==================== block 1
Fig. 1: block 1, cell classes on the final placement
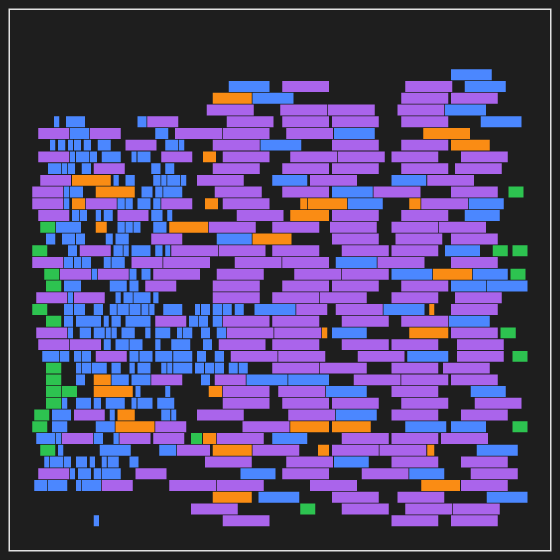

**config.mk**
```make
export PLATFORM = sky130hd
export DESIGN_NAME = uart_rx_fifo
export DESIGN_NICKNAME = d
export VERILOG_FILES = /design/src/rtl/uart_rx_fifo.sv
export SDC_FILE = /design/constraint.sdc
export NUM_CORES = 1
export LEC_CHECK = 0
export ABC_AREA = 0
export CORE_MARGIN = 5
export CORE_UTILIZATION = 55
export DETAILED_ROUTE_END_ITERATION = 16
export PLACE_DENSITY = 0.81
export SLEW_MARGIN = 20
export SYNTH_ARGS = -nofsm -noshare
export SYNTH_HDL_FRONTEND = slang
export SYNTH_SLANG_ARGS = --single-unit
```
**constraint.sdc**
```tcl
create_clock -name clk -period 9.55 [get_ports clk]
set_input_delay 1.4325 -clock clk [delete_from_list [all_inputs] [get_ports clk]]
set_output_delay 1.4325 -clock clk [all_outputs]
set_load 0.005 [all_outputs]
```
**src/rtl/uart_rx_fifo.sv**
```systemverilog
// Oversampling UART receiver feeding a first-word-fall-through FIFO with sticky error flags.
// Define UART_RX_FIFO_PARITY_EN to expect a parity bit (PARITY_ODD selects odd parity).
module uart_rx_fifo #(
    parameter int CLK_FREQ  = 12000000,
    parameter int BAUD      = 115200,
    parameter int DATA_BITS = 8,
    parameter int DEPTH     = 16,
    parameter int AF_LEVEL  = 12
`ifdef UART_RX_FIFO_PARITY_EN
    , parameter bit PARITY_ODD = 1'b0
`endif
) (
    input  logic                   clk,
    input  logic                   rst,
    input  logic                   rx,
    input  logic                   pop,
    input  logic                   clr_err,
    output logic [DATA_BITS-1:0]   rd_data,
    output logic                   empty,
    output logic                   full,
    output logic [$clog2(DEPTH):0] level,
    output logic                   almost_full,
    output logic                   overflow,
    output logic                   frame_err,
    output logic                   parity_err
);
    localparam int BIT_CYC = CLK_FREQ / BAUD;
    localparam int AW      = $clog2(DEPTH);
    localparam int CW      = $clog2(BIT_CYC + 1);
    localparam int BW      = $clog2(DATA_BITS + 1);

    typedef enum logic [2:0] {IDLE, START, DATA, PARITY, STOP} state_t;

    state_t                 state, state_nxt;
    logic                   rx_s1, rx_s2;
    logic [1:0]             sync_fill;
    logic                   armed, start_edge, tick;
    logic [CW-1:0]          cnt;
    logic [BW-1:0]          bit_cnt;
    logic [DATA_BITS-1:0]   shreg;
    logic                   push_req, frame_evt, par_bad;
    logic                   push_ok, pop_ok, ovf_evt;
    logic [AW:0]            wr_ptr, rd_ptr;
    logic [DATA_BITS-1:0]   mem [DEPTH];

    // sync_fill keeps the reset value of the synchroniser from counting as a real high sample.
    // NOTE: sequential state uses non-blocking assignments so every flop samples pre-edge values.
    always_ff @(posedge clk) begin
        if (rst) begin
            rx_s1     <= 1'b1;
            rx_s2     <= 1'b1;
            sync_fill <= '0;
            armed     <= 1'b0;
        end else begin
            rx_s1     <= rx;
            rx_s2     <= rx_s1;
            sync_fill <= {sync_fill[0], 1'b1};
            if (state == IDLE && rx_s2 && sync_fill[1])
                armed <= 1'b1;
            else if (start_edge)
                armed <= 1'b0;
        end
    end

    assign start_edge = (state == IDLE) && armed && !rx_s2;
    assign tick       = (cnt == '0);

    always_ff @(posedge clk) begin
        if (rst) state <= IDLE;
        else     state <= state_nxt;
    end

    // NOTE: every combinational output gets a default first so no latch is inferred.
    always_comb begin
        state_nxt = state;
        case (state)
            IDLE:   if (start_edge) state_nxt = START;
            START:  if (tick) state_nxt = rx_s2 ? IDLE : DATA;
            DATA:   if (tick && bit_cnt == BW'(DATA_BITS - 1))
`ifdef UART_RX_FIFO_PARITY_EN
                        state_nxt = PARITY;
`else
                        state_nxt = STOP;
`endif
            PARITY: if (tick) state_nxt = STOP;
            STOP:   if (tick) state_nxt = IDLE;
            default: state_nxt = IDLE;
        endcase
    end

`ifdef UART_RX_FIFO_PARITY_EN
    logic par_evt;
`endif

    always_comb begin
        push_req  = 1'b0;
        frame_evt = 1'b0;
`ifdef UART_RX_FIFO_PARITY_EN
        par_evt   = 1'b0;
        if (state == PARITY && tick)
            par_evt = ((^shreg) ^ rx_s2) != PARITY_ODD;
`endif
        if (state == STOP && tick) begin
            push_req  = rx_s2 && !par_bad;
            frame_evt = !rx_s2;
        end
    end

    // Baud counter idles at half a bit so the first sample lands mid start bit.
    always_ff @(posedge clk) begin
        if (rst || state == IDLE) begin
            cnt     <= CW'(BIT_CYC / 2);
            bit_cnt <= '0;
        end else if (tick) begin
            cnt <= CW'(BIT_CYC);
            if (state == DATA) begin
                shreg   <= {rx_s2, shreg[DATA_BITS-1:1]};
                bit_cnt <= bit_cnt + 1'b1;
            end
        end else begin
            cnt <= cnt - 1'b1;
        end
    end

`ifdef UART_RX_FIFO_PARITY_EN
    always_ff @(posedge clk) begin
        if (rst || state == IDLE) par_bad <= 1'b0;
        else if (par_evt)         par_bad <= 1'b1;
    end
`else
    assign par_bad = 1'b0;
`endif

    assign empty       = (wr_ptr == rd_ptr);
    assign full        = (wr_ptr[AW] != rd_ptr[AW]) && (wr_ptr[AW-1:0] == rd_ptr[AW-1:0]);
    assign almost_full = (level >= (AW + 1)'(AF_LEVEL));
    assign rd_data     = mem[rd_ptr[AW-1:0]];
    assign pop_ok      = pop && !empty;
    assign push_ok     = push_req && (!full || pop);
    assign ovf_evt     = push_req && full && !pop;

    // NOTE: storage is not reset; only the pointers define which entries are valid.
    always_ff @(posedge clk) begin
        if (push_ok) mem[wr_ptr[AW-1:0]] <= shreg;
    end

    always_ff @(posedge clk) begin
        if (rst) begin
            wr_ptr <= '0;
            rd_ptr <= '0;
            level  <= '0;
        end else begin
            if (push_ok) wr_ptr <= wr_ptr + 1'b1;
            if (pop_ok)  rd_ptr <= rd_ptr + 1'b1;
            level <= level + (AW + 1)'(push_ok) - (AW + 1)'(pop_ok);
        end
    end

    // A new error event outranks a simultaneous clear.
    always_ff @(posedge clk) begin
        if (rst) begin
            overflow  <= 1'b0;
            frame_err <= 1'b0;
        end else begin
            if (ovf_evt)      overflow  <= 1'b1;
            else if (clr_err) overflow  <= 1'b0;
            if (frame_evt)    frame_err <= 1'b1;
            else if (clr_err) frame_err <= 1'b0;
        end
    end

`ifdef UART_RX_FIFO_PARITY_EN
    always_ff @(posedge clk) begin
        if (rst)          parity_err <= 1'b0;
        else if (par_evt) parity_err <= 1'b1;
        else if (clr_err) parity_err <= 1'b0;
    end
`else
    assign parity_err = 1'b0;
`endif

endmodule

```
==================== block 2
===== config.mk =====
export PLATFORM = sky130hd
export DESIGN_NAME = seq_detect_scheduler
export DESIGN_NICKNAME = d
export VERILOG_FILES = /design/src/rtl/seq_detect_scheduler_pkg.sv /design/src/rtl/seq_detect_scheduler_rr_arbiter.sv /design/src/rtl/seq_detect_scheduler.sv
export SDC_FILE = /design/constraint.sdc
export NUM_CORES = 1
export LEC_CHECK = 0
export CORE_MARGIN = 2
export CORE_UTILIZATION = 25
export CTS_BUF_LIST = sky130_fd_sc_hd__clkbuf_8
export DETAILED_ROUTE_END_ITERATION = 8
export DONT_BUFFER_PORTS = 1
export GPL_TIMING_DRIVEN = 0
export PLACE_DENSITY = 0.36
export REMOVE_ABC_BUFFERS = 1
export SLEW_MARGIN = 20
export SYNTH_ARGS = -nofsm -noshare
export SYNTH_HDL_FRONTEND = slang
export SYNTH_HIERARCHICAL = 1
export SYNTH_SLANG_ARGS = --single-unit

===== constraint.sdc =====
create_clock -name clk -period 5.4 [get_ports clk]
set_input_delay 1.35 -clock clk [delete_from_list [all_inputs] [get_ports clk]]
set_output_delay 1.35 -clock clk [all_outputs]
set_load 0.02 [all_outputs]

===== src/rtl/seq_detect_scheduler_pkg.sv =====
// rtl/seq_detect_scheduler_pkg.sv - symbol/state encodings and the shared 1-2-3 transition function
package seq_detect_scheduler_pkg;

  typedef enum logic [1:0] {
    SYM_NOP = 2'd0,
    SYM_A   = 2'd1,
    SYM_B   = 2'd2,
    SYM_C   = 2'd3
  } sym_t;

  typedef enum logic [1:0] {
    ST_IDLE = 2'd0,
    ST_A    = 2'd1,
    ST_AB   = 2'd2,
    ST_ABC  = 2'd3
  } st_t;

  // NOP holds; an A always restarts the sequence, whatever was seen before.
  function automatic st_t next_state(input st_t s, input sym_t y);
    st_t n;
    n = s;
    case (y)
      SYM_NOP: n = s;
      SYM_A:   n = ST_A;
      SYM_B:   n = (s == ST_A || s == ST_AB) ? ST_AB : ST_IDLE;
      SYM_C:   n = (s == ST_AB || s == ST_ABC) ? ST_ABC : ST_IDLE;
      default: n = s;
    endcase
    return n;
  endfunction

endpackage


===== src/rtl/seq_detect_scheduler_rr_arbiter.sv =====
// rtl/seq_detect_scheduler_rr_arbiter.sv - combinational round-robin pick starting at ptr
module seq_detect_scheduler_rr_arbiter #(
  parameter  int N_CH = 4,
  localparam int CH_W = $clog2(N_CH)
) (
  input  logic [N_CH-1:0] req,
  input  logic [CH_W-1:0] ptr,
  output logic [N_CH-1:0] grant,
  output logic [CH_W-1:0] idx,
  output logic            any
);

  int c;

  always_comb begin
    grant = '0;
    idx   = '0;
    any   = 1'b0;
    c     = 0;
    for (int k = 0; k < N_CH; k++) begin
      c = int'(ptr) + k;
      if (c >= N_CH) c = c - N_CH;
      if (!any && req[c]) begin
        any      = 1'b1;
        grant[c] = 1'b1;
        idx      = c[CH_W-1:0];
      end
    end
  end

endmodule


===== src/rtl/seq_detect_scheduler.sv =====
// rtl/seq_detect_scheduler.sv - one shared 1-2-3 detector time-multiplexed over N_CH symbol streams
module seq_detect_scheduler
  import seq_detect_scheduler_pkg::*;
#(
  parameter  int N_CH  = 4,
  parameter  int CNT_W = 8,
  localparam int CH_W  = $clog2(N_CH)
) (
  input  logic                clk,
  input  logic                reset_n,
  input  logic [N_CH-1:0]     req_valid,
  input  logic [2*N_CH-1:0]   req_sym,
  output logic [N_CH-1:0]     req_ready,
  input  logic [N_CH-1:0]     ctx_clr,
  output logic [N_CH-1:0]     match,
  output logic                hit,
  output logic [CH_W-1:0]     hit_ch,
  output logic [CNT_W-1:0]    hit_total
);

  localparam logic [CH_W-1:0] LAST_CH = CH_W'(N_CH - 1);

  logic [CH_W-1:0] ptr;
  st_t             state [N_CH];

  logic [N_CH-1:0] eligible;
  logic [N_CH-1:0] grant;
  logic [CH_W-1:0] g_idx;
  logic            g_any;
  sym_t            g_sym;
  st_t             g_state;
  st_t             g_next;
  logic            hit_now;

  // A channel being cleared is held off so its pending symbol lands on the cleared state.
  assign eligible = req_valid & ~ctx_clr;

  seq_detect_scheduler_rr_arbiter #(.N_CH(N_CH)) u_arb (
    .req   (eligible),
    .ptr   (ptr),
    .grant (grant),
    .idx   (g_idx),
    .any   (g_any)
  );

  assign req_ready = reset_n ? grant : '0;
  assign g_sym     = sym_t'(req_sym[2*g_idx +: 2]);
  assign g_state   = state[g_idx];
  assign g_next    = next_state(g_state, g_sym);
  assign hit_now   = g_any && (g_state != ST_ABC) && (g_next == ST_ABC);

  always_ff @(posedge clk) begin
    if (!reset_n) begin
      ptr       <= '0;
      hit       <= 1'b0;
      hit_ch    <= '0;
      hit_total <= '0;
      for (int i = 0; i < N_CH; i++) state[i] <= ST_IDLE;
    end else begin
      for (int i = 0; i < N_CH; i++) begin
        if (ctx_clr[i])    state[i] <= ST_IDLE;
        else if (grant[i]) state[i] <= g_next;
      end
      if (g_any) ptr <= (g_idx == LAST_CH) ? '0 : g_idx + CH_W'(1);
      hit <= hit_now;
      if (hit_now) begin
        hit_ch    <= g_idx;
        hit_total <= hit_total + CNT_W'(1);
      end
    end
  end

  genvar gi;
  generate
    for (gi = 0; gi < N_CH; gi++) begin : g_match
      assign match[gi] = (state[gi] == ST_ABC);
    end
  endgenerate

endmodule


==================== block 3
===== config.mk =====
export PLATFORM = sky130hd
export DESIGN_NAME = sevenseg_scan_ctrl
export DESIGN_NICKNAME = d
export VERILOG_FILES = /design/src/rtl/sevenseg_pkg.sv /design/src/rtl/sevenseg_digit_rom.sv /design/src/rtl/sevenseg_scan_ctrl.sv
export SDC_FILE = /design/constraint.sdc
export NUM_CORES = 1
export LEC_CHECK = 0
export ABC_CLOCK_PERIOD_IN_PS = 9300
export CAP_MARGIN = 20
export CORE_ASPECT_RATIO = 0.8
export CORE_MARGIN = 8
export CORE_UTILIZATION = 55
export DETAILED_ROUTE_END_ITERATION = 7
export GPL_TIMING_DRIVEN = 1
export PLACE_DENSITY = 0.85
export REMOVE_ABC_BUFFERS = 1
export SYNTH_ARGS = -nofsm -noshare
export SYNTH_HDL_FRONTEND = slang
export SYNTH_SLANG_ARGS = --single-unit

===== constraint.sdc =====
create_clock -name clk -period 9.3 [get_ports clk]
set_clock_uncertainty 0.2 [all_clocks]
set_input_delay 1.86 -clock clk [delete_from_list [all_inputs] [get_ports clk]]
set_output_delay 1.86 -clock clk [all_outputs]
set_load 0.02 [all_outputs]

===== src/rtl/sevenseg_pkg.sv =====
// Shared definitions for the seven-segment scan controller.
//   SEG_BLANK : active-low code with every segment off
//   state_t   : scan FSM state (BLANK gap / DRIVE one digit)
//   SEG_ROM   : active-low {a,b,c,d,e,f,g} codes for nibbles 0..15;
//               non-BCD nibbles 10..15 decode to all-off
package sevenseg_pkg;

    localparam logic [6:0] SEG_BLANK = 7'b1111111;

    typedef enum logic {
        BLANK = 1'b0,
        DRIVE = 1'b1
    } state_t;

    localparam logic [6:0] SEG_ROM [16] = '{
        7'b0000001,  // 0
        7'b1001111,  // 1
        7'b0010010,  // 2
        7'b0000110,  // 3
        7'b1001100,  // 4
        7'b0100100,  // 5
        7'b0100000,  // 6
        7'b0001111,  // 7
        7'b0000000,  // 8
        7'b0000100,  // 9
        SEG_BLANK,   // 10
        SEG_BLANK,   // 11
        SEG_BLANK,   // 12
        SEG_BLANK,   // 13
        SEG_BLANK,   // 14
        SEG_BLANK    // 15
    };

endpackage


===== src/rtl/sevenseg_digit_rom.sv =====
// Combinational nibble-to-segment decoder.
//   nibble : 4-bit digit value
//   code   : active-low {a,b,c,d,e,f,g}, a = bit 6
module sevenseg_digit_rom
    import sevenseg_pkg::*;
(
    input  logic [3:0] nibble,
    output logic [6:0] code
);

    assign code = SEG_ROM[nibble];

endmodule


===== src/rtl/sevenseg_scan_ctrl.sv =====
// Time-multiplexed scan controller for a common-anode seven-segment display.
// Each digit gets a BLANK gap (all digits off) followed by a DRIVE dwell.
// New values arrive through a valid/ready handshake into a shadow register
// and are copied to the display registers only at a frame boundary.
//   clk, rst     : clock, asynchronous active-high reset
//   load_valid   : new value offered
//   load_ready   : shadow register free (no value pending)
//   load_bcd     : BCD nibbles, nibble 0 = least-significant digit
//   load_dp      : decimal point per digit, 1 = lit
//   lz_blank_en  : leading-zero blanking enable
//   seg, dp, an  : active-low segment bus, decimal point, digit enables
//   frame_done   : one-cycle pulse at each frame boundary
module sevenseg_scan_ctrl
    import sevenseg_pkg::*;
#(
    parameter int NUM_DIGITS   = 4,
    parameter int DWELL_CYCLES = 12000,
    parameter int BLANK_CYCLES = 200
) (
    input  logic                      clk,
    input  logic                      rst,
    input  logic                      load_valid,
    output logic                      load_ready,
    input  logic [4*NUM_DIGITS-1:0]   load_bcd,
    input  logic [NUM_DIGITS-1:0]     load_dp,
    input  logic                      lz_blank_en,
    output logic [6:0]                seg,
    output logic                      dp,
    output logic [NUM_DIGITS-1:0]     an,
    output logic                      frame_done
);

    localparam int CNT_MAX = (DWELL_CYCLES > BLANK_CYCLES) ? DWELL_CYCLES : BLANK_CYCLES;
    localparam int CNT_W   = (CNT_MAX > 1) ? $clog2(CNT_MAX) : 1;
    localparam int IDX_W   = (NUM_DIGITS > 1) ? $clog2(NUM_DIGITS) : 1;

    localparam logic [CNT_W-1:0] DWELL_LAST = CNT_W'(DWELL_CYCLES - 1);
    // With no gap configured, BLANK is only ever the one-cycle reset state.
    localparam logic [CNT_W-1:0] BLANK_LAST = (BLANK_CYCLES > 0) ? CNT_W'(BLANK_CYCLES - 1) : '0;
    localparam logic [IDX_W-1:0] IDX_LAST   = IDX_W'(NUM_DIGITS - 1);

    state_t                  state_q, state_d;
    logic [IDX_W-1:0]        idx_q, idx_d;
    logic [CNT_W-1:0]        cnt_q, cnt_d;
    logic [4*NUM_DIGITS-1:0] disp_bcd_q, disp_bcd_d;
    logic [NUM_DIGITS-1:0]   disp_dp_q, disp_dp_d;
    logic [4*NUM_DIGITS-1:0] shd_bcd_q, shd_bcd_d;
    logic [NUM_DIGITS-1:0]   shd_dp_q, shd_dp_d;
    logic                    pending_q, pending_d;

    logic                    boundary;
    logic                    lz_zero;
    logic [NUM_DIGITS-1:0]   lz_mask;
    logic [3:0]              nibble_sel;
    logic [6:0]              rom_code;
    logic [6:0]              seg_d;
    logic                    dp_d;
    logic [NUM_DIGITS-1:0]   an_d;

    // Single decoder on the digit about to be shown, so outputs can be
    // registered on the same edge the FSM moves.
    sevenseg_digit_rom u_rom (
        .nibble (nibble_sel),
        .code   (rom_code)
    );

    // NOTE: every signal gets a default at the top of the block so no path
    // leaves one unassigned and no latch is inferred.
    always_comb begin
        state_d    = state_q;
        idx_d      = idx_q;
        cnt_d      = cnt_q + 1'b1;
        boundary   = 1'b0;
        disp_bcd_d = disp_bcd_q;
        disp_dp_d  = disp_dp_q;
        shd_bcd_d  = shd_bcd_q;
        shd_dp_d   = shd_dp_q;
        pending_d  = pending_q;

        case (state_q)
            BLANK: begin
                if (cnt_q == BLANK_LAST) begin
                    state_d = DRIVE;
                    cnt_d   = '0;
                end
            end
            DRIVE: begin
                if (cnt_q == DWELL_LAST) begin
                    cnt_d   = '0;
                    state_d = (BLANK_CYCLES > 0) ? BLANK : DRIVE;
                    if (idx_q == IDX_LAST) begin
                        idx_d    = '0;
                        boundary = 1'b1;
                    end else begin
                        idx_d = idx_q + 1'b1;
                    end
                end
            end
            default: state_d = BLANK;
        endcase

        // Copy and capture are mutually exclusive: ready is low while pending.
        if (boundary && pending_q) begin
            disp_bcd_d = shd_bcd_q;
            disp_dp_d  = shd_dp_q;
            pending_d  = 1'b0;
        end
        if (load_valid && load_ready) begin
            shd_bcd_d = load_bcd;
            shd_dp_d  = load_dp;
            pending_d = 1'b1;
        end

        // A digit is a leading zero if it and every more-significant digit
        // are zero; digit 0 is always shown.
        lz_zero = 1'b1;
        lz_mask = '0;
        for (int i = NUM_DIGITS - 1; i >= 1; i--) begin
            lz_zero    = lz_zero & (disp_bcd_d[i*4 +: 4] == 4'd0);
            lz_mask[i] = lz_zero;
        end

        nibble_sel = disp_bcd_d[int'(idx_d)*4 +: 4];

        seg_d = SEG_BLANK;
        dp_d  = 1'b1;
        an_d  = '1;
        if (state_d == DRIVE) begin
            an_d[idx_d] = 1'b0;
            seg_d       = (lz_blank_en && lz_mask[idx_d]) ? SEG_BLANK : rom_code;
            dp_d        = ~disp_dp_d[idx_d];
        end
    end

    // NOTE: sequential state uses non-blocking assignments only, so every
    // register samples the pre-edge value of the others.
    // NOTE: display and shadow registers are reset so the first frame after
    // reset shows a defined value and any pending load is discarded.
    always_ff @(posedge clk or posedge rst) begin
        if (rst) begin
            state_q    <= BLANK;
            idx_q      <= '0;
            cnt_q      <= '0;
            disp_bcd_q <= '0;
            disp_dp_q  <= '0;
            shd_bcd_q  <= '0;
            shd_dp_q   <= '0;
            pending_q  <= 1'b0;
            seg        <= SEG_BLANK;
            dp         <= 1'b1;
            an         <= '1;
            frame_done <= 1'b0;
            load_ready <= 1'b0;
        end else begin
            state_q    <= state_d;
            idx_q      <= idx_d;
            cnt_q      <= cnt_d;
            disp_bcd_q <= disp_bcd_d;
            disp_dp_q  <= disp_dp_d;
            shd_bcd_q  <= shd_bcd_d;
            shd_dp_q   <= shd_dp_d;
            pending_q  <= pending_d;
            seg        <= seg_d;
            dp         <= dp_d;
            an         <= an_d;
            frame_done <= boundary;
            load_ready <= ~pending_d;
        end
    end

endmodule


==================== block 4
===== src/rtl/int_flag_unit.sv =====
// Flag and interrupt front-end beside the MCU control unit: C/Z/I flags, shadow copies,
// interrupt-line synchroniser with edge detect, pending request latch and ack counter.
module int_flag_unit #(
    parameter int CNT_W        = 8,
    parameter bit LATCH_MASKED = 1'b1
) (
    input  logic             CLK,
    input  logic             RESET,
    input  logic             C_IN,
    input  logic             Z_IN,
    input  logic             FLG_C_SET,
    input  logic             FLG_C_CLR,
    input  logic             FLG_C_LD,
    input  logic             FLG_Z_LD,
    input  logic             FLG_LD_SEL,
    input  logic             FLG_SHAD_LD,
    input  logic             I_SET,
    input  logic             I_CLR,
    input  logic             INT_IN,
    input  logic             INT_ACK,
    output logic             C_FLAG,
    output logic             Z_FLAG,
    output logic             I_FLAG,
    output logic             INT_R,
    output logic             OVERRUN,
    output logic [CNT_W-1:0] INT_COUNT
);

    logic             r_c;
    logic             r_z;
    logic             r_i;
    logic             r_shad_c;
    logic             r_shad_z;
    logic             r_s1;
    logic             r_s2;
    logic             r_s3;
    logic             r_pending;
    logic             r_overrun;
    logic [CNT_W-1:0] r_count;

    logic             w_edge;
    logic             w_set_req;
    logic             w_ack_taken;
    logic             w_c_ld_val;
    logic             w_z_ld_val;

    assign w_edge      = r_s2 & ~r_s3;
    assign w_set_req   = w_edge & (r_i | LATCH_MASKED);
    assign w_ack_taken = INT_ACK & r_pending;
    assign w_c_ld_val  = FLG_LD_SEL ? r_shad_c : C_IN;
    assign w_z_ld_val  = FLG_LD_SEL ? r_shad_z : Z_IN;

    // Flags and shadow; the shadow captures pre-edge C/Z even when they change this cycle.
    always_ff @(posedge CLK) begin
        if (RESET) begin
            r_c      <= 1'b0;
            r_z      <= 1'b0;
            r_i      <= 1'b0;
            r_shad_c <= 1'b0;
            r_shad_z <= 1'b0;
        end else begin
            if (FLG_C_CLR)
                r_c <= 1'b0;
            else if (FLG_C_SET)
                r_c <= 1'b1;
            else if (FLG_C_LD)
                r_c <= w_c_ld_val;

            if (FLG_Z_LD)
                r_z <= w_z_ld_val;

            if (FLG_SHAD_LD) begin
                r_shad_c <= r_c;
                r_shad_z <= r_z;
            end

            if (I_CLR)
                r_i <= 1'b0;
            else if (I_SET)
                r_i <= 1'b1;
        end
    end

    // Three-stage synchroniser; the third stage only serves the edge detector.
    always_ff @(posedge CLK) begin
        if (RESET) begin
            r_s1 <= 1'b0;
            r_s2 <= 1'b0;
            r_s3 <= 1'b0;
        end else begin
            r_s1 <= INT_IN;
            r_s2 <= r_s1;
            r_s3 <= r_s2;
        end
    end

    // A new request wins over a same-cycle ack so it is never lost.
    always_ff @(posedge CLK) begin
        if (RESET) begin
            r_pending <= 1'b0;
            r_overrun <= 1'b0;
            r_count   <= '0;
        end else begin
            if (w_set_req)
                r_pending <= 1'b1;
            else if (INT_ACK)
                r_pending <= 1'b0;

            if (w_set_req && r_pending && !INT_ACK)
                r_overrun <= 1'b1;

            if (w_ack_taken)
                r_count <= r_count + CNT_W'(1);
        end
    end

    assign C_FLAG    = r_c;
    assign Z_FLAG    = r_z;
    assign I_FLAG    = r_i;
    assign INT_R     = r_pending & r_i;
    assign OVERRUN   = r_overrun;
    assign INT_COUNT = r_count;

endmodule


===== config.mk =====
export PLATFORM = sky130hd
export DESIGN_NAME = int_flag_unit
export DESIGN_NICKNAME = d
export VERILOG_FILES = /design/src/rtl/int_flag_unit.sv
export SDC_FILE = /design/constraint.sdc
export NUM_CORES = 1
export LEC_CHECK = 0
export CORE_MARGIN = 2
export CORE_UTILIZATION = 41
export CTS_CLUSTER_SIZE = 16
export DETAILED_ROUTE_END_ITERATION = 12
export GPL_TIMING_DRIVEN = 0
export PLACE_DENSITY = 0.84
export SYNTH_ARGS = -nofsm -noshare
export SYNTH_HDL_FRONTEND = slang
export SYNTH_SLANG_ARGS = --single-unit
export TNS_END_PERCENT = 100

===== constraint.sdc =====
create_clock -name CLK -period 1.7 [get_ports CLK]
set_clock_uncertainty 0.15 [all_clocks]
set_input_delay 0.17 -clock CLK [delete_from_list [all_inputs] [get_ports CLK]]
set_output_delay 0.17 -clock CLK [all_outputs]
set_load 0.01 [all_outputs]

==================== block 5
## src/rtl/io_bridge_unit.sv

```systemverilog
// Pad/LA bridge: input resynchronisation with per-channel glitch filtering and edge
// pulses, plus registered pad outputs and output-enables with LA override.
module io_bridge_unit #(
  parameter int                NUM_IN         = 4,
  parameter int                NUM_OUT        = 10,
  parameter int                SYNC_STAGES    = 2,
  parameter int                FILTER_WIDTH   = 4,
  parameter logic [NUM_IN-1:0]  IN_RESET_LEVEL = {NUM_IN{1'b1}},
  parameter logic [NUM_OUT-1:0] OEB_DEFAULT    = {NUM_OUT{1'b0}}
) (
  input  logic                    clock,
  input  logic                    reset,
  input  logic [NUM_IN-1:0]       pad_in,
  input  logic [NUM_IN-1:0]       la_in_data,
  input  logic [NUM_IN-1:0]       la_in_oenb,
  input  logic [FILTER_WIDTH-1:0] filter_len,
  input  logic [NUM_IN-1:0]       filter_bypass,
  output logic [NUM_IN-1:0]       in_level,
  output logic [NUM_IN-1:0]       in_rise,
  output logic [NUM_IN-1:0]       in_fall,
  input  logic [NUM_OUT-1:0]      core_out,
  input  logic [NUM_OUT-1:0]      la_out_data,
  input  logic [NUM_OUT-1:0]      la_out_oenb,
  input  logic [NUM_OUT-1:0]      la_oeb_data,
  input  logic [NUM_OUT-1:0]      la_oeb_oenb,
  output logic [NUM_OUT-1:0]      pad_out,
  output logic [NUM_OUT-1:0]      pad_oeb
);

  logic [NUM_IN-1:0]       src;
  logic [NUM_IN-1:0]       sync_q [SYNC_STAGES];
  logic [NUM_IN-1:0]       sync_s;
  logic [FILTER_WIDTH-1:0] cnt_q  [NUM_IN];

  assign src    = (la_in_oenb & pad_in) | (~la_in_oenb & la_in_data);
  assign sync_s = sync_q[SYNC_STAGES-1];

  always_ff @(posedge clock) begin
    if (reset) begin
      for (int st = 0; st < SYNC_STAGES; st++) begin
        sync_q[st] <= IN_RESET_LEVEL;
      end
    end else begin
      sync_q[0] <= src;
      for (int st = 1; st < SYNC_STAGES; st++) begin
        sync_q[st] <= sync_q[st-1];
      end
    end
  end

  // The counter only runs while the synchronised level disagrees with in_level, so any
  // mismatch that ends before reaching filter_len+1 cycles is simply forgotten.
  always_ff @(posedge clock) begin
    if (reset) begin
      in_level <= IN_RESET_LEVEL;
      in_rise  <= '0;
      in_fall  <= '0;
      for (int i = 0; i < NUM_IN; i++) begin
        cnt_q[i] <= '0;
      end
    end else begin
      for (int i = 0; i < NUM_IN; i++) begin
        in_rise[i] <= 1'b0;
        in_fall[i] <= 1'b0;
        if (filter_bypass[i]) begin
          in_level[i] <= sync_s[i];
          in_rise[i]  <= sync_s[i] & ~in_level[i];
          in_fall[i]  <= ~sync_s[i] & in_level[i];
          cnt_q[i]    <= '0;
        end else if (sync_s[i] == in_level[i]) begin
          cnt_q[i] <= '0;
        end else if (cnt_q[i] >= filter_len) begin
          in_level[i] <= sync_s[i];
          in_rise[i]  <= sync_s[i];
          in_fall[i]  <= ~sync_s[i];
          cnt_q[i]    <= '0;
        end else begin
          cnt_q[i] <= cnt_q[i] + FILTER_WIDTH'(1);
        end
      end
    end
  end

  always_ff @(posedge clock) begin
    if (reset) begin
      pad_out <= '0;
      pad_oeb <= OEB_DEFAULT;
    end else begin
      pad_out <= (la_out_oenb & core_out) | (~la_out_oenb & la_out_data);
      pad_oeb <= (la_oeb_oenb & OEB_DEFAULT) | (~la_oeb_oenb & la_oeb_data);
    end
  end

endmodule
```

## config.mk

```make
export PLATFORM = sky130hd
export DESIGN_NAME = io_bridge_unit
export DESIGN_NICKNAME = d
export VERILOG_FILES = /design/src/rtl/io_bridge_unit.sv
export SDC_FILE = /design/constraint.sdc
export NUM_CORES = 1
export LEC_CHECK = 0
export ABC_CLOCK_PERIOD_IN_PS = 2500
export CAP_MARGIN = 10
export CORE_MARGIN = 4
export CORE_UTILIZATION = 43
export CTS_CLUSTER_DIAMETER = 40
export DETAILED_ROUTE_END_ITERATION = 7
export GPL_TIMING_DRIVEN = 0
export HOLD_SLACK_MARGIN = 0.12
export PLACE_DENSITY = 0.8
export SLEW_MARGIN = 15
export SYNTH_ARGS = -nofsm -noshare
export SYNTH_HDL_FRONTEND = slang
export SYNTH_SLANG_ARGS = --single-unit
```

## constraint.sdc

```tcl
create_clock -name clock -period 2.5 [get_ports clock]
set_input_delay 0.25 -clock clock [delete_from_list [all_inputs] [get_ports clock]]
set_output_delay 0.25 -clock clock [all_outputs]
set_load 0.1 [all_outputs]
```


==> layout pictures side by side <==
Drive-strength map.
(a)
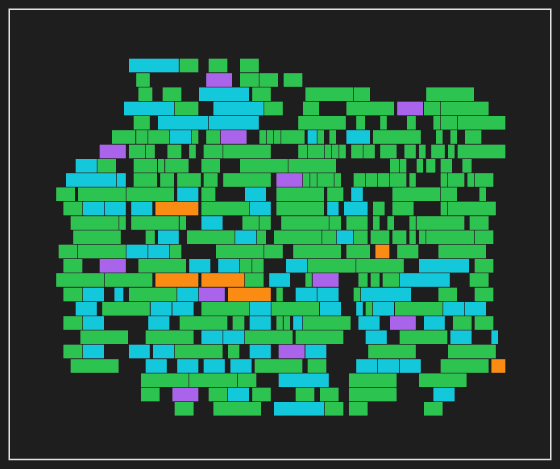
(b)
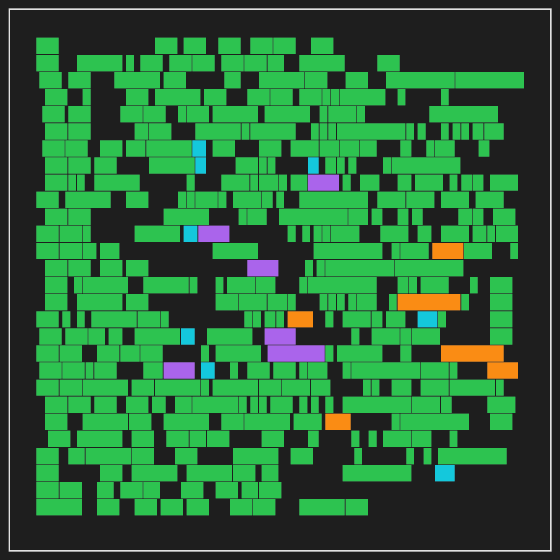
(c)
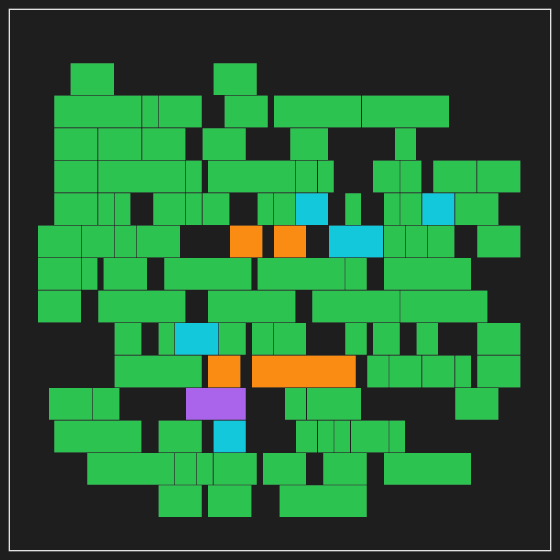
(d)
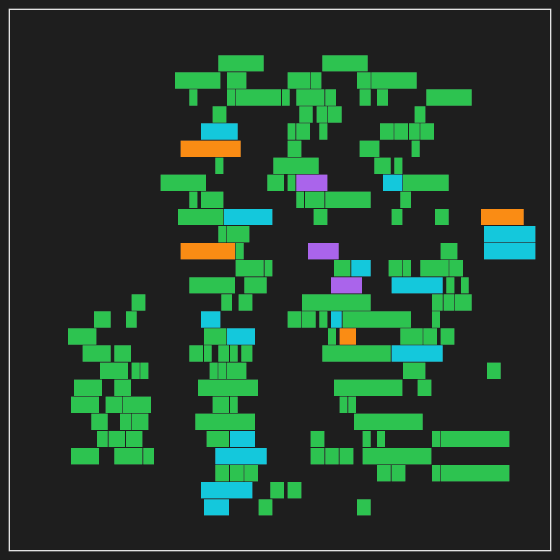
(e)
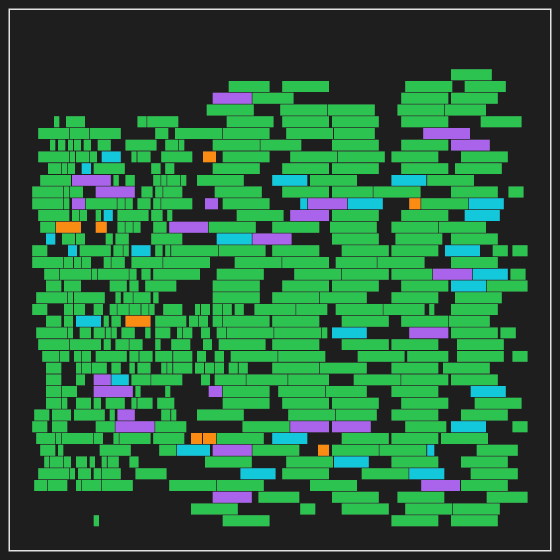
- block 4 = (c)
- block 3 = (a)
- block 1 = (e)
- block 2 = (d)
- block 5 = (b)
Of these, most cells: (e)
Of these, fewest cells: (c)

Fig. 2: block 5, cell density map
Bar = 20 um. 9 x 9 tiles, from dark blue (low) to red (high), 0 to 100% covered.
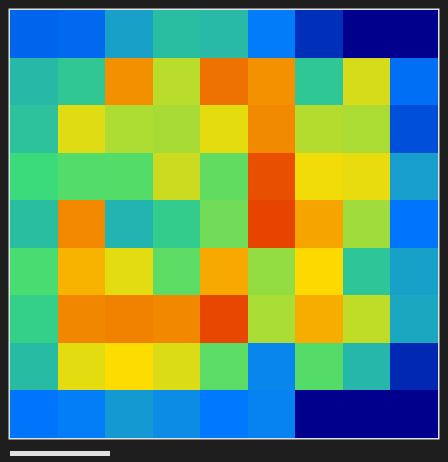
- nearly empty tiles: 6.2%
- mean over tiles: 52%
- tiles over 75% full: 20%
- fullest tile: 92%
core area: 5920 um2
FP Core Util: 44.1%
final core occ: 65.8%

Fig. 3: block 5, cell classes on the final placement
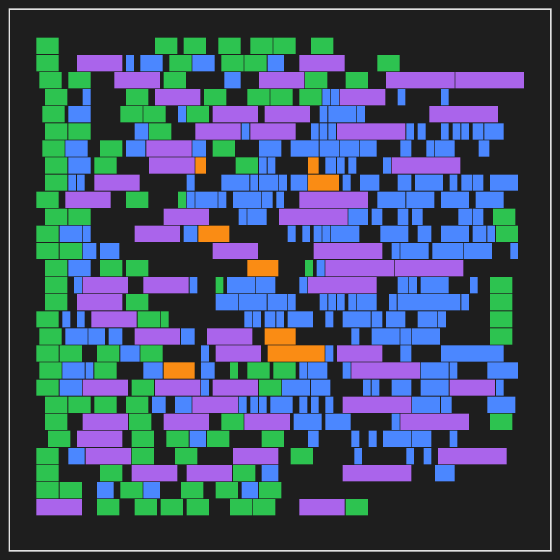
- blue: combinational and other logic (cells 199)
- purple: flops (cells 56)
- green: other buffers and delay cells (cells 108)
- orange: clock drivers and dummy loads (cells 8)
sequential share of cell area: 32.9%
Placement Rows: 28
post-route cell area: 3900 um2

==> changes_impl.md, block 5 <==
## Implementation

* Status: finished clean
* Reg2reg end: cnt_q[0][2]$_SDFFCE_PN0P_
* TritonCTS clock tree: built
* Pre-CTS setup slack at 0.0670 ns
* Met3 Routed Length at 504 um
* Number of cells in Yosys stat at 245
* Placer Congestion at 0.759
* Vias post-DR at 2,103
* R2R setup slack at 0.42 ns
* Clk latency of the worst-skew pair at 0.30 ns
* Setup ws final at 0.357 ns
* CP max FO at 4
* Hold Vio Cnt, Final at 0
* Pwr dens at 520 nW/um2
* # fillers at 502
* Mean Syn Cell Area at 10.7 um2
* Cells after Synth at 245
* Antenna violations before repair at 0
Fig. 4: block 2, routing congestion
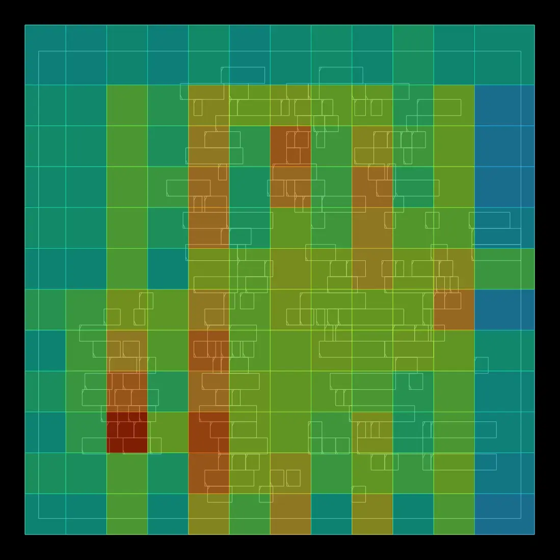
Top Usage Layer GRT: met2
met1 usage: 13.8%

==> changes_impl.md, block 2 <==
## Implementation

* CTS buffer count at 3
* Worst min-delay path endpoint: hit_ch[0]$_SDFFE_PN0P_
* Share of power burned in registers at 28.7%
* Area leader share at 15.5%
* NonClk Buf Share at 0.423%
* Status: finished clean
* Sequential share of cell area at 28.2%
* Final Cycle Share at 95.4%
* Critical Path RT at 5.59 ns
* P_leak at 0.624 nW
* Clock Sinks at 21
* Placement Rows at 29
* Sw frac at 45.7%
* Final WL at 4020 um
* Most frequent cells after synthesis: 21 x nor2_1, 13 x dfxtp_1, 11 x and2_1, 11 x ha_1, 10 x o21ai_0
Fig. 5: block 4, cell classes on the final placement
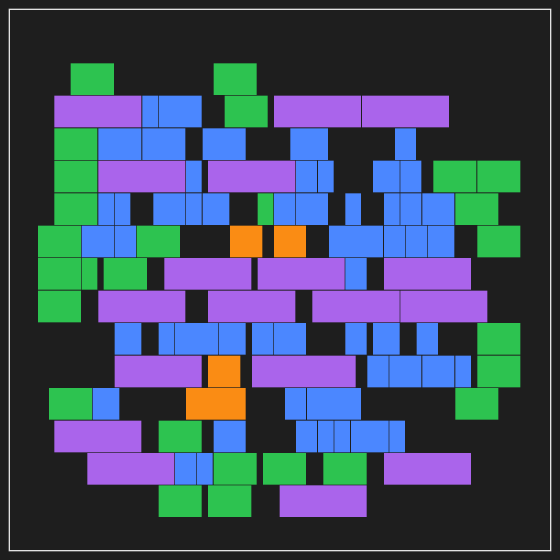
- green: other buffers and delay cells (cells 27)
- purple: flops (cells 18)
- orange: clock drivers and dummy loads (cells 4)
- blue: combinational and other logic (cells 54)
sequential share of cell area: 36.1%
final core occ: 65.3%
core area: 1540 um2
Placement Rows: 14

==> changes_impl.md, block 4 <==
## Implementation

* HP Class: primary input to flip-flop
* Global-route track usage on met2 at 23.4%
* Nonclk buf count at 27
* WP buf/inv at 1
* Synth warn at 0
* Switch Pwr at 0.151 mW
* Top cells excl fill/tap: 25 x clkdlybuf4s50_1, 17 x dfxtp_1, 9 x nor2_1, 8 x a21oi_1
* Comb area at 322 um2
* Initial DRC Count at 11
* Combinational share of cell area at 31.9%
* Top-count cell post-synth: dfxtp_1
* Sw frac at 20.0%
* Worst Setup SP: r_pending$_SDFFE_PP0P_
* Hold WS at 0.0938 ns
* Largest class: flip-flops and latches
* Comb power frac at 9.2%
* Status: finished clean
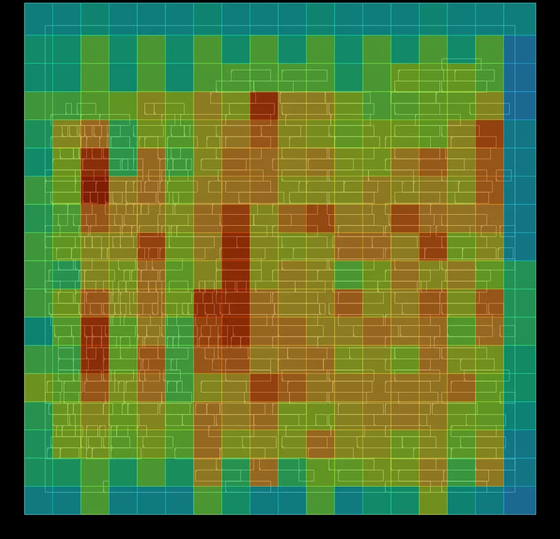
Fig. 6. Routing congestion (block 1).
Total Routing Usage GR: 18.4%
GR Util met3: 4.73%
WL per Instance: 21.8 um

Fig. 7: block 1, cell density map
Bar = 50 um. 13 x 13 tiles, from dark blue (low) to red (high), 0 to 100% covered.
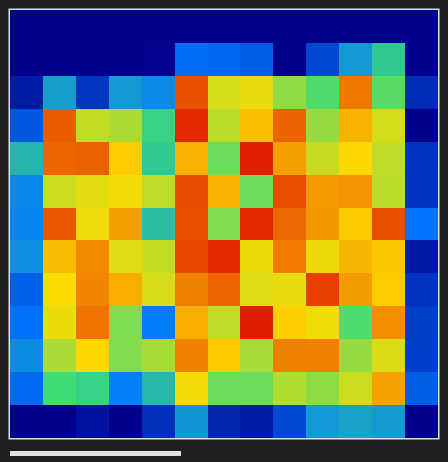
- nearly empty tiles: 15%
- emptiest ninth of the die: top left
- densest ninth of the die: middle
- tiles over 75% full: 31%
- mean over tiles: 51%
- fullest tile: 97%
final core occ: 62.2%
core area: 13,100 um2
FP Core Util: 55.5%

## Picture notes: Fig. 1
- orange: clock drivers and dummy loads (cells 32)
- purple: flops (cells 176)
- blue: combinational and other logic (cells 226)
- green: other buffers and delay cells (cells 23)
sequential share of cell area: 59.8%
Placement Rows: 42

==> changes_impl.md, block 1 <==
## Implementation

* Status: finished clean
* Critical Path RT at 8.12 ns
* Ratio of cells with drive above 1 in the final layout at 12.7%
* Post-route cell area at 8170 um2
* AO/OA Area Share at 2.88%
* CTS Buffer Depth at 2
* Clock network area share at 6.88%
* Clk network pwr share at 39.3%
* Total power at 1.67 mW
* Clock buffers at 18
* Met1 usage at 23.3%
* Clk latency of the worst-skew pair at 0.43 ns
* Crit-path slowest cell: dfxtp_2
* Layout area overhead at 12.0%
* Comb group at 0.162 mW
* CP max FO at 32
Fig. 8: block 3, cell classes on the final placement
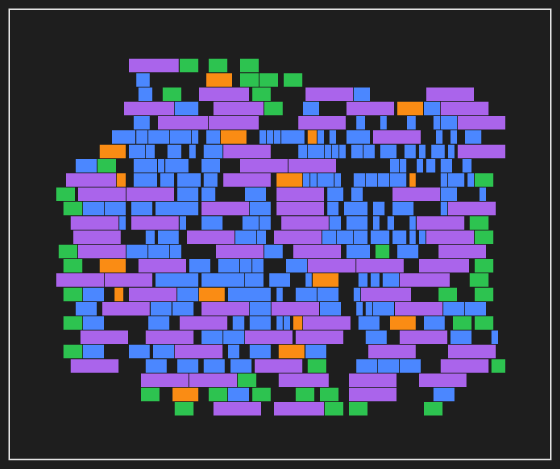
- green: other buffers and delay cells (cells 39)
- blue: combinational and other logic (cells 173)
- orange: clock drivers and dummy loads (cells 16)
- purple: flops (cells 72)
final core occ: 67.1%
core area: 5850 um2
sequential share of cell area: 46.3%
post-route cell area: 3930 um2
Placement Rows: 25

==> changes_impl.md, block 3 <==
## Implementation

* Setup bufs post-CTS at 0
* Most frequent logic cell in the layout: dfrtp_1
* Reg2reg start: cnt_q[0]$_DFF_PP0_
* Status: finished clean
* Final Cycle Share at 40.6%
* Crit path arrival time at 3.81 ns
* Top logic family: multiplexers
* Vias in the first global route at 2,240
* Vias per cell at 5.38
* Clock Sinks at 72
* Reg2reg end: seg[1]$_DFF_PP1_
* Gr ovfl total at 0
* Hold depth at 1
* CTS Buffer Depth at 2
* Num ports at 38
* Ratio of cells with drive above 1 in the final layout at 30.7%
* Antenna violations before repair at 0
* Share of power burned in registers at 57.5%
* Max Used Layer: met4

==================== block 6
Fig. 9: block 6, signal metal coverage by tile
Bar = 20 um. 12 x 20 tiles, from dark blue (low) to red (high), scaled to the fullest tile. Values are wire area over tile area, all layers added.
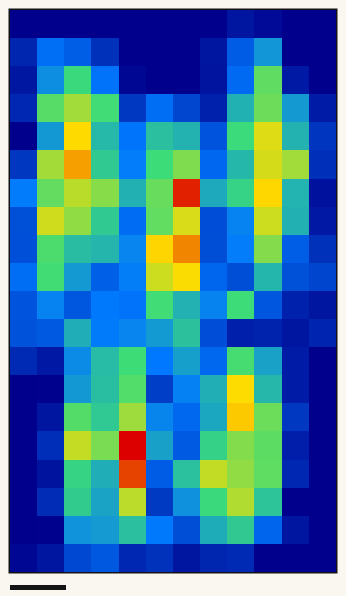

==> src/rtl/paddle_input_ctrl_if.sv <==
// Button inputs and paddle-control outputs of paddle_input_ctrl.
// The master side drives the raw buttons. The slave side (the controller) drives the strobes and levels.
interface paddle_input_ctrl_if;
  logic btn_left;
  logic btn_right;
  logic btn_pause;
  logic btn_reset;
  logic move_left;
  logic move_right;
  logic pause;
  logic game_reset;

  modport master (
    output btn_left, btn_right, btn_pause, btn_reset,
    input  move_left, move_right, pause, game_reset
  );

  modport slave (
    input  btn_left, btn_right, btn_pause, btn_reset,
    output move_left, move_right, pause, game_reset
  );
endinterface

==> src/rtl/paddle_input_ctrl.sv <==
// Paddle input controller: it synchronizes and debounces four push-buttons.
// It then drives rate-limited move strobes, a pause toggle and a one-cycle restart pulse.
module paddle_input_ctrl #(
  parameter int DEBOUNCE_CYCLES = 500000,
  parameter int MOVE_DIV        = 250000
) (
  input  logic               clk,
  input  logic               reset,
  paddle_input_ctrl_if.slave bus
);

  localparam logic [1:0]  ST_IDLE   = 2'd0;
  localparam logic [1:0]  ST_LEFT   = 2'd1;
  localparam logic [1:0]  ST_RIGHT  = 2'd2;
  localparam logic [19:0] DEB_LAST  = 20'(DEBOUNCE_CYCLES - 1);
  localparam logic [19:0] MOVE_LAST = 20'(MOVE_DIV - 1);
  localparam int          B_LEFT    = 0;
  localparam int          B_RIGHT   = 1;
  localparam int          B_PAUSE   = 2;
  localparam int          B_RESET   = 3;

  logic [3:0]  raw_s;
  logic [3:0]  sync1_r;
  logic [3:0]  sync2_r;
  logic [3:0]  deb_r;
  logic [3:0]  deb_d_r;
  logic [3:0]  rise_s;
  logic [19:0] deb_cnt_r [4];
  logic [1:0]  state_r;
  logic [1:0]  state_next_s;
  logic [19:0] rate_cnt_r;
  logic [19:0] rate_cnt_next_s;
  logic        pause_r;
  logic        pause_next_s;
  logic        hold_s;
  logic        strobe_ok_s;
  logic        move_left_next_s;
  logic        move_right_next_s;
  logic        move_left_r;
  logic        move_right_r;
  logic        game_reset_r;

  function automatic logic [1:0] dir_decode(input logic l, input logic r);
    logic [1:0] d;
    case ({l, r})
      2'b10:   d = ST_LEFT;
      2'b01:   d = ST_RIGHT;
      default: d = ST_IDLE;
    endcase
    return d;
  endfunction

  assign raw_s  = {bus.btn_reset, bus.btn_pause, bus.btn_right, bus.btn_left};
  assign rise_s = deb_r & ~deb_d_r;

  // Two-flop synchronizers for the raw asynchronous buttons
  always_ff @(posedge clk or negedge reset) begin
    if (!reset) begin
      sync1_r <= 4'b0000;
      sync2_r <= 4'b0000;
    end else begin
      sync1_r <= raw_s;
      sync2_r <= sync1_r;
    end
  end

  // Per-button debouncers; the counter runs only while input and level disagree
  always_ff @(posedge clk or negedge reset) begin
    if (!reset) begin
      deb_r   <= 4'b0000;
      deb_d_r <= 4'b0000;
      for (int i = 0; i < 4; i++) deb_cnt_r[i] <= 20'd0;
    end else begin
      deb_d_r <= deb_r;
      for (int i = 0; i < 4; i++) begin
        if (sync2_r[i] == deb_r[i]) begin
          deb_cnt_r[i] <= 20'd0;
        end else if (deb_cnt_r[i] == DEB_LAST) begin
          deb_r[i]     <= sync2_r[i];
          deb_cnt_r[i] <= 20'd0;
        end else begin
          deb_cnt_r[i] <= deb_cnt_r[i] + 20'd1;
        end
      end
    end
  end

  // Next direction, pause level, rate counter and strobes
  always_comb begin
    state_next_s = dir_decode(deb_r[B_LEFT], deb_r[B_RIGHT]);
    if (rise_s[B_RESET]) begin
      pause_next_s = 1'b0;
    end else if (rise_s[B_PAUSE]) begin
      pause_next_s = ~pause_r;
    end else begin
      pause_next_s = pause_r;
    end
    // Either pause edge also counts as paused, so a strobe can never coincide with pause=1.
    // It also makes the first strobe after unpausing land one cycle after pause falls.
    hold_s = pause_r | pause_next_s;
    if ((state_next_s == ST_IDLE) || (state_next_s != state_r) || hold_s) begin
      rate_cnt_next_s = 20'd0;
    end else if (rate_cnt_r == MOVE_LAST) begin
      rate_cnt_next_s = 20'd0;
    end else begin
      rate_cnt_next_s = rate_cnt_r + 20'd1;
    end
    strobe_ok_s       = (state_next_s == state_r) && !hold_s && (rate_cnt_r == 20'd0);
    move_left_next_s  = strobe_ok_s && (state_r == ST_LEFT);
    move_right_next_s = strobe_ok_s && (state_r == ST_RIGHT);
  end

  // Registered FSM, rate counter and outputs
  always_ff @(posedge clk or negedge reset) begin
    if (!reset) begin
      state_r      <= ST_IDLE;
      rate_cnt_r   <= 20'd0;
      pause_r      <= 1'b0;
      game_reset_r <= 1'b0;
      move_left_r  <= 1'b0;
      move_right_r <= 1'b0;
    end else begin
      state_r      <= state_next_s;
      rate_cnt_r   <= rate_cnt_next_s;
      pause_r      <= pause_next_s;
      game_reset_r <= rise_s[B_RESET];
      move_left_r  <= move_left_next_s;
      move_right_r <= move_right_next_s;
    end
  end

  assign bus.move_left  = move_left_r;
  assign bus.move_right = move_right_r;
  assign bus.pause      = pause_r;
  assign bus.game_reset = game_reset_r;

endmodule

==> src/flat_wrapper.sv <==
// flat-port wrapper written by rule: the top's interface ports become plain ports
module paddle_input_ctrl_flat 
#(
  parameter int DEBOUNCE_CYCLES = 500000,
  parameter int MOVE_DIV        = 250000
)
  (clk, reset, bus_btn_left, bus_btn_right, bus_btn_pause, bus_btn_reset, bus_move_left, bus_move_right, bus_pause, bus_game_reset);
  paddle_input_ctrl_if bus_i ();
  input  logic clk;
  input  logic reset;
  input wire logic [$bits(bus_i.btn_left)-1:0] bus_btn_left;
  input wire logic [$bits(bus_i.btn_right)-1:0] bus_btn_right;
  input wire logic [$bits(bus_i.btn_pause)-1:0] bus_btn_pause;
  input wire logic [$bits(bus_i.btn_reset)-1:0] bus_btn_reset;
  output wire logic [$bits(bus_i.move_left)-1:0] bus_move_left;
  output wire logic [$bits(bus_i.move_right)-1:0] bus_move_right;
  output wire logic [$bits(bus_i.pause)-1:0] bus_pause;
  output wire logic [$bits(bus_i.game_reset)-1:0] bus_game_reset;
  assign bus_i.btn_left = bus_btn_left;
  assign bus_i.btn_right = bus_btn_right;
  assign bus_i.btn_pause = bus_btn_pause;
  assign bus_i.btn_reset = bus_btn_reset;
  assign bus_move_left = bus_i.move_left;
  assign bus_move_right = bus_i.move_right;
  assign bus_pause = bus_i.pause;
  assign bus_game_reset = bus_i.game_reset;
  paddle_input_ctrl #(.DEBOUNCE_CYCLES(DEBOUNCE_CYCLES), .MOVE_DIV(MOVE_DIV)) u_core (.clk(clk), .reset(reset), .bus(bus_i));
endmodule
==> config.mk <==
export PLATFORM = sky130hd
export DESIGN_NAME = paddle_input_ctrl_flat
export DESIGN_NICKNAME = d
export VERILOG_FILES = /design/src/rtl/paddle_input_ctrl_if.sv /design/src/rtl/paddle_input_ctrl.sv /design/src/flat_wrapper.sv
export SDC_FILE = /design/constraint.sdc
export NUM_CORES = 1
export LEC_CHECK = 0
export ABC_AREA = 1
export CAP_MARGIN = 10
export CORE_ASPECT_RATIO = 1.75
export CORE_MARGIN = 2
export CORE_UTILIZATION = 30
export CTS_BUF_LIST = sky130_fd_sc_hd__clkbuf_8
export DETAILED_ROUTE_END_ITERATION = 6
export GPL_TIMING_DRIVEN = 0
export PLACE_DENSITY = 0.44
export SLEW_MARGIN = 20
export SYNTH_ARGS = -nofsm -noshare
export SYNTH_HDL_FRONTEND = slang
export SYNTH_SLANG_ARGS = --single-unit
==> constraint.sdc <==
create_clock -name clk -period 1.91 [get_ports clk]
set_input_delay 0.573 -clock clk [delete_from_list [all_inputs] [get_ports clk]]
set_output_delay 0.573 -clock clk [all_outputs]
set_load 0.01 [all_outputs]
==================== block 7
$ cat src/rtl/wb_rr_arbiter2_if.sv
// Wishbone classic bus bundle used for both arbiter master ports and the shared slave port.
interface wb_rr_arbiter2_if #(
    parameter int AW = 32,
    parameter int DW = 32
);
    logic          cyc;
    logic          stb;
    logic          we;
    logic [AW-1:0] addr;
    logic [DW-1:0] wdata;
    logic [DW/8-1:0] sel;
    logic [DW-1:0] rdata;
    logic          ack;

    modport master (output cyc, stb, we, addr, wdata, sel, input rdata, ack);
    modport slave  (input cyc, stb, we, addr, wdata, sel, output rdata, ack);
endinterface

$ cat src/rtl/wb_rr_arbiter2.sv
// Two-master Wishbone classic round-robin arbiter with a no-ack watchdog.
// One transfer at a time; grant is released after every ack, abort or timeout.
module wb_rr_arbiter2 #(
    parameter int WB_AD_WIDTH  = 32,
    parameter int WB_DAT_WIDTH = 32,
    parameter int TIMEOUT      = 255
) (
    input  logic             clk,
    input  logic             rst,
    wb_rr_arbiter2_if.slave  m0,
    wb_rr_arbiter2_if.slave  m1,
    wb_rr_arbiter2_if.master s,
    output logic             timeout_o
);
    typedef enum logic {IDLE, BUSY} state_t;

    localparam logic [9:0]              TO     = 10'(TIMEOUT);
    localparam logic [WB_DAT_WIDTH-1:0] MARKER = WB_DAT_WIDTH'(32'hDEAD_BEEF);

    state_t state, state_n;
    logic   gnt, gnt_n, last, last_n;
    logic [9:0] cnt, cnt_n;

    logic req0, req1;
    logic g_cyc, g_stb, g_we;
    logic [WB_AD_WIDTH-1:0]    g_addr;
    logic [WB_DAT_WIDTH-1:0]   g_wdata;
    logic [WB_DAT_WIDTH/8-1:0] g_sel;
    logic                      ack_g;
    logic [WB_DAT_WIDTH-1:0]   rd_g;

    assign req0 = m0.cyc & m0.stb;
    assign req1 = m1.cyc & m1.stb;

    assign g_cyc   = gnt ? m1.cyc   : m0.cyc;
    assign g_stb   = gnt ? m1.stb   : m0.stb;
    assign g_we    = gnt ? m1.we    : m0.we;
    assign g_addr  = gnt ? m1.addr  : m0.addr;
    assign g_wdata = gnt ? m1.wdata : m0.wdata;
    assign g_sel   = gnt ? m1.sel   : m0.sel;

    always_ff @(posedge clk) begin
        if (rst) begin
            state <= IDLE;
            gnt   <= 1'b0;
            last  <= 1'b1;
            cnt   <= '0;
        end else begin
            state <= state_n;
            gnt   <= gnt_n;
            last  <= last_n;
            cnt   <= cnt_n;
        end
    end

    always_comb begin
        state_n   = state;
        gnt_n     = gnt;
        last_n    = last;
        cnt_n     = cnt;
        s.cyc     = 1'b0;
        s.stb     = 1'b0;
        s.we      = 1'b0;
        s.addr    = '0;
        s.wdata   = '0;
        s.sel     = '0;
        ack_g     = 1'b0;
        rd_g      = '0;
        timeout_o = 1'b0;
        case (state)
            IDLE: begin
                if (req0 | req1) begin
                    // on a tie the master that was not served last wins
                    gnt_n   = (req0 & req1) ? ~last : req1;
                    last_n  = gnt_n;
                    cnt_n   = '0;
                    state_n = BUSY;
                end
            end
            BUSY: begin
                s.cyc   = g_cyc;
                s.stb   = g_stb;
                s.we    = g_we;
                s.addr  = g_addr;
                s.wdata = g_wdata;
                s.sel   = g_sel;
                rd_g    = s.rdata;
                if (!g_cyc) begin
                    state_n = IDLE;
                end else if (s.ack) begin
                    ack_g   = 1'b1;
                    state_n = IDLE;
                end else if (cnt == TO) begin
                    ack_g     = 1'b1;
                    rd_g      = MARKER;
                    timeout_o = 1'b1;
                    state_n   = IDLE;
                end else if (cnt != '1) begin
                    cnt_n = cnt + 10'd1;
                end
            end
            default: state_n = IDLE;
        endcase
    end

    // ungranted master always sees a quiet bus
    assign m0.ack   = ack_g & ~gnt;
    assign m0.rdata = gnt ? '0 : rd_g;
    assign m1.ack   = ack_g & gnt;
    assign m1.rdata = gnt ? rd_g : '0;
endmodule
$ cat src/flat_wrapper.sv
// flat-port wrapper written by rule: the top's interface ports become plain ports
module wb_rr_arbiter2_flat 
#(
    parameter int WB_AD_WIDTH  = 32,
    parameter int WB_DAT_WIDTH = 32,
    parameter int TIMEOUT      = 255
)
  (clk, rst, timeout_o, m0_cyc, m0_stb, m0_we, m0_addr, m0_wdata, m0_sel, m0_rdata, m0_ack, m1_cyc, m1_stb, m1_we, m1_addr, m1_wdata, m1_sel, m1_rdata, m1_ack, s_cyc, s_stb, s_we, s_addr, s_wdata, s_sel, s_rdata, s_ack);
  wb_rr_arbiter2_if m0_i ();
  wb_rr_arbiter2_if m1_i ();
  wb_rr_arbiter2_if s_i ();
  input  logic clk;
  input  logic rst;
  output logic timeout_o;
  input wire logic [$bits(m0_i.cyc)-1:0] m0_cyc;
  input wire logic [$bits(m0_i.stb)-1:0] m0_stb;
  input wire logic [$bits(m0_i.we)-1:0] m0_we;
  input wire logic [$bits(m0_i.addr)-1:0] m0_addr;
  input wire logic [$bits(m0_i.wdata)-1:0] m0_wdata;
  input wire logic [$bits(m0_i.sel)-1:0] m0_sel;
  output wire logic [$bits(m0_i.rdata)-1:0] m0_rdata;
  output wire logic [$bits(m0_i.ack)-1:0] m0_ack;
  input wire logic [$bits(m1_i.cyc)-1:0] m1_cyc;
  input wire logic [$bits(m1_i.stb)-1:0] m1_stb;
  input wire logic [$bits(m1_i.we)-1:0] m1_we;
  input wire logic [$bits(m1_i.addr)-1:0] m1_addr;
  input wire logic [$bits(m1_i.wdata)-1:0] m1_wdata;
  input wire logic [$bits(m1_i.sel)-1:0] m1_sel;
  output wire logic [$bits(m1_i.rdata)-1:0] m1_rdata;
  output wire logic [$bits(m1_i.ack)-1:0] m1_ack;
  output wire logic [$bits(s_i.cyc)-1:0] s_cyc;
  output wire logic [$bits(s_i.stb)-1:0] s_stb;
  output wire logic [$bits(s_i.we)-1:0] s_we;
  output wire logic [$bits(s_i.addr)-1:0] s_addr;
  output wire logic [$bits(s_i.wdata)-1:0] s_wdata;
  output wire logic [$bits(s_i.sel)-1:0] s_sel;
  input wire logic [$bits(s_i.rdata)-1:0] s_rdata;
  input wire logic [$bits(s_i.ack)-1:0] s_ack;
  assign m0_i.cyc = m0_cyc;
  assign m0_i.stb = m0_stb;
  assign m0_i.we = m0_we;
  assign m0_i.addr = m0_addr;
  assign m0_i.wdata = m0_wdata;
  assign m0_i.sel = m0_sel;
  assign m0_rdata = m0_i.rdata;
  assign m0_ack = m0_i.ack;
  assign m1_i.cyc = m1_cyc;
  assign m1_i.stb = m1_stb;
  assign m1_i.we = m1_we;
  assign m1_i.addr = m1_addr;
  assign m1_i.wdata = m1_wdata;
  assign m1_i.sel = m1_sel;
  assign m1_rdata = m1_i.rdata;
  assign m1_ack = m1_i.ack;
  assign s_cyc = s_i.cyc;
  assign s_stb = s_i.stb;
  assign s_we = s_i.we;
  assign s_addr = s_i.addr;
  assign s_wdata = s_i.wdata;
  assign s_sel = s_i.sel;
  assign s_i.rdata = s_rdata;
  assign s_i.ack = s_ack;
  wb_rr_arbiter2 #(.WB_AD_WIDTH(WB_AD_WIDTH), .WB_DAT_WIDTH(WB_DAT_WIDTH), .TIMEOUT(TIMEOUT)) u_core (.clk(clk), .rst(rst), .m0(m0_i), .m1(m1_i), .s(s_i), .timeout_o(timeout_o));
endmodule
$ cat config.mk
export PLATFORM = sky130hd
export DESIGN_NAME = wb_rr_arbiter2_flat
export DESIGN_NICKNAME = d
export VERILOG_FILES = /design/src/rtl/wb_rr_arbiter2_if.sv /design/src/rtl/wb_rr_arbiter2.sv /design/src/flat_wrapper.sv
export SDC_FILE = /design/constraint.sdc
export NUM_CORES = 1
export LEC_CHECK = 0
export ABC_AREA = 1
export CORE_AREA = 2 2 121 123
export DETAILED_ROUTE_END_ITERATION = 16
export DIE_AREA = 0 0 123 125
export PLACE_DENSITY = 0.66
export SLEW_MARGIN = 20
export SYNTH_ARGS = -nofsm -noshare
export SYNTH_HDL_FRONTEND = slang
export SYNTH_SLANG_ARGS = --single-unit
$ cat constraint.sdc
create_clock -name clk -period 2.08 [get_ports clk]
set_input_delay 0.208 -clock clk [delete_from_list [all_inputs] [get_ports clk]]
set_output_delay 0.208 -clock clk [all_outputs]
set_load 0.05 [all_outputs]
==================== block 8
$ cat src/rtl/bcd_serial_add_ctrl.sv
// Digit-serial packed-BCD adder: one shared single-digit BCD stage walks LSD->MSD.
// Latency: accept edge E0, digits on E1..E_DIGITS, out_valid after E_DIGITS+1.
// Backpressure: result held in DONE until out_ready; in_ready low while RUN/DONE.
// Optional BCD_SUB_EN macro adds a sub port (9's-complement B, carry-in forced to 1).
module bcd_serial_add_ctrl #(
  parameter int DIGITS = 4
) (
  input  logic                  clk,
  input  logic                  rst_n,
  input  logic                  in_valid,
  output logic                  in_ready,
  input  logic [4*DIGITS-1:0]   op_a,
  input  logic [4*DIGITS-1:0]   op_b,
  input  logic                  cin,
`ifdef BCD_SUB_EN
  input  logic                  sub,
`endif
  output logic                  out_valid,
  input  logic                  out_ready,
  output logic [4*DIGITS-1:0]   sum,
  output logic                  cout,
  output logic                  err,
  output logic                  busy
);

  localparam int W  = 4 * DIGITS;
  localparam int KW = (DIGITS > 1) ? $clog2(DIGITS) : 1;

  typedef enum logic [1:0] {IDLE, RUN, DONE} state_t;

  state_t          state_q, state_d;
  logic [KW-1:0]   k_q, k_d;
  logic [W-1:0]    a_q, a_d, b_q, b_d, sum_q, sum_d;
  logic            c_q, c_d;
  logic            cout_q, cout_d;
  logic            err_q, err_d;
  logic            out_valid_q, out_valid_d;
  logic            in_ready_q, in_ready_d;
  logic            busy_q, busy_d;
`ifdef BCD_SUB_EN
  logic            sub_q, sub_d;
`endif

  // Shared digit stage: operands shift right so the active digit is always at [3:0].
  logic [3:0] b_dig;
  logic [4:0] t;
  logic       carry;
  logic [3:0] digit;

  // Single-digit BCD add with decimal correction; invalid digits use the same rule.
  always_comb begin
    b_dig = b_q[3:0];
`ifdef BCD_SUB_EN
    if (sub_q) b_dig = 4'd9 - b_q[3:0];
`endif
    t     = {1'b0, a_q[3:0]} + {1'b0, b_dig} + {4'b0000, c_q};
    carry = (t > 5'd9);
    digit = carry ? (t[3:0] + 4'd6) : t[3:0];
  end

  // Next-state and next-register values; every target defaults to holding.
  always_comb begin
    state_d = state_q;
    k_d     = k_q;
    a_d     = a_q;
    b_d     = b_q;
    c_d     = c_q;
    sum_d   = sum_q;
    cout_d  = cout_q;
    err_d   = err_q;
`ifdef BCD_SUB_EN
    sub_d   = sub_q;
`endif
    case (state_q)
      IDLE: begin
        if (in_valid && in_ready_q) begin
          a_d    = op_a;
          b_d    = op_b;
          c_d    = cin;
`ifdef BCD_SUB_EN
          sub_d  = sub;
          if (sub) c_d = 1'b1;
`endif
          k_d     = '0;
          err_d   = 1'b0;
          sum_d   = '0;
          cout_d  = 1'b0;
          state_d = RUN;
        end
      end
      RUN: begin
        a_d   = a_q >> 4;
        b_d   = b_q >> 4;
        c_d   = carry;
        // New digit enters at the top; after DIGITS shifts digit 0 sits at [3:0].
        sum_d = (sum_q >> 4) | (W'(digit) << (W - 4));
        err_d = err_q | (a_q[3:0] > 4'd9) | (b_q[3:0] > 4'd9);
        k_d   = k_q + KW'(1);
        if (k_q == KW'(DIGITS - 1)) begin
          cout_d  = carry;
          state_d = DONE;
        end
      end
      DONE: begin
        if (out_valid_q && out_ready) state_d = IDLE;
      end
      default: state_d = IDLE;
    endcase
    // out_valid rises one cycle into DONE, so the result settles before it is offered.
    out_valid_d = (state_q == DONE) && (state_d == DONE);
    in_ready_d  = (state_d == IDLE);
    busy_d      = (state_d != IDLE);
  end

  // State and datapath registers; reset abandons any operation in flight.
  always_ff @(posedge clk or negedge rst_n) begin
    if (!rst_n) begin
      state_q     <= IDLE;
      k_q         <= '0;
      a_q         <= '0;
      b_q         <= '0;
      c_q         <= 1'b0;
      sum_q       <= '0;
      cout_q      <= 1'b0;
      err_q       <= 1'b0;
      out_valid_q <= 1'b0;
      in_ready_q  <= 1'b0;
      busy_q      <= 1'b0;
`ifdef BCD_SUB_EN
      sub_q       <= 1'b0;
`endif
    end else begin
      state_q     <= state_d;
      k_q         <= k_d;
      a_q         <= a_d;
      b_q         <= b_d;
      c_q         <= c_d;
      sum_q       <= sum_d;
      cout_q      <= cout_d;
      err_q       <= err_d;
      out_valid_q <= out_valid_d;
      in_ready_q  <= in_ready_d;
      busy_q      <= busy_d;
`ifdef BCD_SUB_EN
      sub_q       <= sub_d;
`endif
    end
  end

  assign in_ready  = in_ready_q;
  assign out_valid = out_valid_q;
  assign sum       = sum_q;
  assign cout      = cout_q;
  assign err       = err_q;
  assign busy      = busy_q;

endmodule

$ cat config.mk
export PLATFORM = sky130hd
export DESIGN_NAME = bcd_serial_add_ctrl
export DESIGN_NICKNAME = d
export VERILOG_FILES = /design/src/rtl/bcd_serial_add_ctrl.sv
export SDC_FILE = /design/constraint.sdc
export NUM_CORES = 1
export LEC_CHECK = 0
export CORE_MARGIN = 2
export CORE_UTILIZATION = 25
export DETAILED_ROUTE_END_ITERATION = 10
export GPL_TIMING_DRIVEN = 0
export PLACE_DENSITY_LB_ADDON = 0.1
export SLEW_MARGIN = 40
export SYNTH_ARGS = -nofsm -noshare
export SYNTH_HDL_FRONTEND = slang
export SYNTH_SLANG_ARGS = --single-unit
$ cat constraint.sdc
create_clock -name clk -period 7.65 [get_ports clk]
set_clock_uncertainty 0.05 [all_clocks]
set_input_delay 1.1475 -clock clk [delete_from_list [all_inputs] [get_ports clk]]
set_output_delay 1.1475 -clock clk [all_outputs]
set_load 0.05 [all_outputs]
==================== block 9
`src/rtl/cam_pixel_capture_pkg.sv`:
```
// Shared definitions for the camera pixel capture block: default frame geometry,
// bus widths and the capture FSM state encoding.
package cam_pixel_capture_pkg;

  localparam int CPC_AW    = 15;
  localparam int CPC_DW    = 12;
  localparam int CPC_IMG_W = 160;
  localparam int CPC_IMG_H = 120;
  localparam int CPC_NPIX  = CPC_IMG_W * CPC_IMG_H;

  typedef enum logic [1:0] {
    ST_IDLE     = 2'd0,
    ST_WAIT_SOF = 2'd1,
    ST_BYTE1    = 2'd2,
    ST_BYTE2    = 2'd3
  } state_t;

endpackage

```
`src/rtl/cam_pixel_capture_if.sv`:
```
// Camera-side inputs and frame-buffer write-port outputs of the pixel capture block.
// The slave modport is the capture block; the master modport is whoever drives the camera bus.
interface cam_pixel_capture_if
  import cam_pixel_capture_pkg::*;
#(
  parameter int AW = CPC_AW,
  parameter int DW = CPC_DW
) ();

  logic          en;
  logic          vsync;
  logic          href;
  logic [7:0]    px_data;
  logic [AW-1:0] addr_in;
  logic [DW-1:0] data_in;
  logic          regwrite;
  logic          frame_done;
  logic          frame_err;

  modport master (
    output en, vsync, href, px_data,
    input  addr_in, data_in, regwrite, frame_done, frame_err
  );

  modport slave (
    input  en, vsync, href, px_data,
    output addr_in, data_in, regwrite, frame_done, frame_err
  );

endinterface

```
`src/rtl/cam_pixel_capture.sv`:
```
// Captures RGB444 pixels (two bytes each) from a camera bus into frame-buffer writes,
// one write per pixel, and flags frames whose pixel count is not exactly IMG_W*IMG_H.
module cam_pixel_capture
  import cam_pixel_capture_pkg::*;
#(
  parameter int AW    = CPC_AW,
  parameter int DW    = CPC_DW,
  parameter int IMG_W = CPC_IMG_W,
  parameter int IMG_H = CPC_IMG_H
) (
  input  logic pclk,
  input  logic rst,
  cam_pixel_capture_if.slave bus
);

  localparam int            NPIX   = IMG_W * IMG_H;
  localparam logic [AW-1:0] NPIX_A = AW'(NPIX);

  state_t        state_q, state_d;
  logic          vsync_q, vsync_d;
  logic [3:0]    r_q, r_d;
  logic [AW-1:0] ptr_q, ptr_d;
  logic          ovf_q, ovf_d;
  logic [AW-1:0] addr_in_q, addr_in_d;
  logic [DW-1:0] data_in_q, data_in_d;
  logic          regwrite_q, regwrite_d;
  logic          frame_done_q, frame_done_d;
  logic          frame_err_q, frame_err_d;

  logic vs_rise, vs_fall, end_frame;

  assign vs_rise = bus.vsync & ~vsync_q;
  assign vs_fall = ~bus.vsync & vsync_q;

  always_comb begin
    state_d      = state_q;
    vsync_d      = bus.vsync;
    r_d          = r_q;
    ptr_d        = ptr_q;
    ovf_d        = ovf_q;
    addr_in_d    = addr_in_q;
    data_in_d    = data_in_q;
    regwrite_d   = 1'b0;
    frame_done_d = 1'b0;
    frame_err_d  = frame_err_q;
    end_frame    = 1'b0;

    case (state_q)
      ST_IDLE: begin
        if (bus.en && bus.vsync) state_d = ST_WAIT_SOF;
      end
      ST_WAIT_SOF: begin
        if (vs_fall) begin
          state_d = ST_BYTE1;
          ptr_d   = '0;
          ovf_d   = 1'b0;
        end
      end
      ST_BYTE1: begin
        if (vs_rise) begin
          end_frame = 1'b1;
        end else if (bus.href) begin
          r_d     = bus.px_data[3:0];
          state_d = ST_BYTE2;
        end
      end
      ST_BYTE2: begin
        // Odd-length lines land here with href low: the half pixel is simply dropped.
        if (bus.href) begin
          if (ptr_q < NPIX_A) begin
            regwrite_d = 1'b1;
            addr_in_d  = ptr_q;
            data_in_d  = DW'({r_q, bus.px_data});
            ptr_d      = ptr_q + AW'(1);
          end else begin
            ovf_d = 1'b1;
          end
        end
        state_d = ST_BYTE1;
        if (vs_rise) end_frame = 1'b1;
      end
      default: state_d = ST_IDLE;
    endcase

    // Count check uses the post-update counter so a write issued this cycle is included.
    if (end_frame) begin
      frame_done_d = 1'b1;
      if ((ptr_d != NPIX_A) || ovf_d) frame_err_d = 1'b1;
      state_d = bus.en ? ST_WAIT_SOF : ST_IDLE;
    end
  end

  always_ff @(posedge pclk) begin
    if (!rst) begin
      state_q      <= ST_IDLE;
      vsync_q      <= 1'b0;
      r_q          <= '0;
      ptr_q        <= '0;
      ovf_q        <= 1'b0;
      addr_in_q    <= '0;
      data_in_q    <= '0;
      regwrite_q   <= 1'b0;
      frame_done_q <= 1'b0;
      frame_err_q  <= 1'b0;
    end else begin
      state_q      <= state_d;
      vsync_q      <= vsync_d;
      r_q          <= r_d;
      ptr_q        <= ptr_d;
      ovf_q        <= ovf_d;
      addr_in_q    <= addr_in_d;
      data_in_q    <= data_in_d;
      regwrite_q   <= regwrite_d;
      frame_done_q <= frame_done_d;
      frame_err_q  <= frame_err_d;
    end
  end

  assign bus.addr_in    = addr_in_q;
  assign bus.data_in    = data_in_q;
  assign bus.regwrite   = regwrite_q;
  assign bus.frame_done = frame_done_q;
  assign bus.frame_err  = frame_err_q;

endmodule

```
`src/flat_wrapper.sv`:
```
// flat-port wrapper written by rule: the top's interface ports become plain ports
module cam_pixel_capture_flat import cam_pixel_capture_pkg::*;
#(
  parameter int AW    = CPC_AW,
  parameter int DW    = CPC_DW,
  parameter int IMG_W = CPC_IMG_W,
  parameter int IMG_H = CPC_IMG_H
)
  (pclk, rst, bus_en, bus_vsync, bus_href, bus_px_data, bus_addr_in, bus_data_in, bus_regwrite, bus_frame_done, bus_frame_err);
  cam_pixel_capture_if #(.AW(AW), .DW(DW)) bus_i ();
  input  logic pclk;
  input  logic rst;
  input wire logic [$bits(bus_i.en)-1:0] bus_en;
  input wire logic [$bits(bus_i.vsync)-1:0] bus_vsync;
  input wire logic [$bits(bus_i.href)-1:0] bus_href;
  input wire logic [$bits(bus_i.px_data)-1:0] bus_px_data;
  output wire logic [$bits(bus_i.addr_in)-1:0] bus_addr_in;
  output wire logic [$bits(bus_i.data_in)-1:0] bus_data_in;
  output wire logic [$bits(bus_i.regwrite)-1:0] bus_regwrite;
  output wire logic [$bits(bus_i.frame_done)-1:0] bus_frame_done;
  output wire logic [$bits(bus_i.frame_err)-1:0] bus_frame_err;
  assign bus_i.en = bus_en;
  assign bus_i.vsync = bus_vsync;
  assign bus_i.href = bus_href;
  assign bus_i.px_data = bus_px_data;
  assign bus_addr_in = bus_i.addr_in;
  assign bus_data_in = bus_i.data_in;
  assign bus_regwrite = bus_i.regwrite;
  assign bus_frame_done = bus_i.frame_done;
  assign bus_frame_err = bus_i.frame_err;
  cam_pixel_capture #(.AW(AW), .DW(DW), .IMG_W(IMG_W), .IMG_H(IMG_H)) u_core (.pclk(pclk), .rst(rst), .bus(bus_i));
endmodule
```
`config.mk`:
```
export PLATFORM = sky130hd
export DESIGN_NAME = cam_pixel_capture_flat
export DESIGN_NICKNAME = d
export VERILOG_FILES = /design/src/rtl/cam_pixel_capture_pkg.sv /design/src/rtl/cam_pixel_capture_if.sv /design/src/rtl/cam_pixel_capture.sv /design/src/flat_wrapper.sv
export SDC_FILE = /design/constraint.sdc
export NUM_CORES = 1
export LEC_CHECK = 0
export ABC_AREA = 1
export CORE_AREA = 5 5 93 69
export CTS_CLUSTER_DIAMETER = 60
export DETAILED_ROUTE_END_ITERATION = 10
export DIE_AREA = 0 0 98 74
export GPL_TIMING_DRIVEN = 1
export PLACE_DENSITY = 0.7
export SYNTH_ARGS = -nofsm -noshare
export SYNTH_HDL_FRONTEND = slang
export SYNTH_SLANG_ARGS = --single-unit
```
`constraint.sdc`:
```
create_clock -name pclk -period 1.5 [get_ports pclk]
set_input_delay 0.3 -clock pclk [delete_from_list [all_inputs] [get_ports pclk]]
set_output_delay 0.3 -clock pclk [all_outputs]
set_load 0.01 [all_outputs]
```

==> layout pictures side by side <==
Cell classes on the final placement.
picture 1
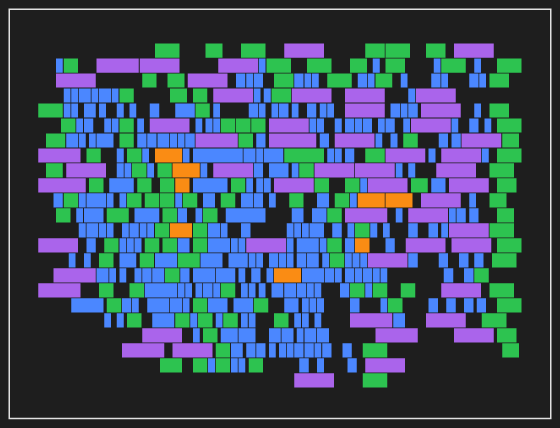
picture 2
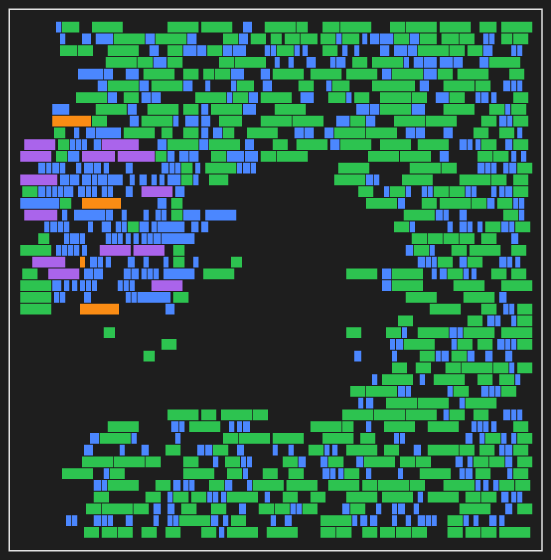
picture 3
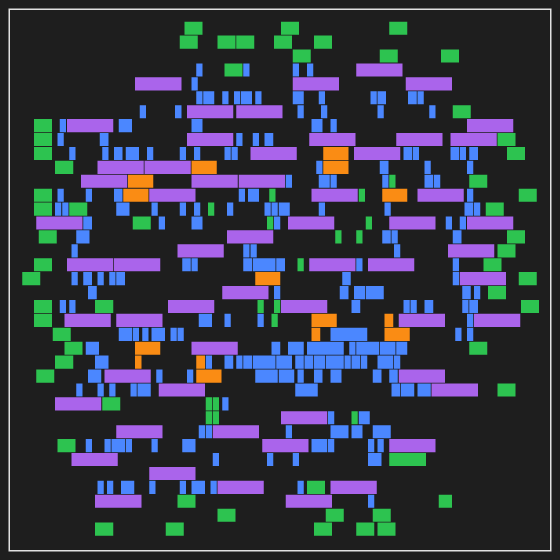
picture 4
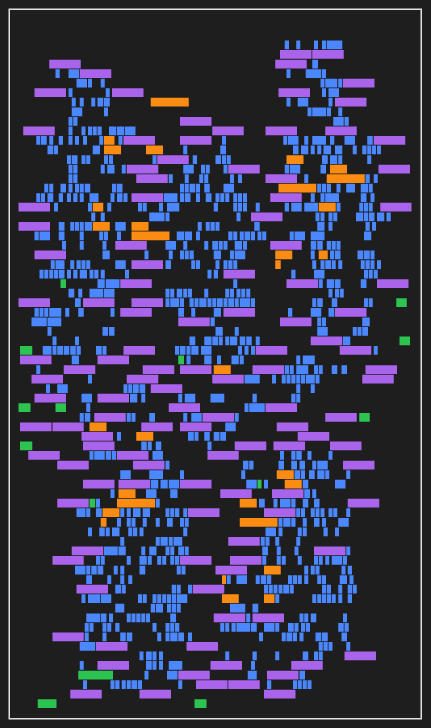
- block 9 = picture 1
- block 6 = picture 4
- block 7 = picture 2
- block 8 = picture 3

Key to picture 4:
- blue: combinational and other logic (cells 776)
- purple: flops (cells 120)
- orange: clock drivers and dummy loads (cells 31)
- green: other buffers and delay cells (cells 14)

Fig. 10: block 8, cell density map
Bar = 20 um. 11 x 11 tiles, from dark blue (low) to red (high), 0 to 100% covered.
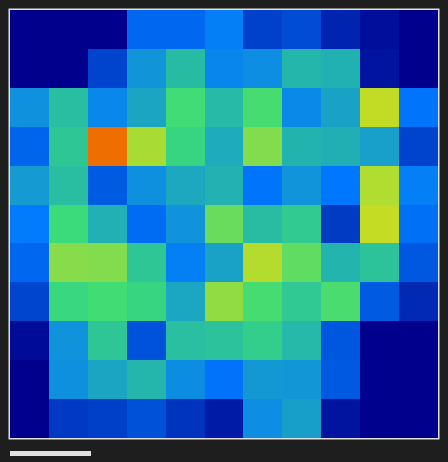
- mean over tiles: 30%
- tiles over 75% full: 0.80%
- emptiest ninth of the die: bottom right
- fullest tile: 87%
- nearly empty tiles: 12%
final core occ: 34.4%
FP Core Util: 25.3%
core area: 10,200 um2

Fig. 11: block 8, drive-strength map
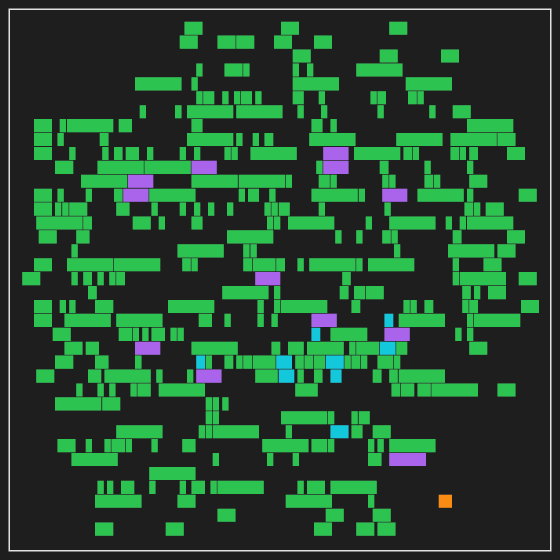
- cyan: _2 cells (cells 9; share 2.5%)
- green: _0 and _1 cells (cells 334; share 94%)
- orange: _3 and _4 cells (cells 1; share 0.28%)
- purple: _6 and larger (cells 12; share 3.4%)

==> changes_impl.md, block 8 <==
## Implementation

* Internal power at 0.928 mW
* Worst min-delay path endpoint: a_q[7]$_DFFE_PN0P_
* Fin crit period at 2.85 ns
* Area leader share at 56.3%
* Nonclk buf count at 75
* Layout area overhead at 36.0%
* Final setup fails at 0
* Final WL at 6810 um
* Comb_multi_in at 202
* Setup bufs post-CTS at 0
* WP buf/inv at 0
* DR pass1 iterations at 4
* Leading area contributor after synthesis: dfrtp_1
* R2R depth at 9
* Hold Vio Cnt, Final at 0
* Hold depth at 2
* Total power at 1.75 mW
* Crit Path Category: flip-flop to flip-flop
* Comb power frac at 54.1%
* Synth Seq Share at 56.3%
* Cell Area, Synth at 2580 um2
* Cts-stage hold buffer count at 0
* HP Class: flip-flop to flip-flop
* EDFF count, synth at 0
* Tap cell count at 136
* RSZ-0062 raised after global routing: no
* GR Util met3 at 4.45%
* Maximum clock frequency at 351 MHz
* Top logic family: simple AND/OR/NAND/NOR gates
* Syn_nets at 327
* Ant. Diodes at 0
* Hold WS at 0.425 ns
* Top-count cell post-synth: nand2_1
* Post-DP HPWL at 4870 um
* Status: finished clean
* Num ports at 58
* Final ANT Viol Nets at 0
* Most frequent cells after synthesis: 101 x nand2_1, 58 x dfrtp_1, 23 x nand3_1, 17 x a22oi_1, 17 x clkbuf_1
* Final Cycle Share at 37.3%
* First-pass GRT wire length at 11,500 um
* Global-route track usage on met2 at 21.8%
* Worst setup EP type: flip-flop
* Met1 usage at 16.9%
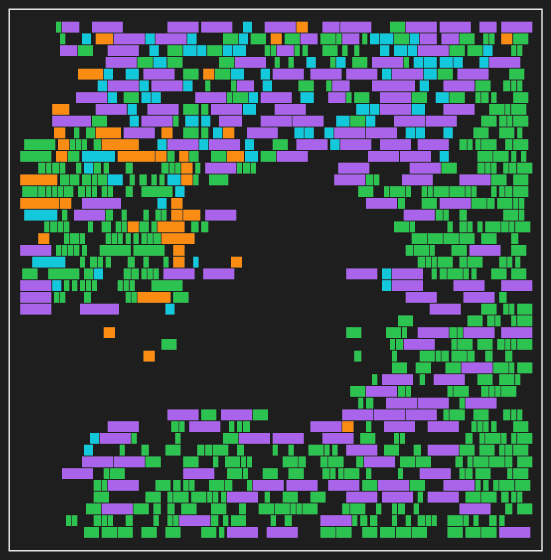
Fig. 12. Drive-strength map (block 7).
- orange: _3 and _4 cells (cells 37; share 4.7%)
- green: _0 and _1 cells (cells 519; share 66%)
- purple: _6 and larger (cells 146; share 19%)
- cyan: _2 cells (cells 81; share 10%)
Layout area overhead: 210%
setup ws final: 0.0609 ns
post-route cell area: 7390 um2
nonclk buf count: 339

==> changes_impl.md, block 7 <==
## Implementation

* Most area-consuming cells after synthesis: nor2_1 35%, o21ai_0 16%, dfxtp_1 11%, nand2_1 7.9%, o21ai_2 7.0%
* Tap cell count at 184
* Vias per cell at 4.41
* YS chip area at 2380 um2
* Number of cells in Yosys stat at 475
* Clk network pwr share at 15.8%
* Switch Pwr at 1.01 mW
* CTS buffer count at 3
* Final core occ at 52.1%
* Combinational share of cell area at 28.6%
* CP max FO at 8
* Clk. pwr at 0.371 mW
* Comb group at 1.70 mW
* Largest class: non-clock buffers
* Syn_nets at 653
* Comb power frac at 72.4%
* HP Class: primary input to flip-flop
* Clock slew at reported path FFs at 0.04 ns
* Maximum clock frequency at 495 MHz
* Top logic family: simple AND/OR/NAND/NOR gates
* Status: finished clean
* Clock Sinks at 13
* Reg2reg end: u_core.cnt[2]$_SDFFE_PP0P_
* Registers at 13
* Top-count cell post-synth: nor2_1
* Tool Warnings at 30
* Comb_multi_in at 413
* Comb area at 2120 um2
* R2R setup slack at 0.47 ns
* Final ANT Viol Nets at 0
* Area after DPL at 7130 um2
* Clk latency of the worst-skew pair at 0.25 ns
* Core area at 14,200 um2
* Relative slew slack at 62.3%
* Top cells excl fill/tap: 175 x nor2_1, 175 x clkdlybuf4s50_1, 126 x buf_12, 70 x o21ai_0, 50 x nor2_2
* Gr ovfl total at 0
* Pwr dens at 317 nW/um2
* Crit-path most repeated cell: nor2_8
* Antenna violations before repair at 1
* Largest net degree at the start of global routing at 104
* Pre-CTS setup slack at 0.00502 ns
* Crit Path Category: flip-flop to output pin
* Worst Setup SP: u_core.cnt[1]$_SDFFE_PP0P_
* NonClk Buf Share at 62.7%
* EDFF count, synth at 0
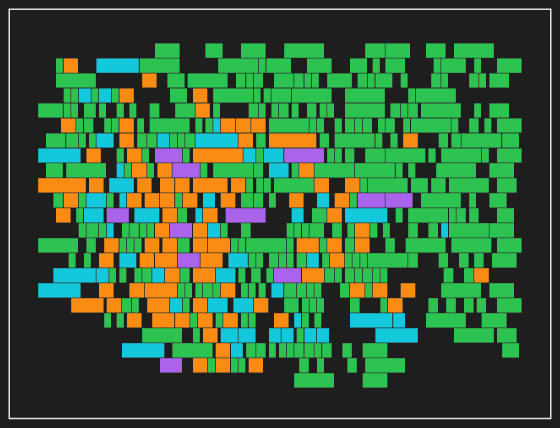
Fig. 13. Drive-strength map (block 9).
- purple: _6 and larger (cells 11; share 2.4%)
- orange: _3 and _4 cells (cells 85; share 18%)
- green: _0 and _1 cells (cells 316; share 69%)
- cyan: _2 cells (cells 49; share 11%)
Layout area overhead: 53.4%
setup ws final: -0.202 ns
nonclk buf count: 115
post-route cell area: 3760 um2

==> changes_impl.md, block 9 <==
## Implementation

* EDFF count, synth at 0
* GR Util met3 at 3.75%
* XORs/XNORs by Area at 0%
* Die ar. at 7250 um2
* Max Used Layer: met4
* Min-Delay Startpoint: bus_vsync
* Max stage delay on crit path at 0.39 ns
* Worst min-delay path endpoint: u_core.vsync_q$_SDFF_PN0_
* Reg2reg start: u_core.ptr_q[1]$_SDFF_PN0_
* Critical Path RT at 1.72 ns
* Metal-1 WL at 3440 um
* Setup ws final at -0.202 ns
* Comb_multi_in at 248
* Maximum clock frequency at 588 MHz
* Die Height at 74 um
* Startpoint types: flip-flop
* Clock Sinks at 53
* Met2 wire len at 3220 um
* Status: complete, but fails checks
* Crit-path slowest cell: dfxtp_4
* R2R depth at 13
* Top power group: sequential cells
* Cell Type Count at 31
* Pre-CTS setup slack at -0.562 ns
* CTS Buffer Depth at 2
* Final setup fails at 6
* Placement Rows at 23
* Relative slew slack at 71.4%
* Vias per cell at 4.91
* Crit path to: u_core.bus.frame_err$_SDFFE_PN0P_
* Worst Skew at 0.00815 ns
* Area after DPL at 3390 um2
* Pwr dens at 754 nW/um2
* Residual DRC at 0
* First-pass GRT wire length at 11,400 um
* R2R setup slack at -0.20 ns
* Comb group at 0.474 mW
* Violated checks: setup timing
* HP Class: primary input to flip-flop
* CTS buffer count at 5
* Met1 usage at 28.3%
* RSZ-0062 raised after global routing: yes
Fig. 14: block 6, cell density map
Bar = 20 um. 12 x 20 tiles, from dark blue (low) to red (high), 0 to 100% covered.
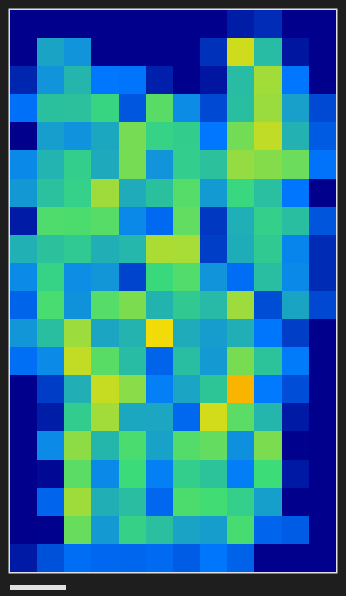
- nearly empty tiles: 17%
- fullest tile: 80%
- emptiest ninth of the die: bottom right

## Picture notes: Fig. 9
- fullest tile: 0.38
- densest ninth of the die: middle
- tiles over half the peak: 22%
- emptiest ninth of the die: top middle
- nearly empty tiles: 17%
- mean over tiles: 0.11

==> changes_impl.md, block 6 <==
## Implementation

* Seq cells post-synth at 120
* Most flop-heavy register: u_core.deb_cnt_r
* Total power at 5.55 mW
* Post-CTS Resized at 4
* Slew @ Worst Pin at 0.553 ns
* Global-route track usage on met2 at 28.1%
* Pre-CTS setup slack at 0.288 ns
* Non-filler cells, final at 1,237
* Combinational share of cell area at 42.4%
* Ratio of cells with drive above 1 in the final layout at 9.78%
* CTS buffer count at 17
* Gr ovfl total at 0
* Synth warn at 0
* Metal-1 WL at 6320 um
* First-pass GRT wire length at 27,800 um
* Maximum clock frequency at 582 MHz
* Final Cycle Share at 90.0%
* Registers at 120
* Share of power burned in registers at 46.7%
* Top cells excl fill/tap: 219 x nor2_1, 189 x nand2_1, 120 x dfrtp_1, 114 x inv_1, 74 x nand3_1
* # fillers at 2,384
* CP max FO at 2
* Hold WS at 0.0154 ns
* Final WL at 16,300 um
* Crit Path Category: flip-flop to output pin
* Final ANT Viol Nets at 0
* Vias per cell at 4.42
* RSZ-0062 raised after global routing: no
* Post-synth mux share at 0%
* DR pass1 iterations at 5
* Area leader share at 44.8%
* Fa+ha+maj area frac at 1.49%
* Startpoint types: flip-flop
* Status: finished clean
* Fin crit period at 1.72 ns
* Most frequent logic cell in the layout: nor2_1
* Switch Pwr at 1.23 mW
* Crit-path slowest cell: dfrtp_1
* Crit path depth at 1
* Clk. pwr at 2.80 mW


==> layout pictures side by side <==
Routing congestion.
image #1
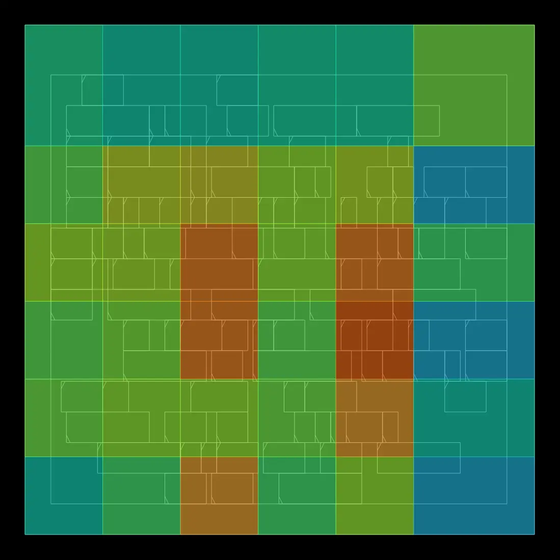
image #2
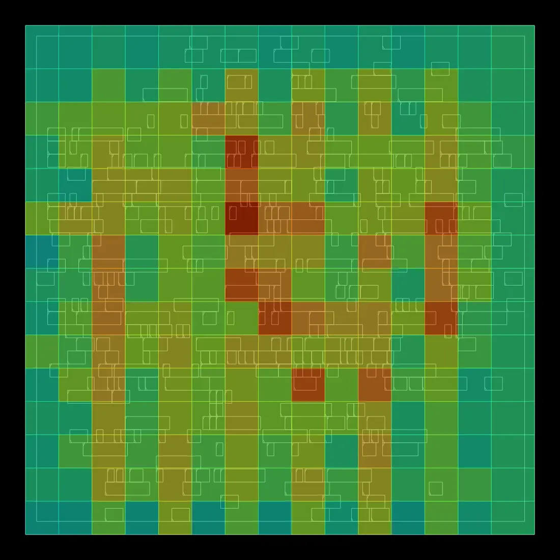
image #3
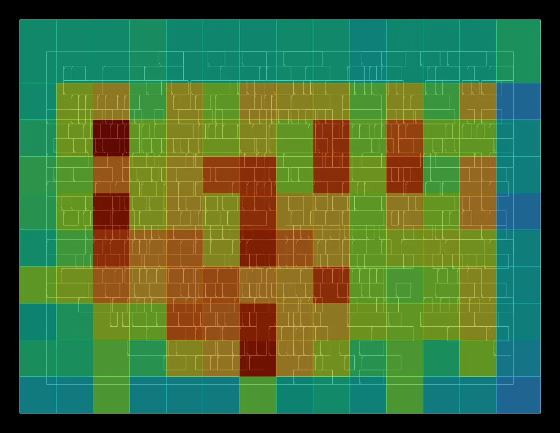
image #4
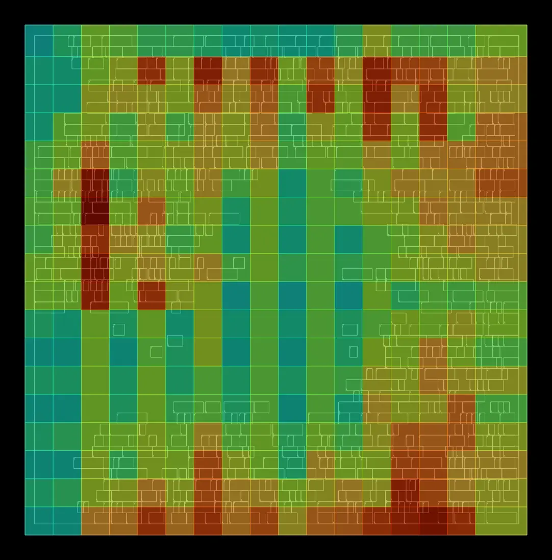
image #5
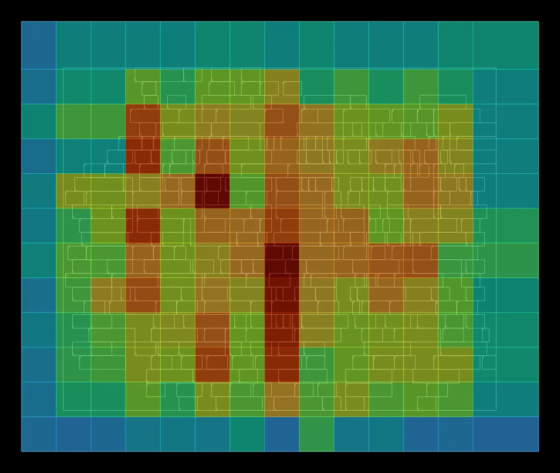
image #6
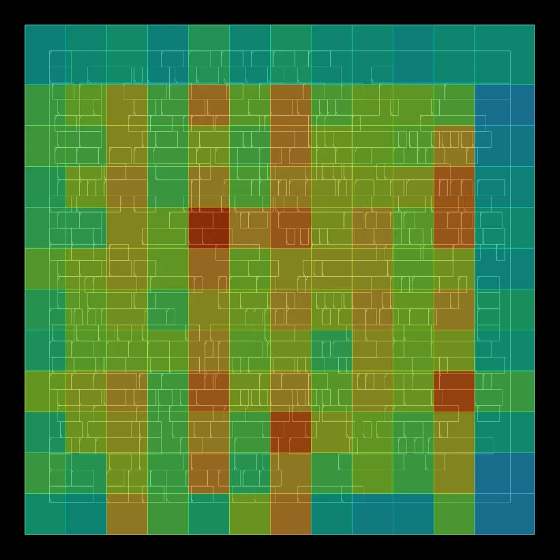
Image #1 comes from block 4.
Image #3 comes from block 9.
Image #2 comes from block 8.
Image #6 comes from block 5.
Image #5 comes from block 3.
Image #4 comes from block 7.


==> notes/layouts.md <==
Pictures saved along the way, in no particular order.

Cell density map.
shot_01.png
Bar = 20 um. 10 x 9 tiles, from dark blue (low) to red (high), 0 to 100% covered.
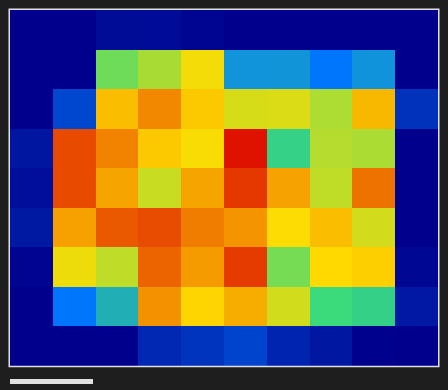
shot_02.png
Bar = 20 um. 12 x 12 tiles, from dark blue (low) to red (high), 0 to 100% covered.
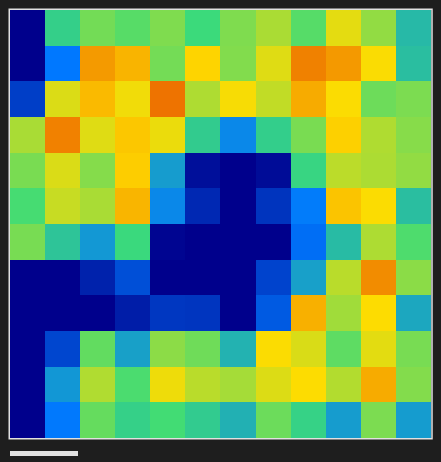
shot_03.png
Bar = 10 um. 9 x 9 tiles, from dark blue (low) to red (high), 0 to 100% covered.
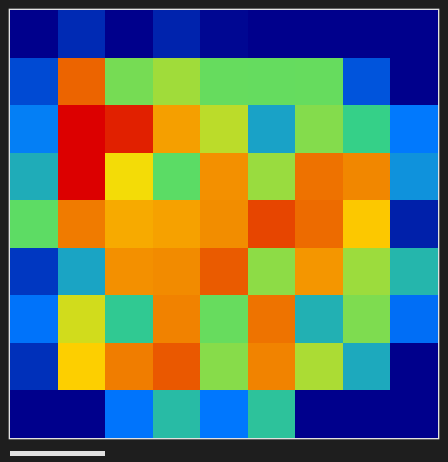
shot_04.png
Bar = 20 um. 10 x 7 tiles, from dark blue (low) to red (high), 0 to 100% covered.
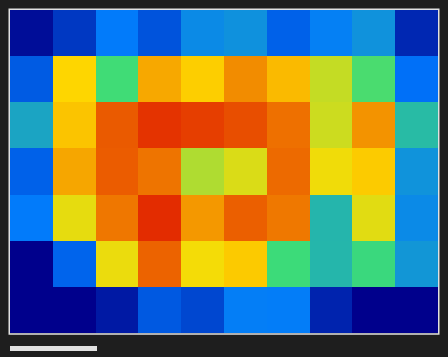
shot_05.png
Bar = 20 um. 9 x 9 tiles, from dark blue (low) to red (high), 0 to 100% covered.
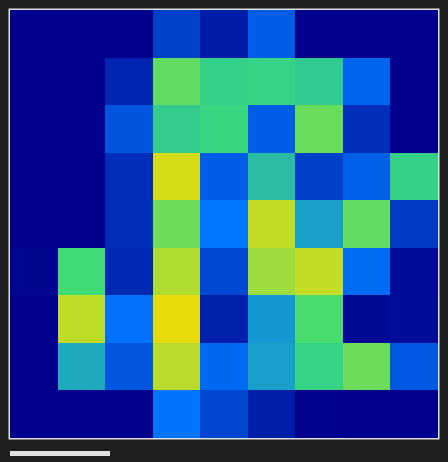
shot_03.png: block 4
shot_05.png: block 2
shot_01.png: block 3
shot_04.png: block 9
shot_02.png: block 7
- lowest utilization: shot_05.png
- largest die: shot_02.png

Power and IR drop assume default switching activity.
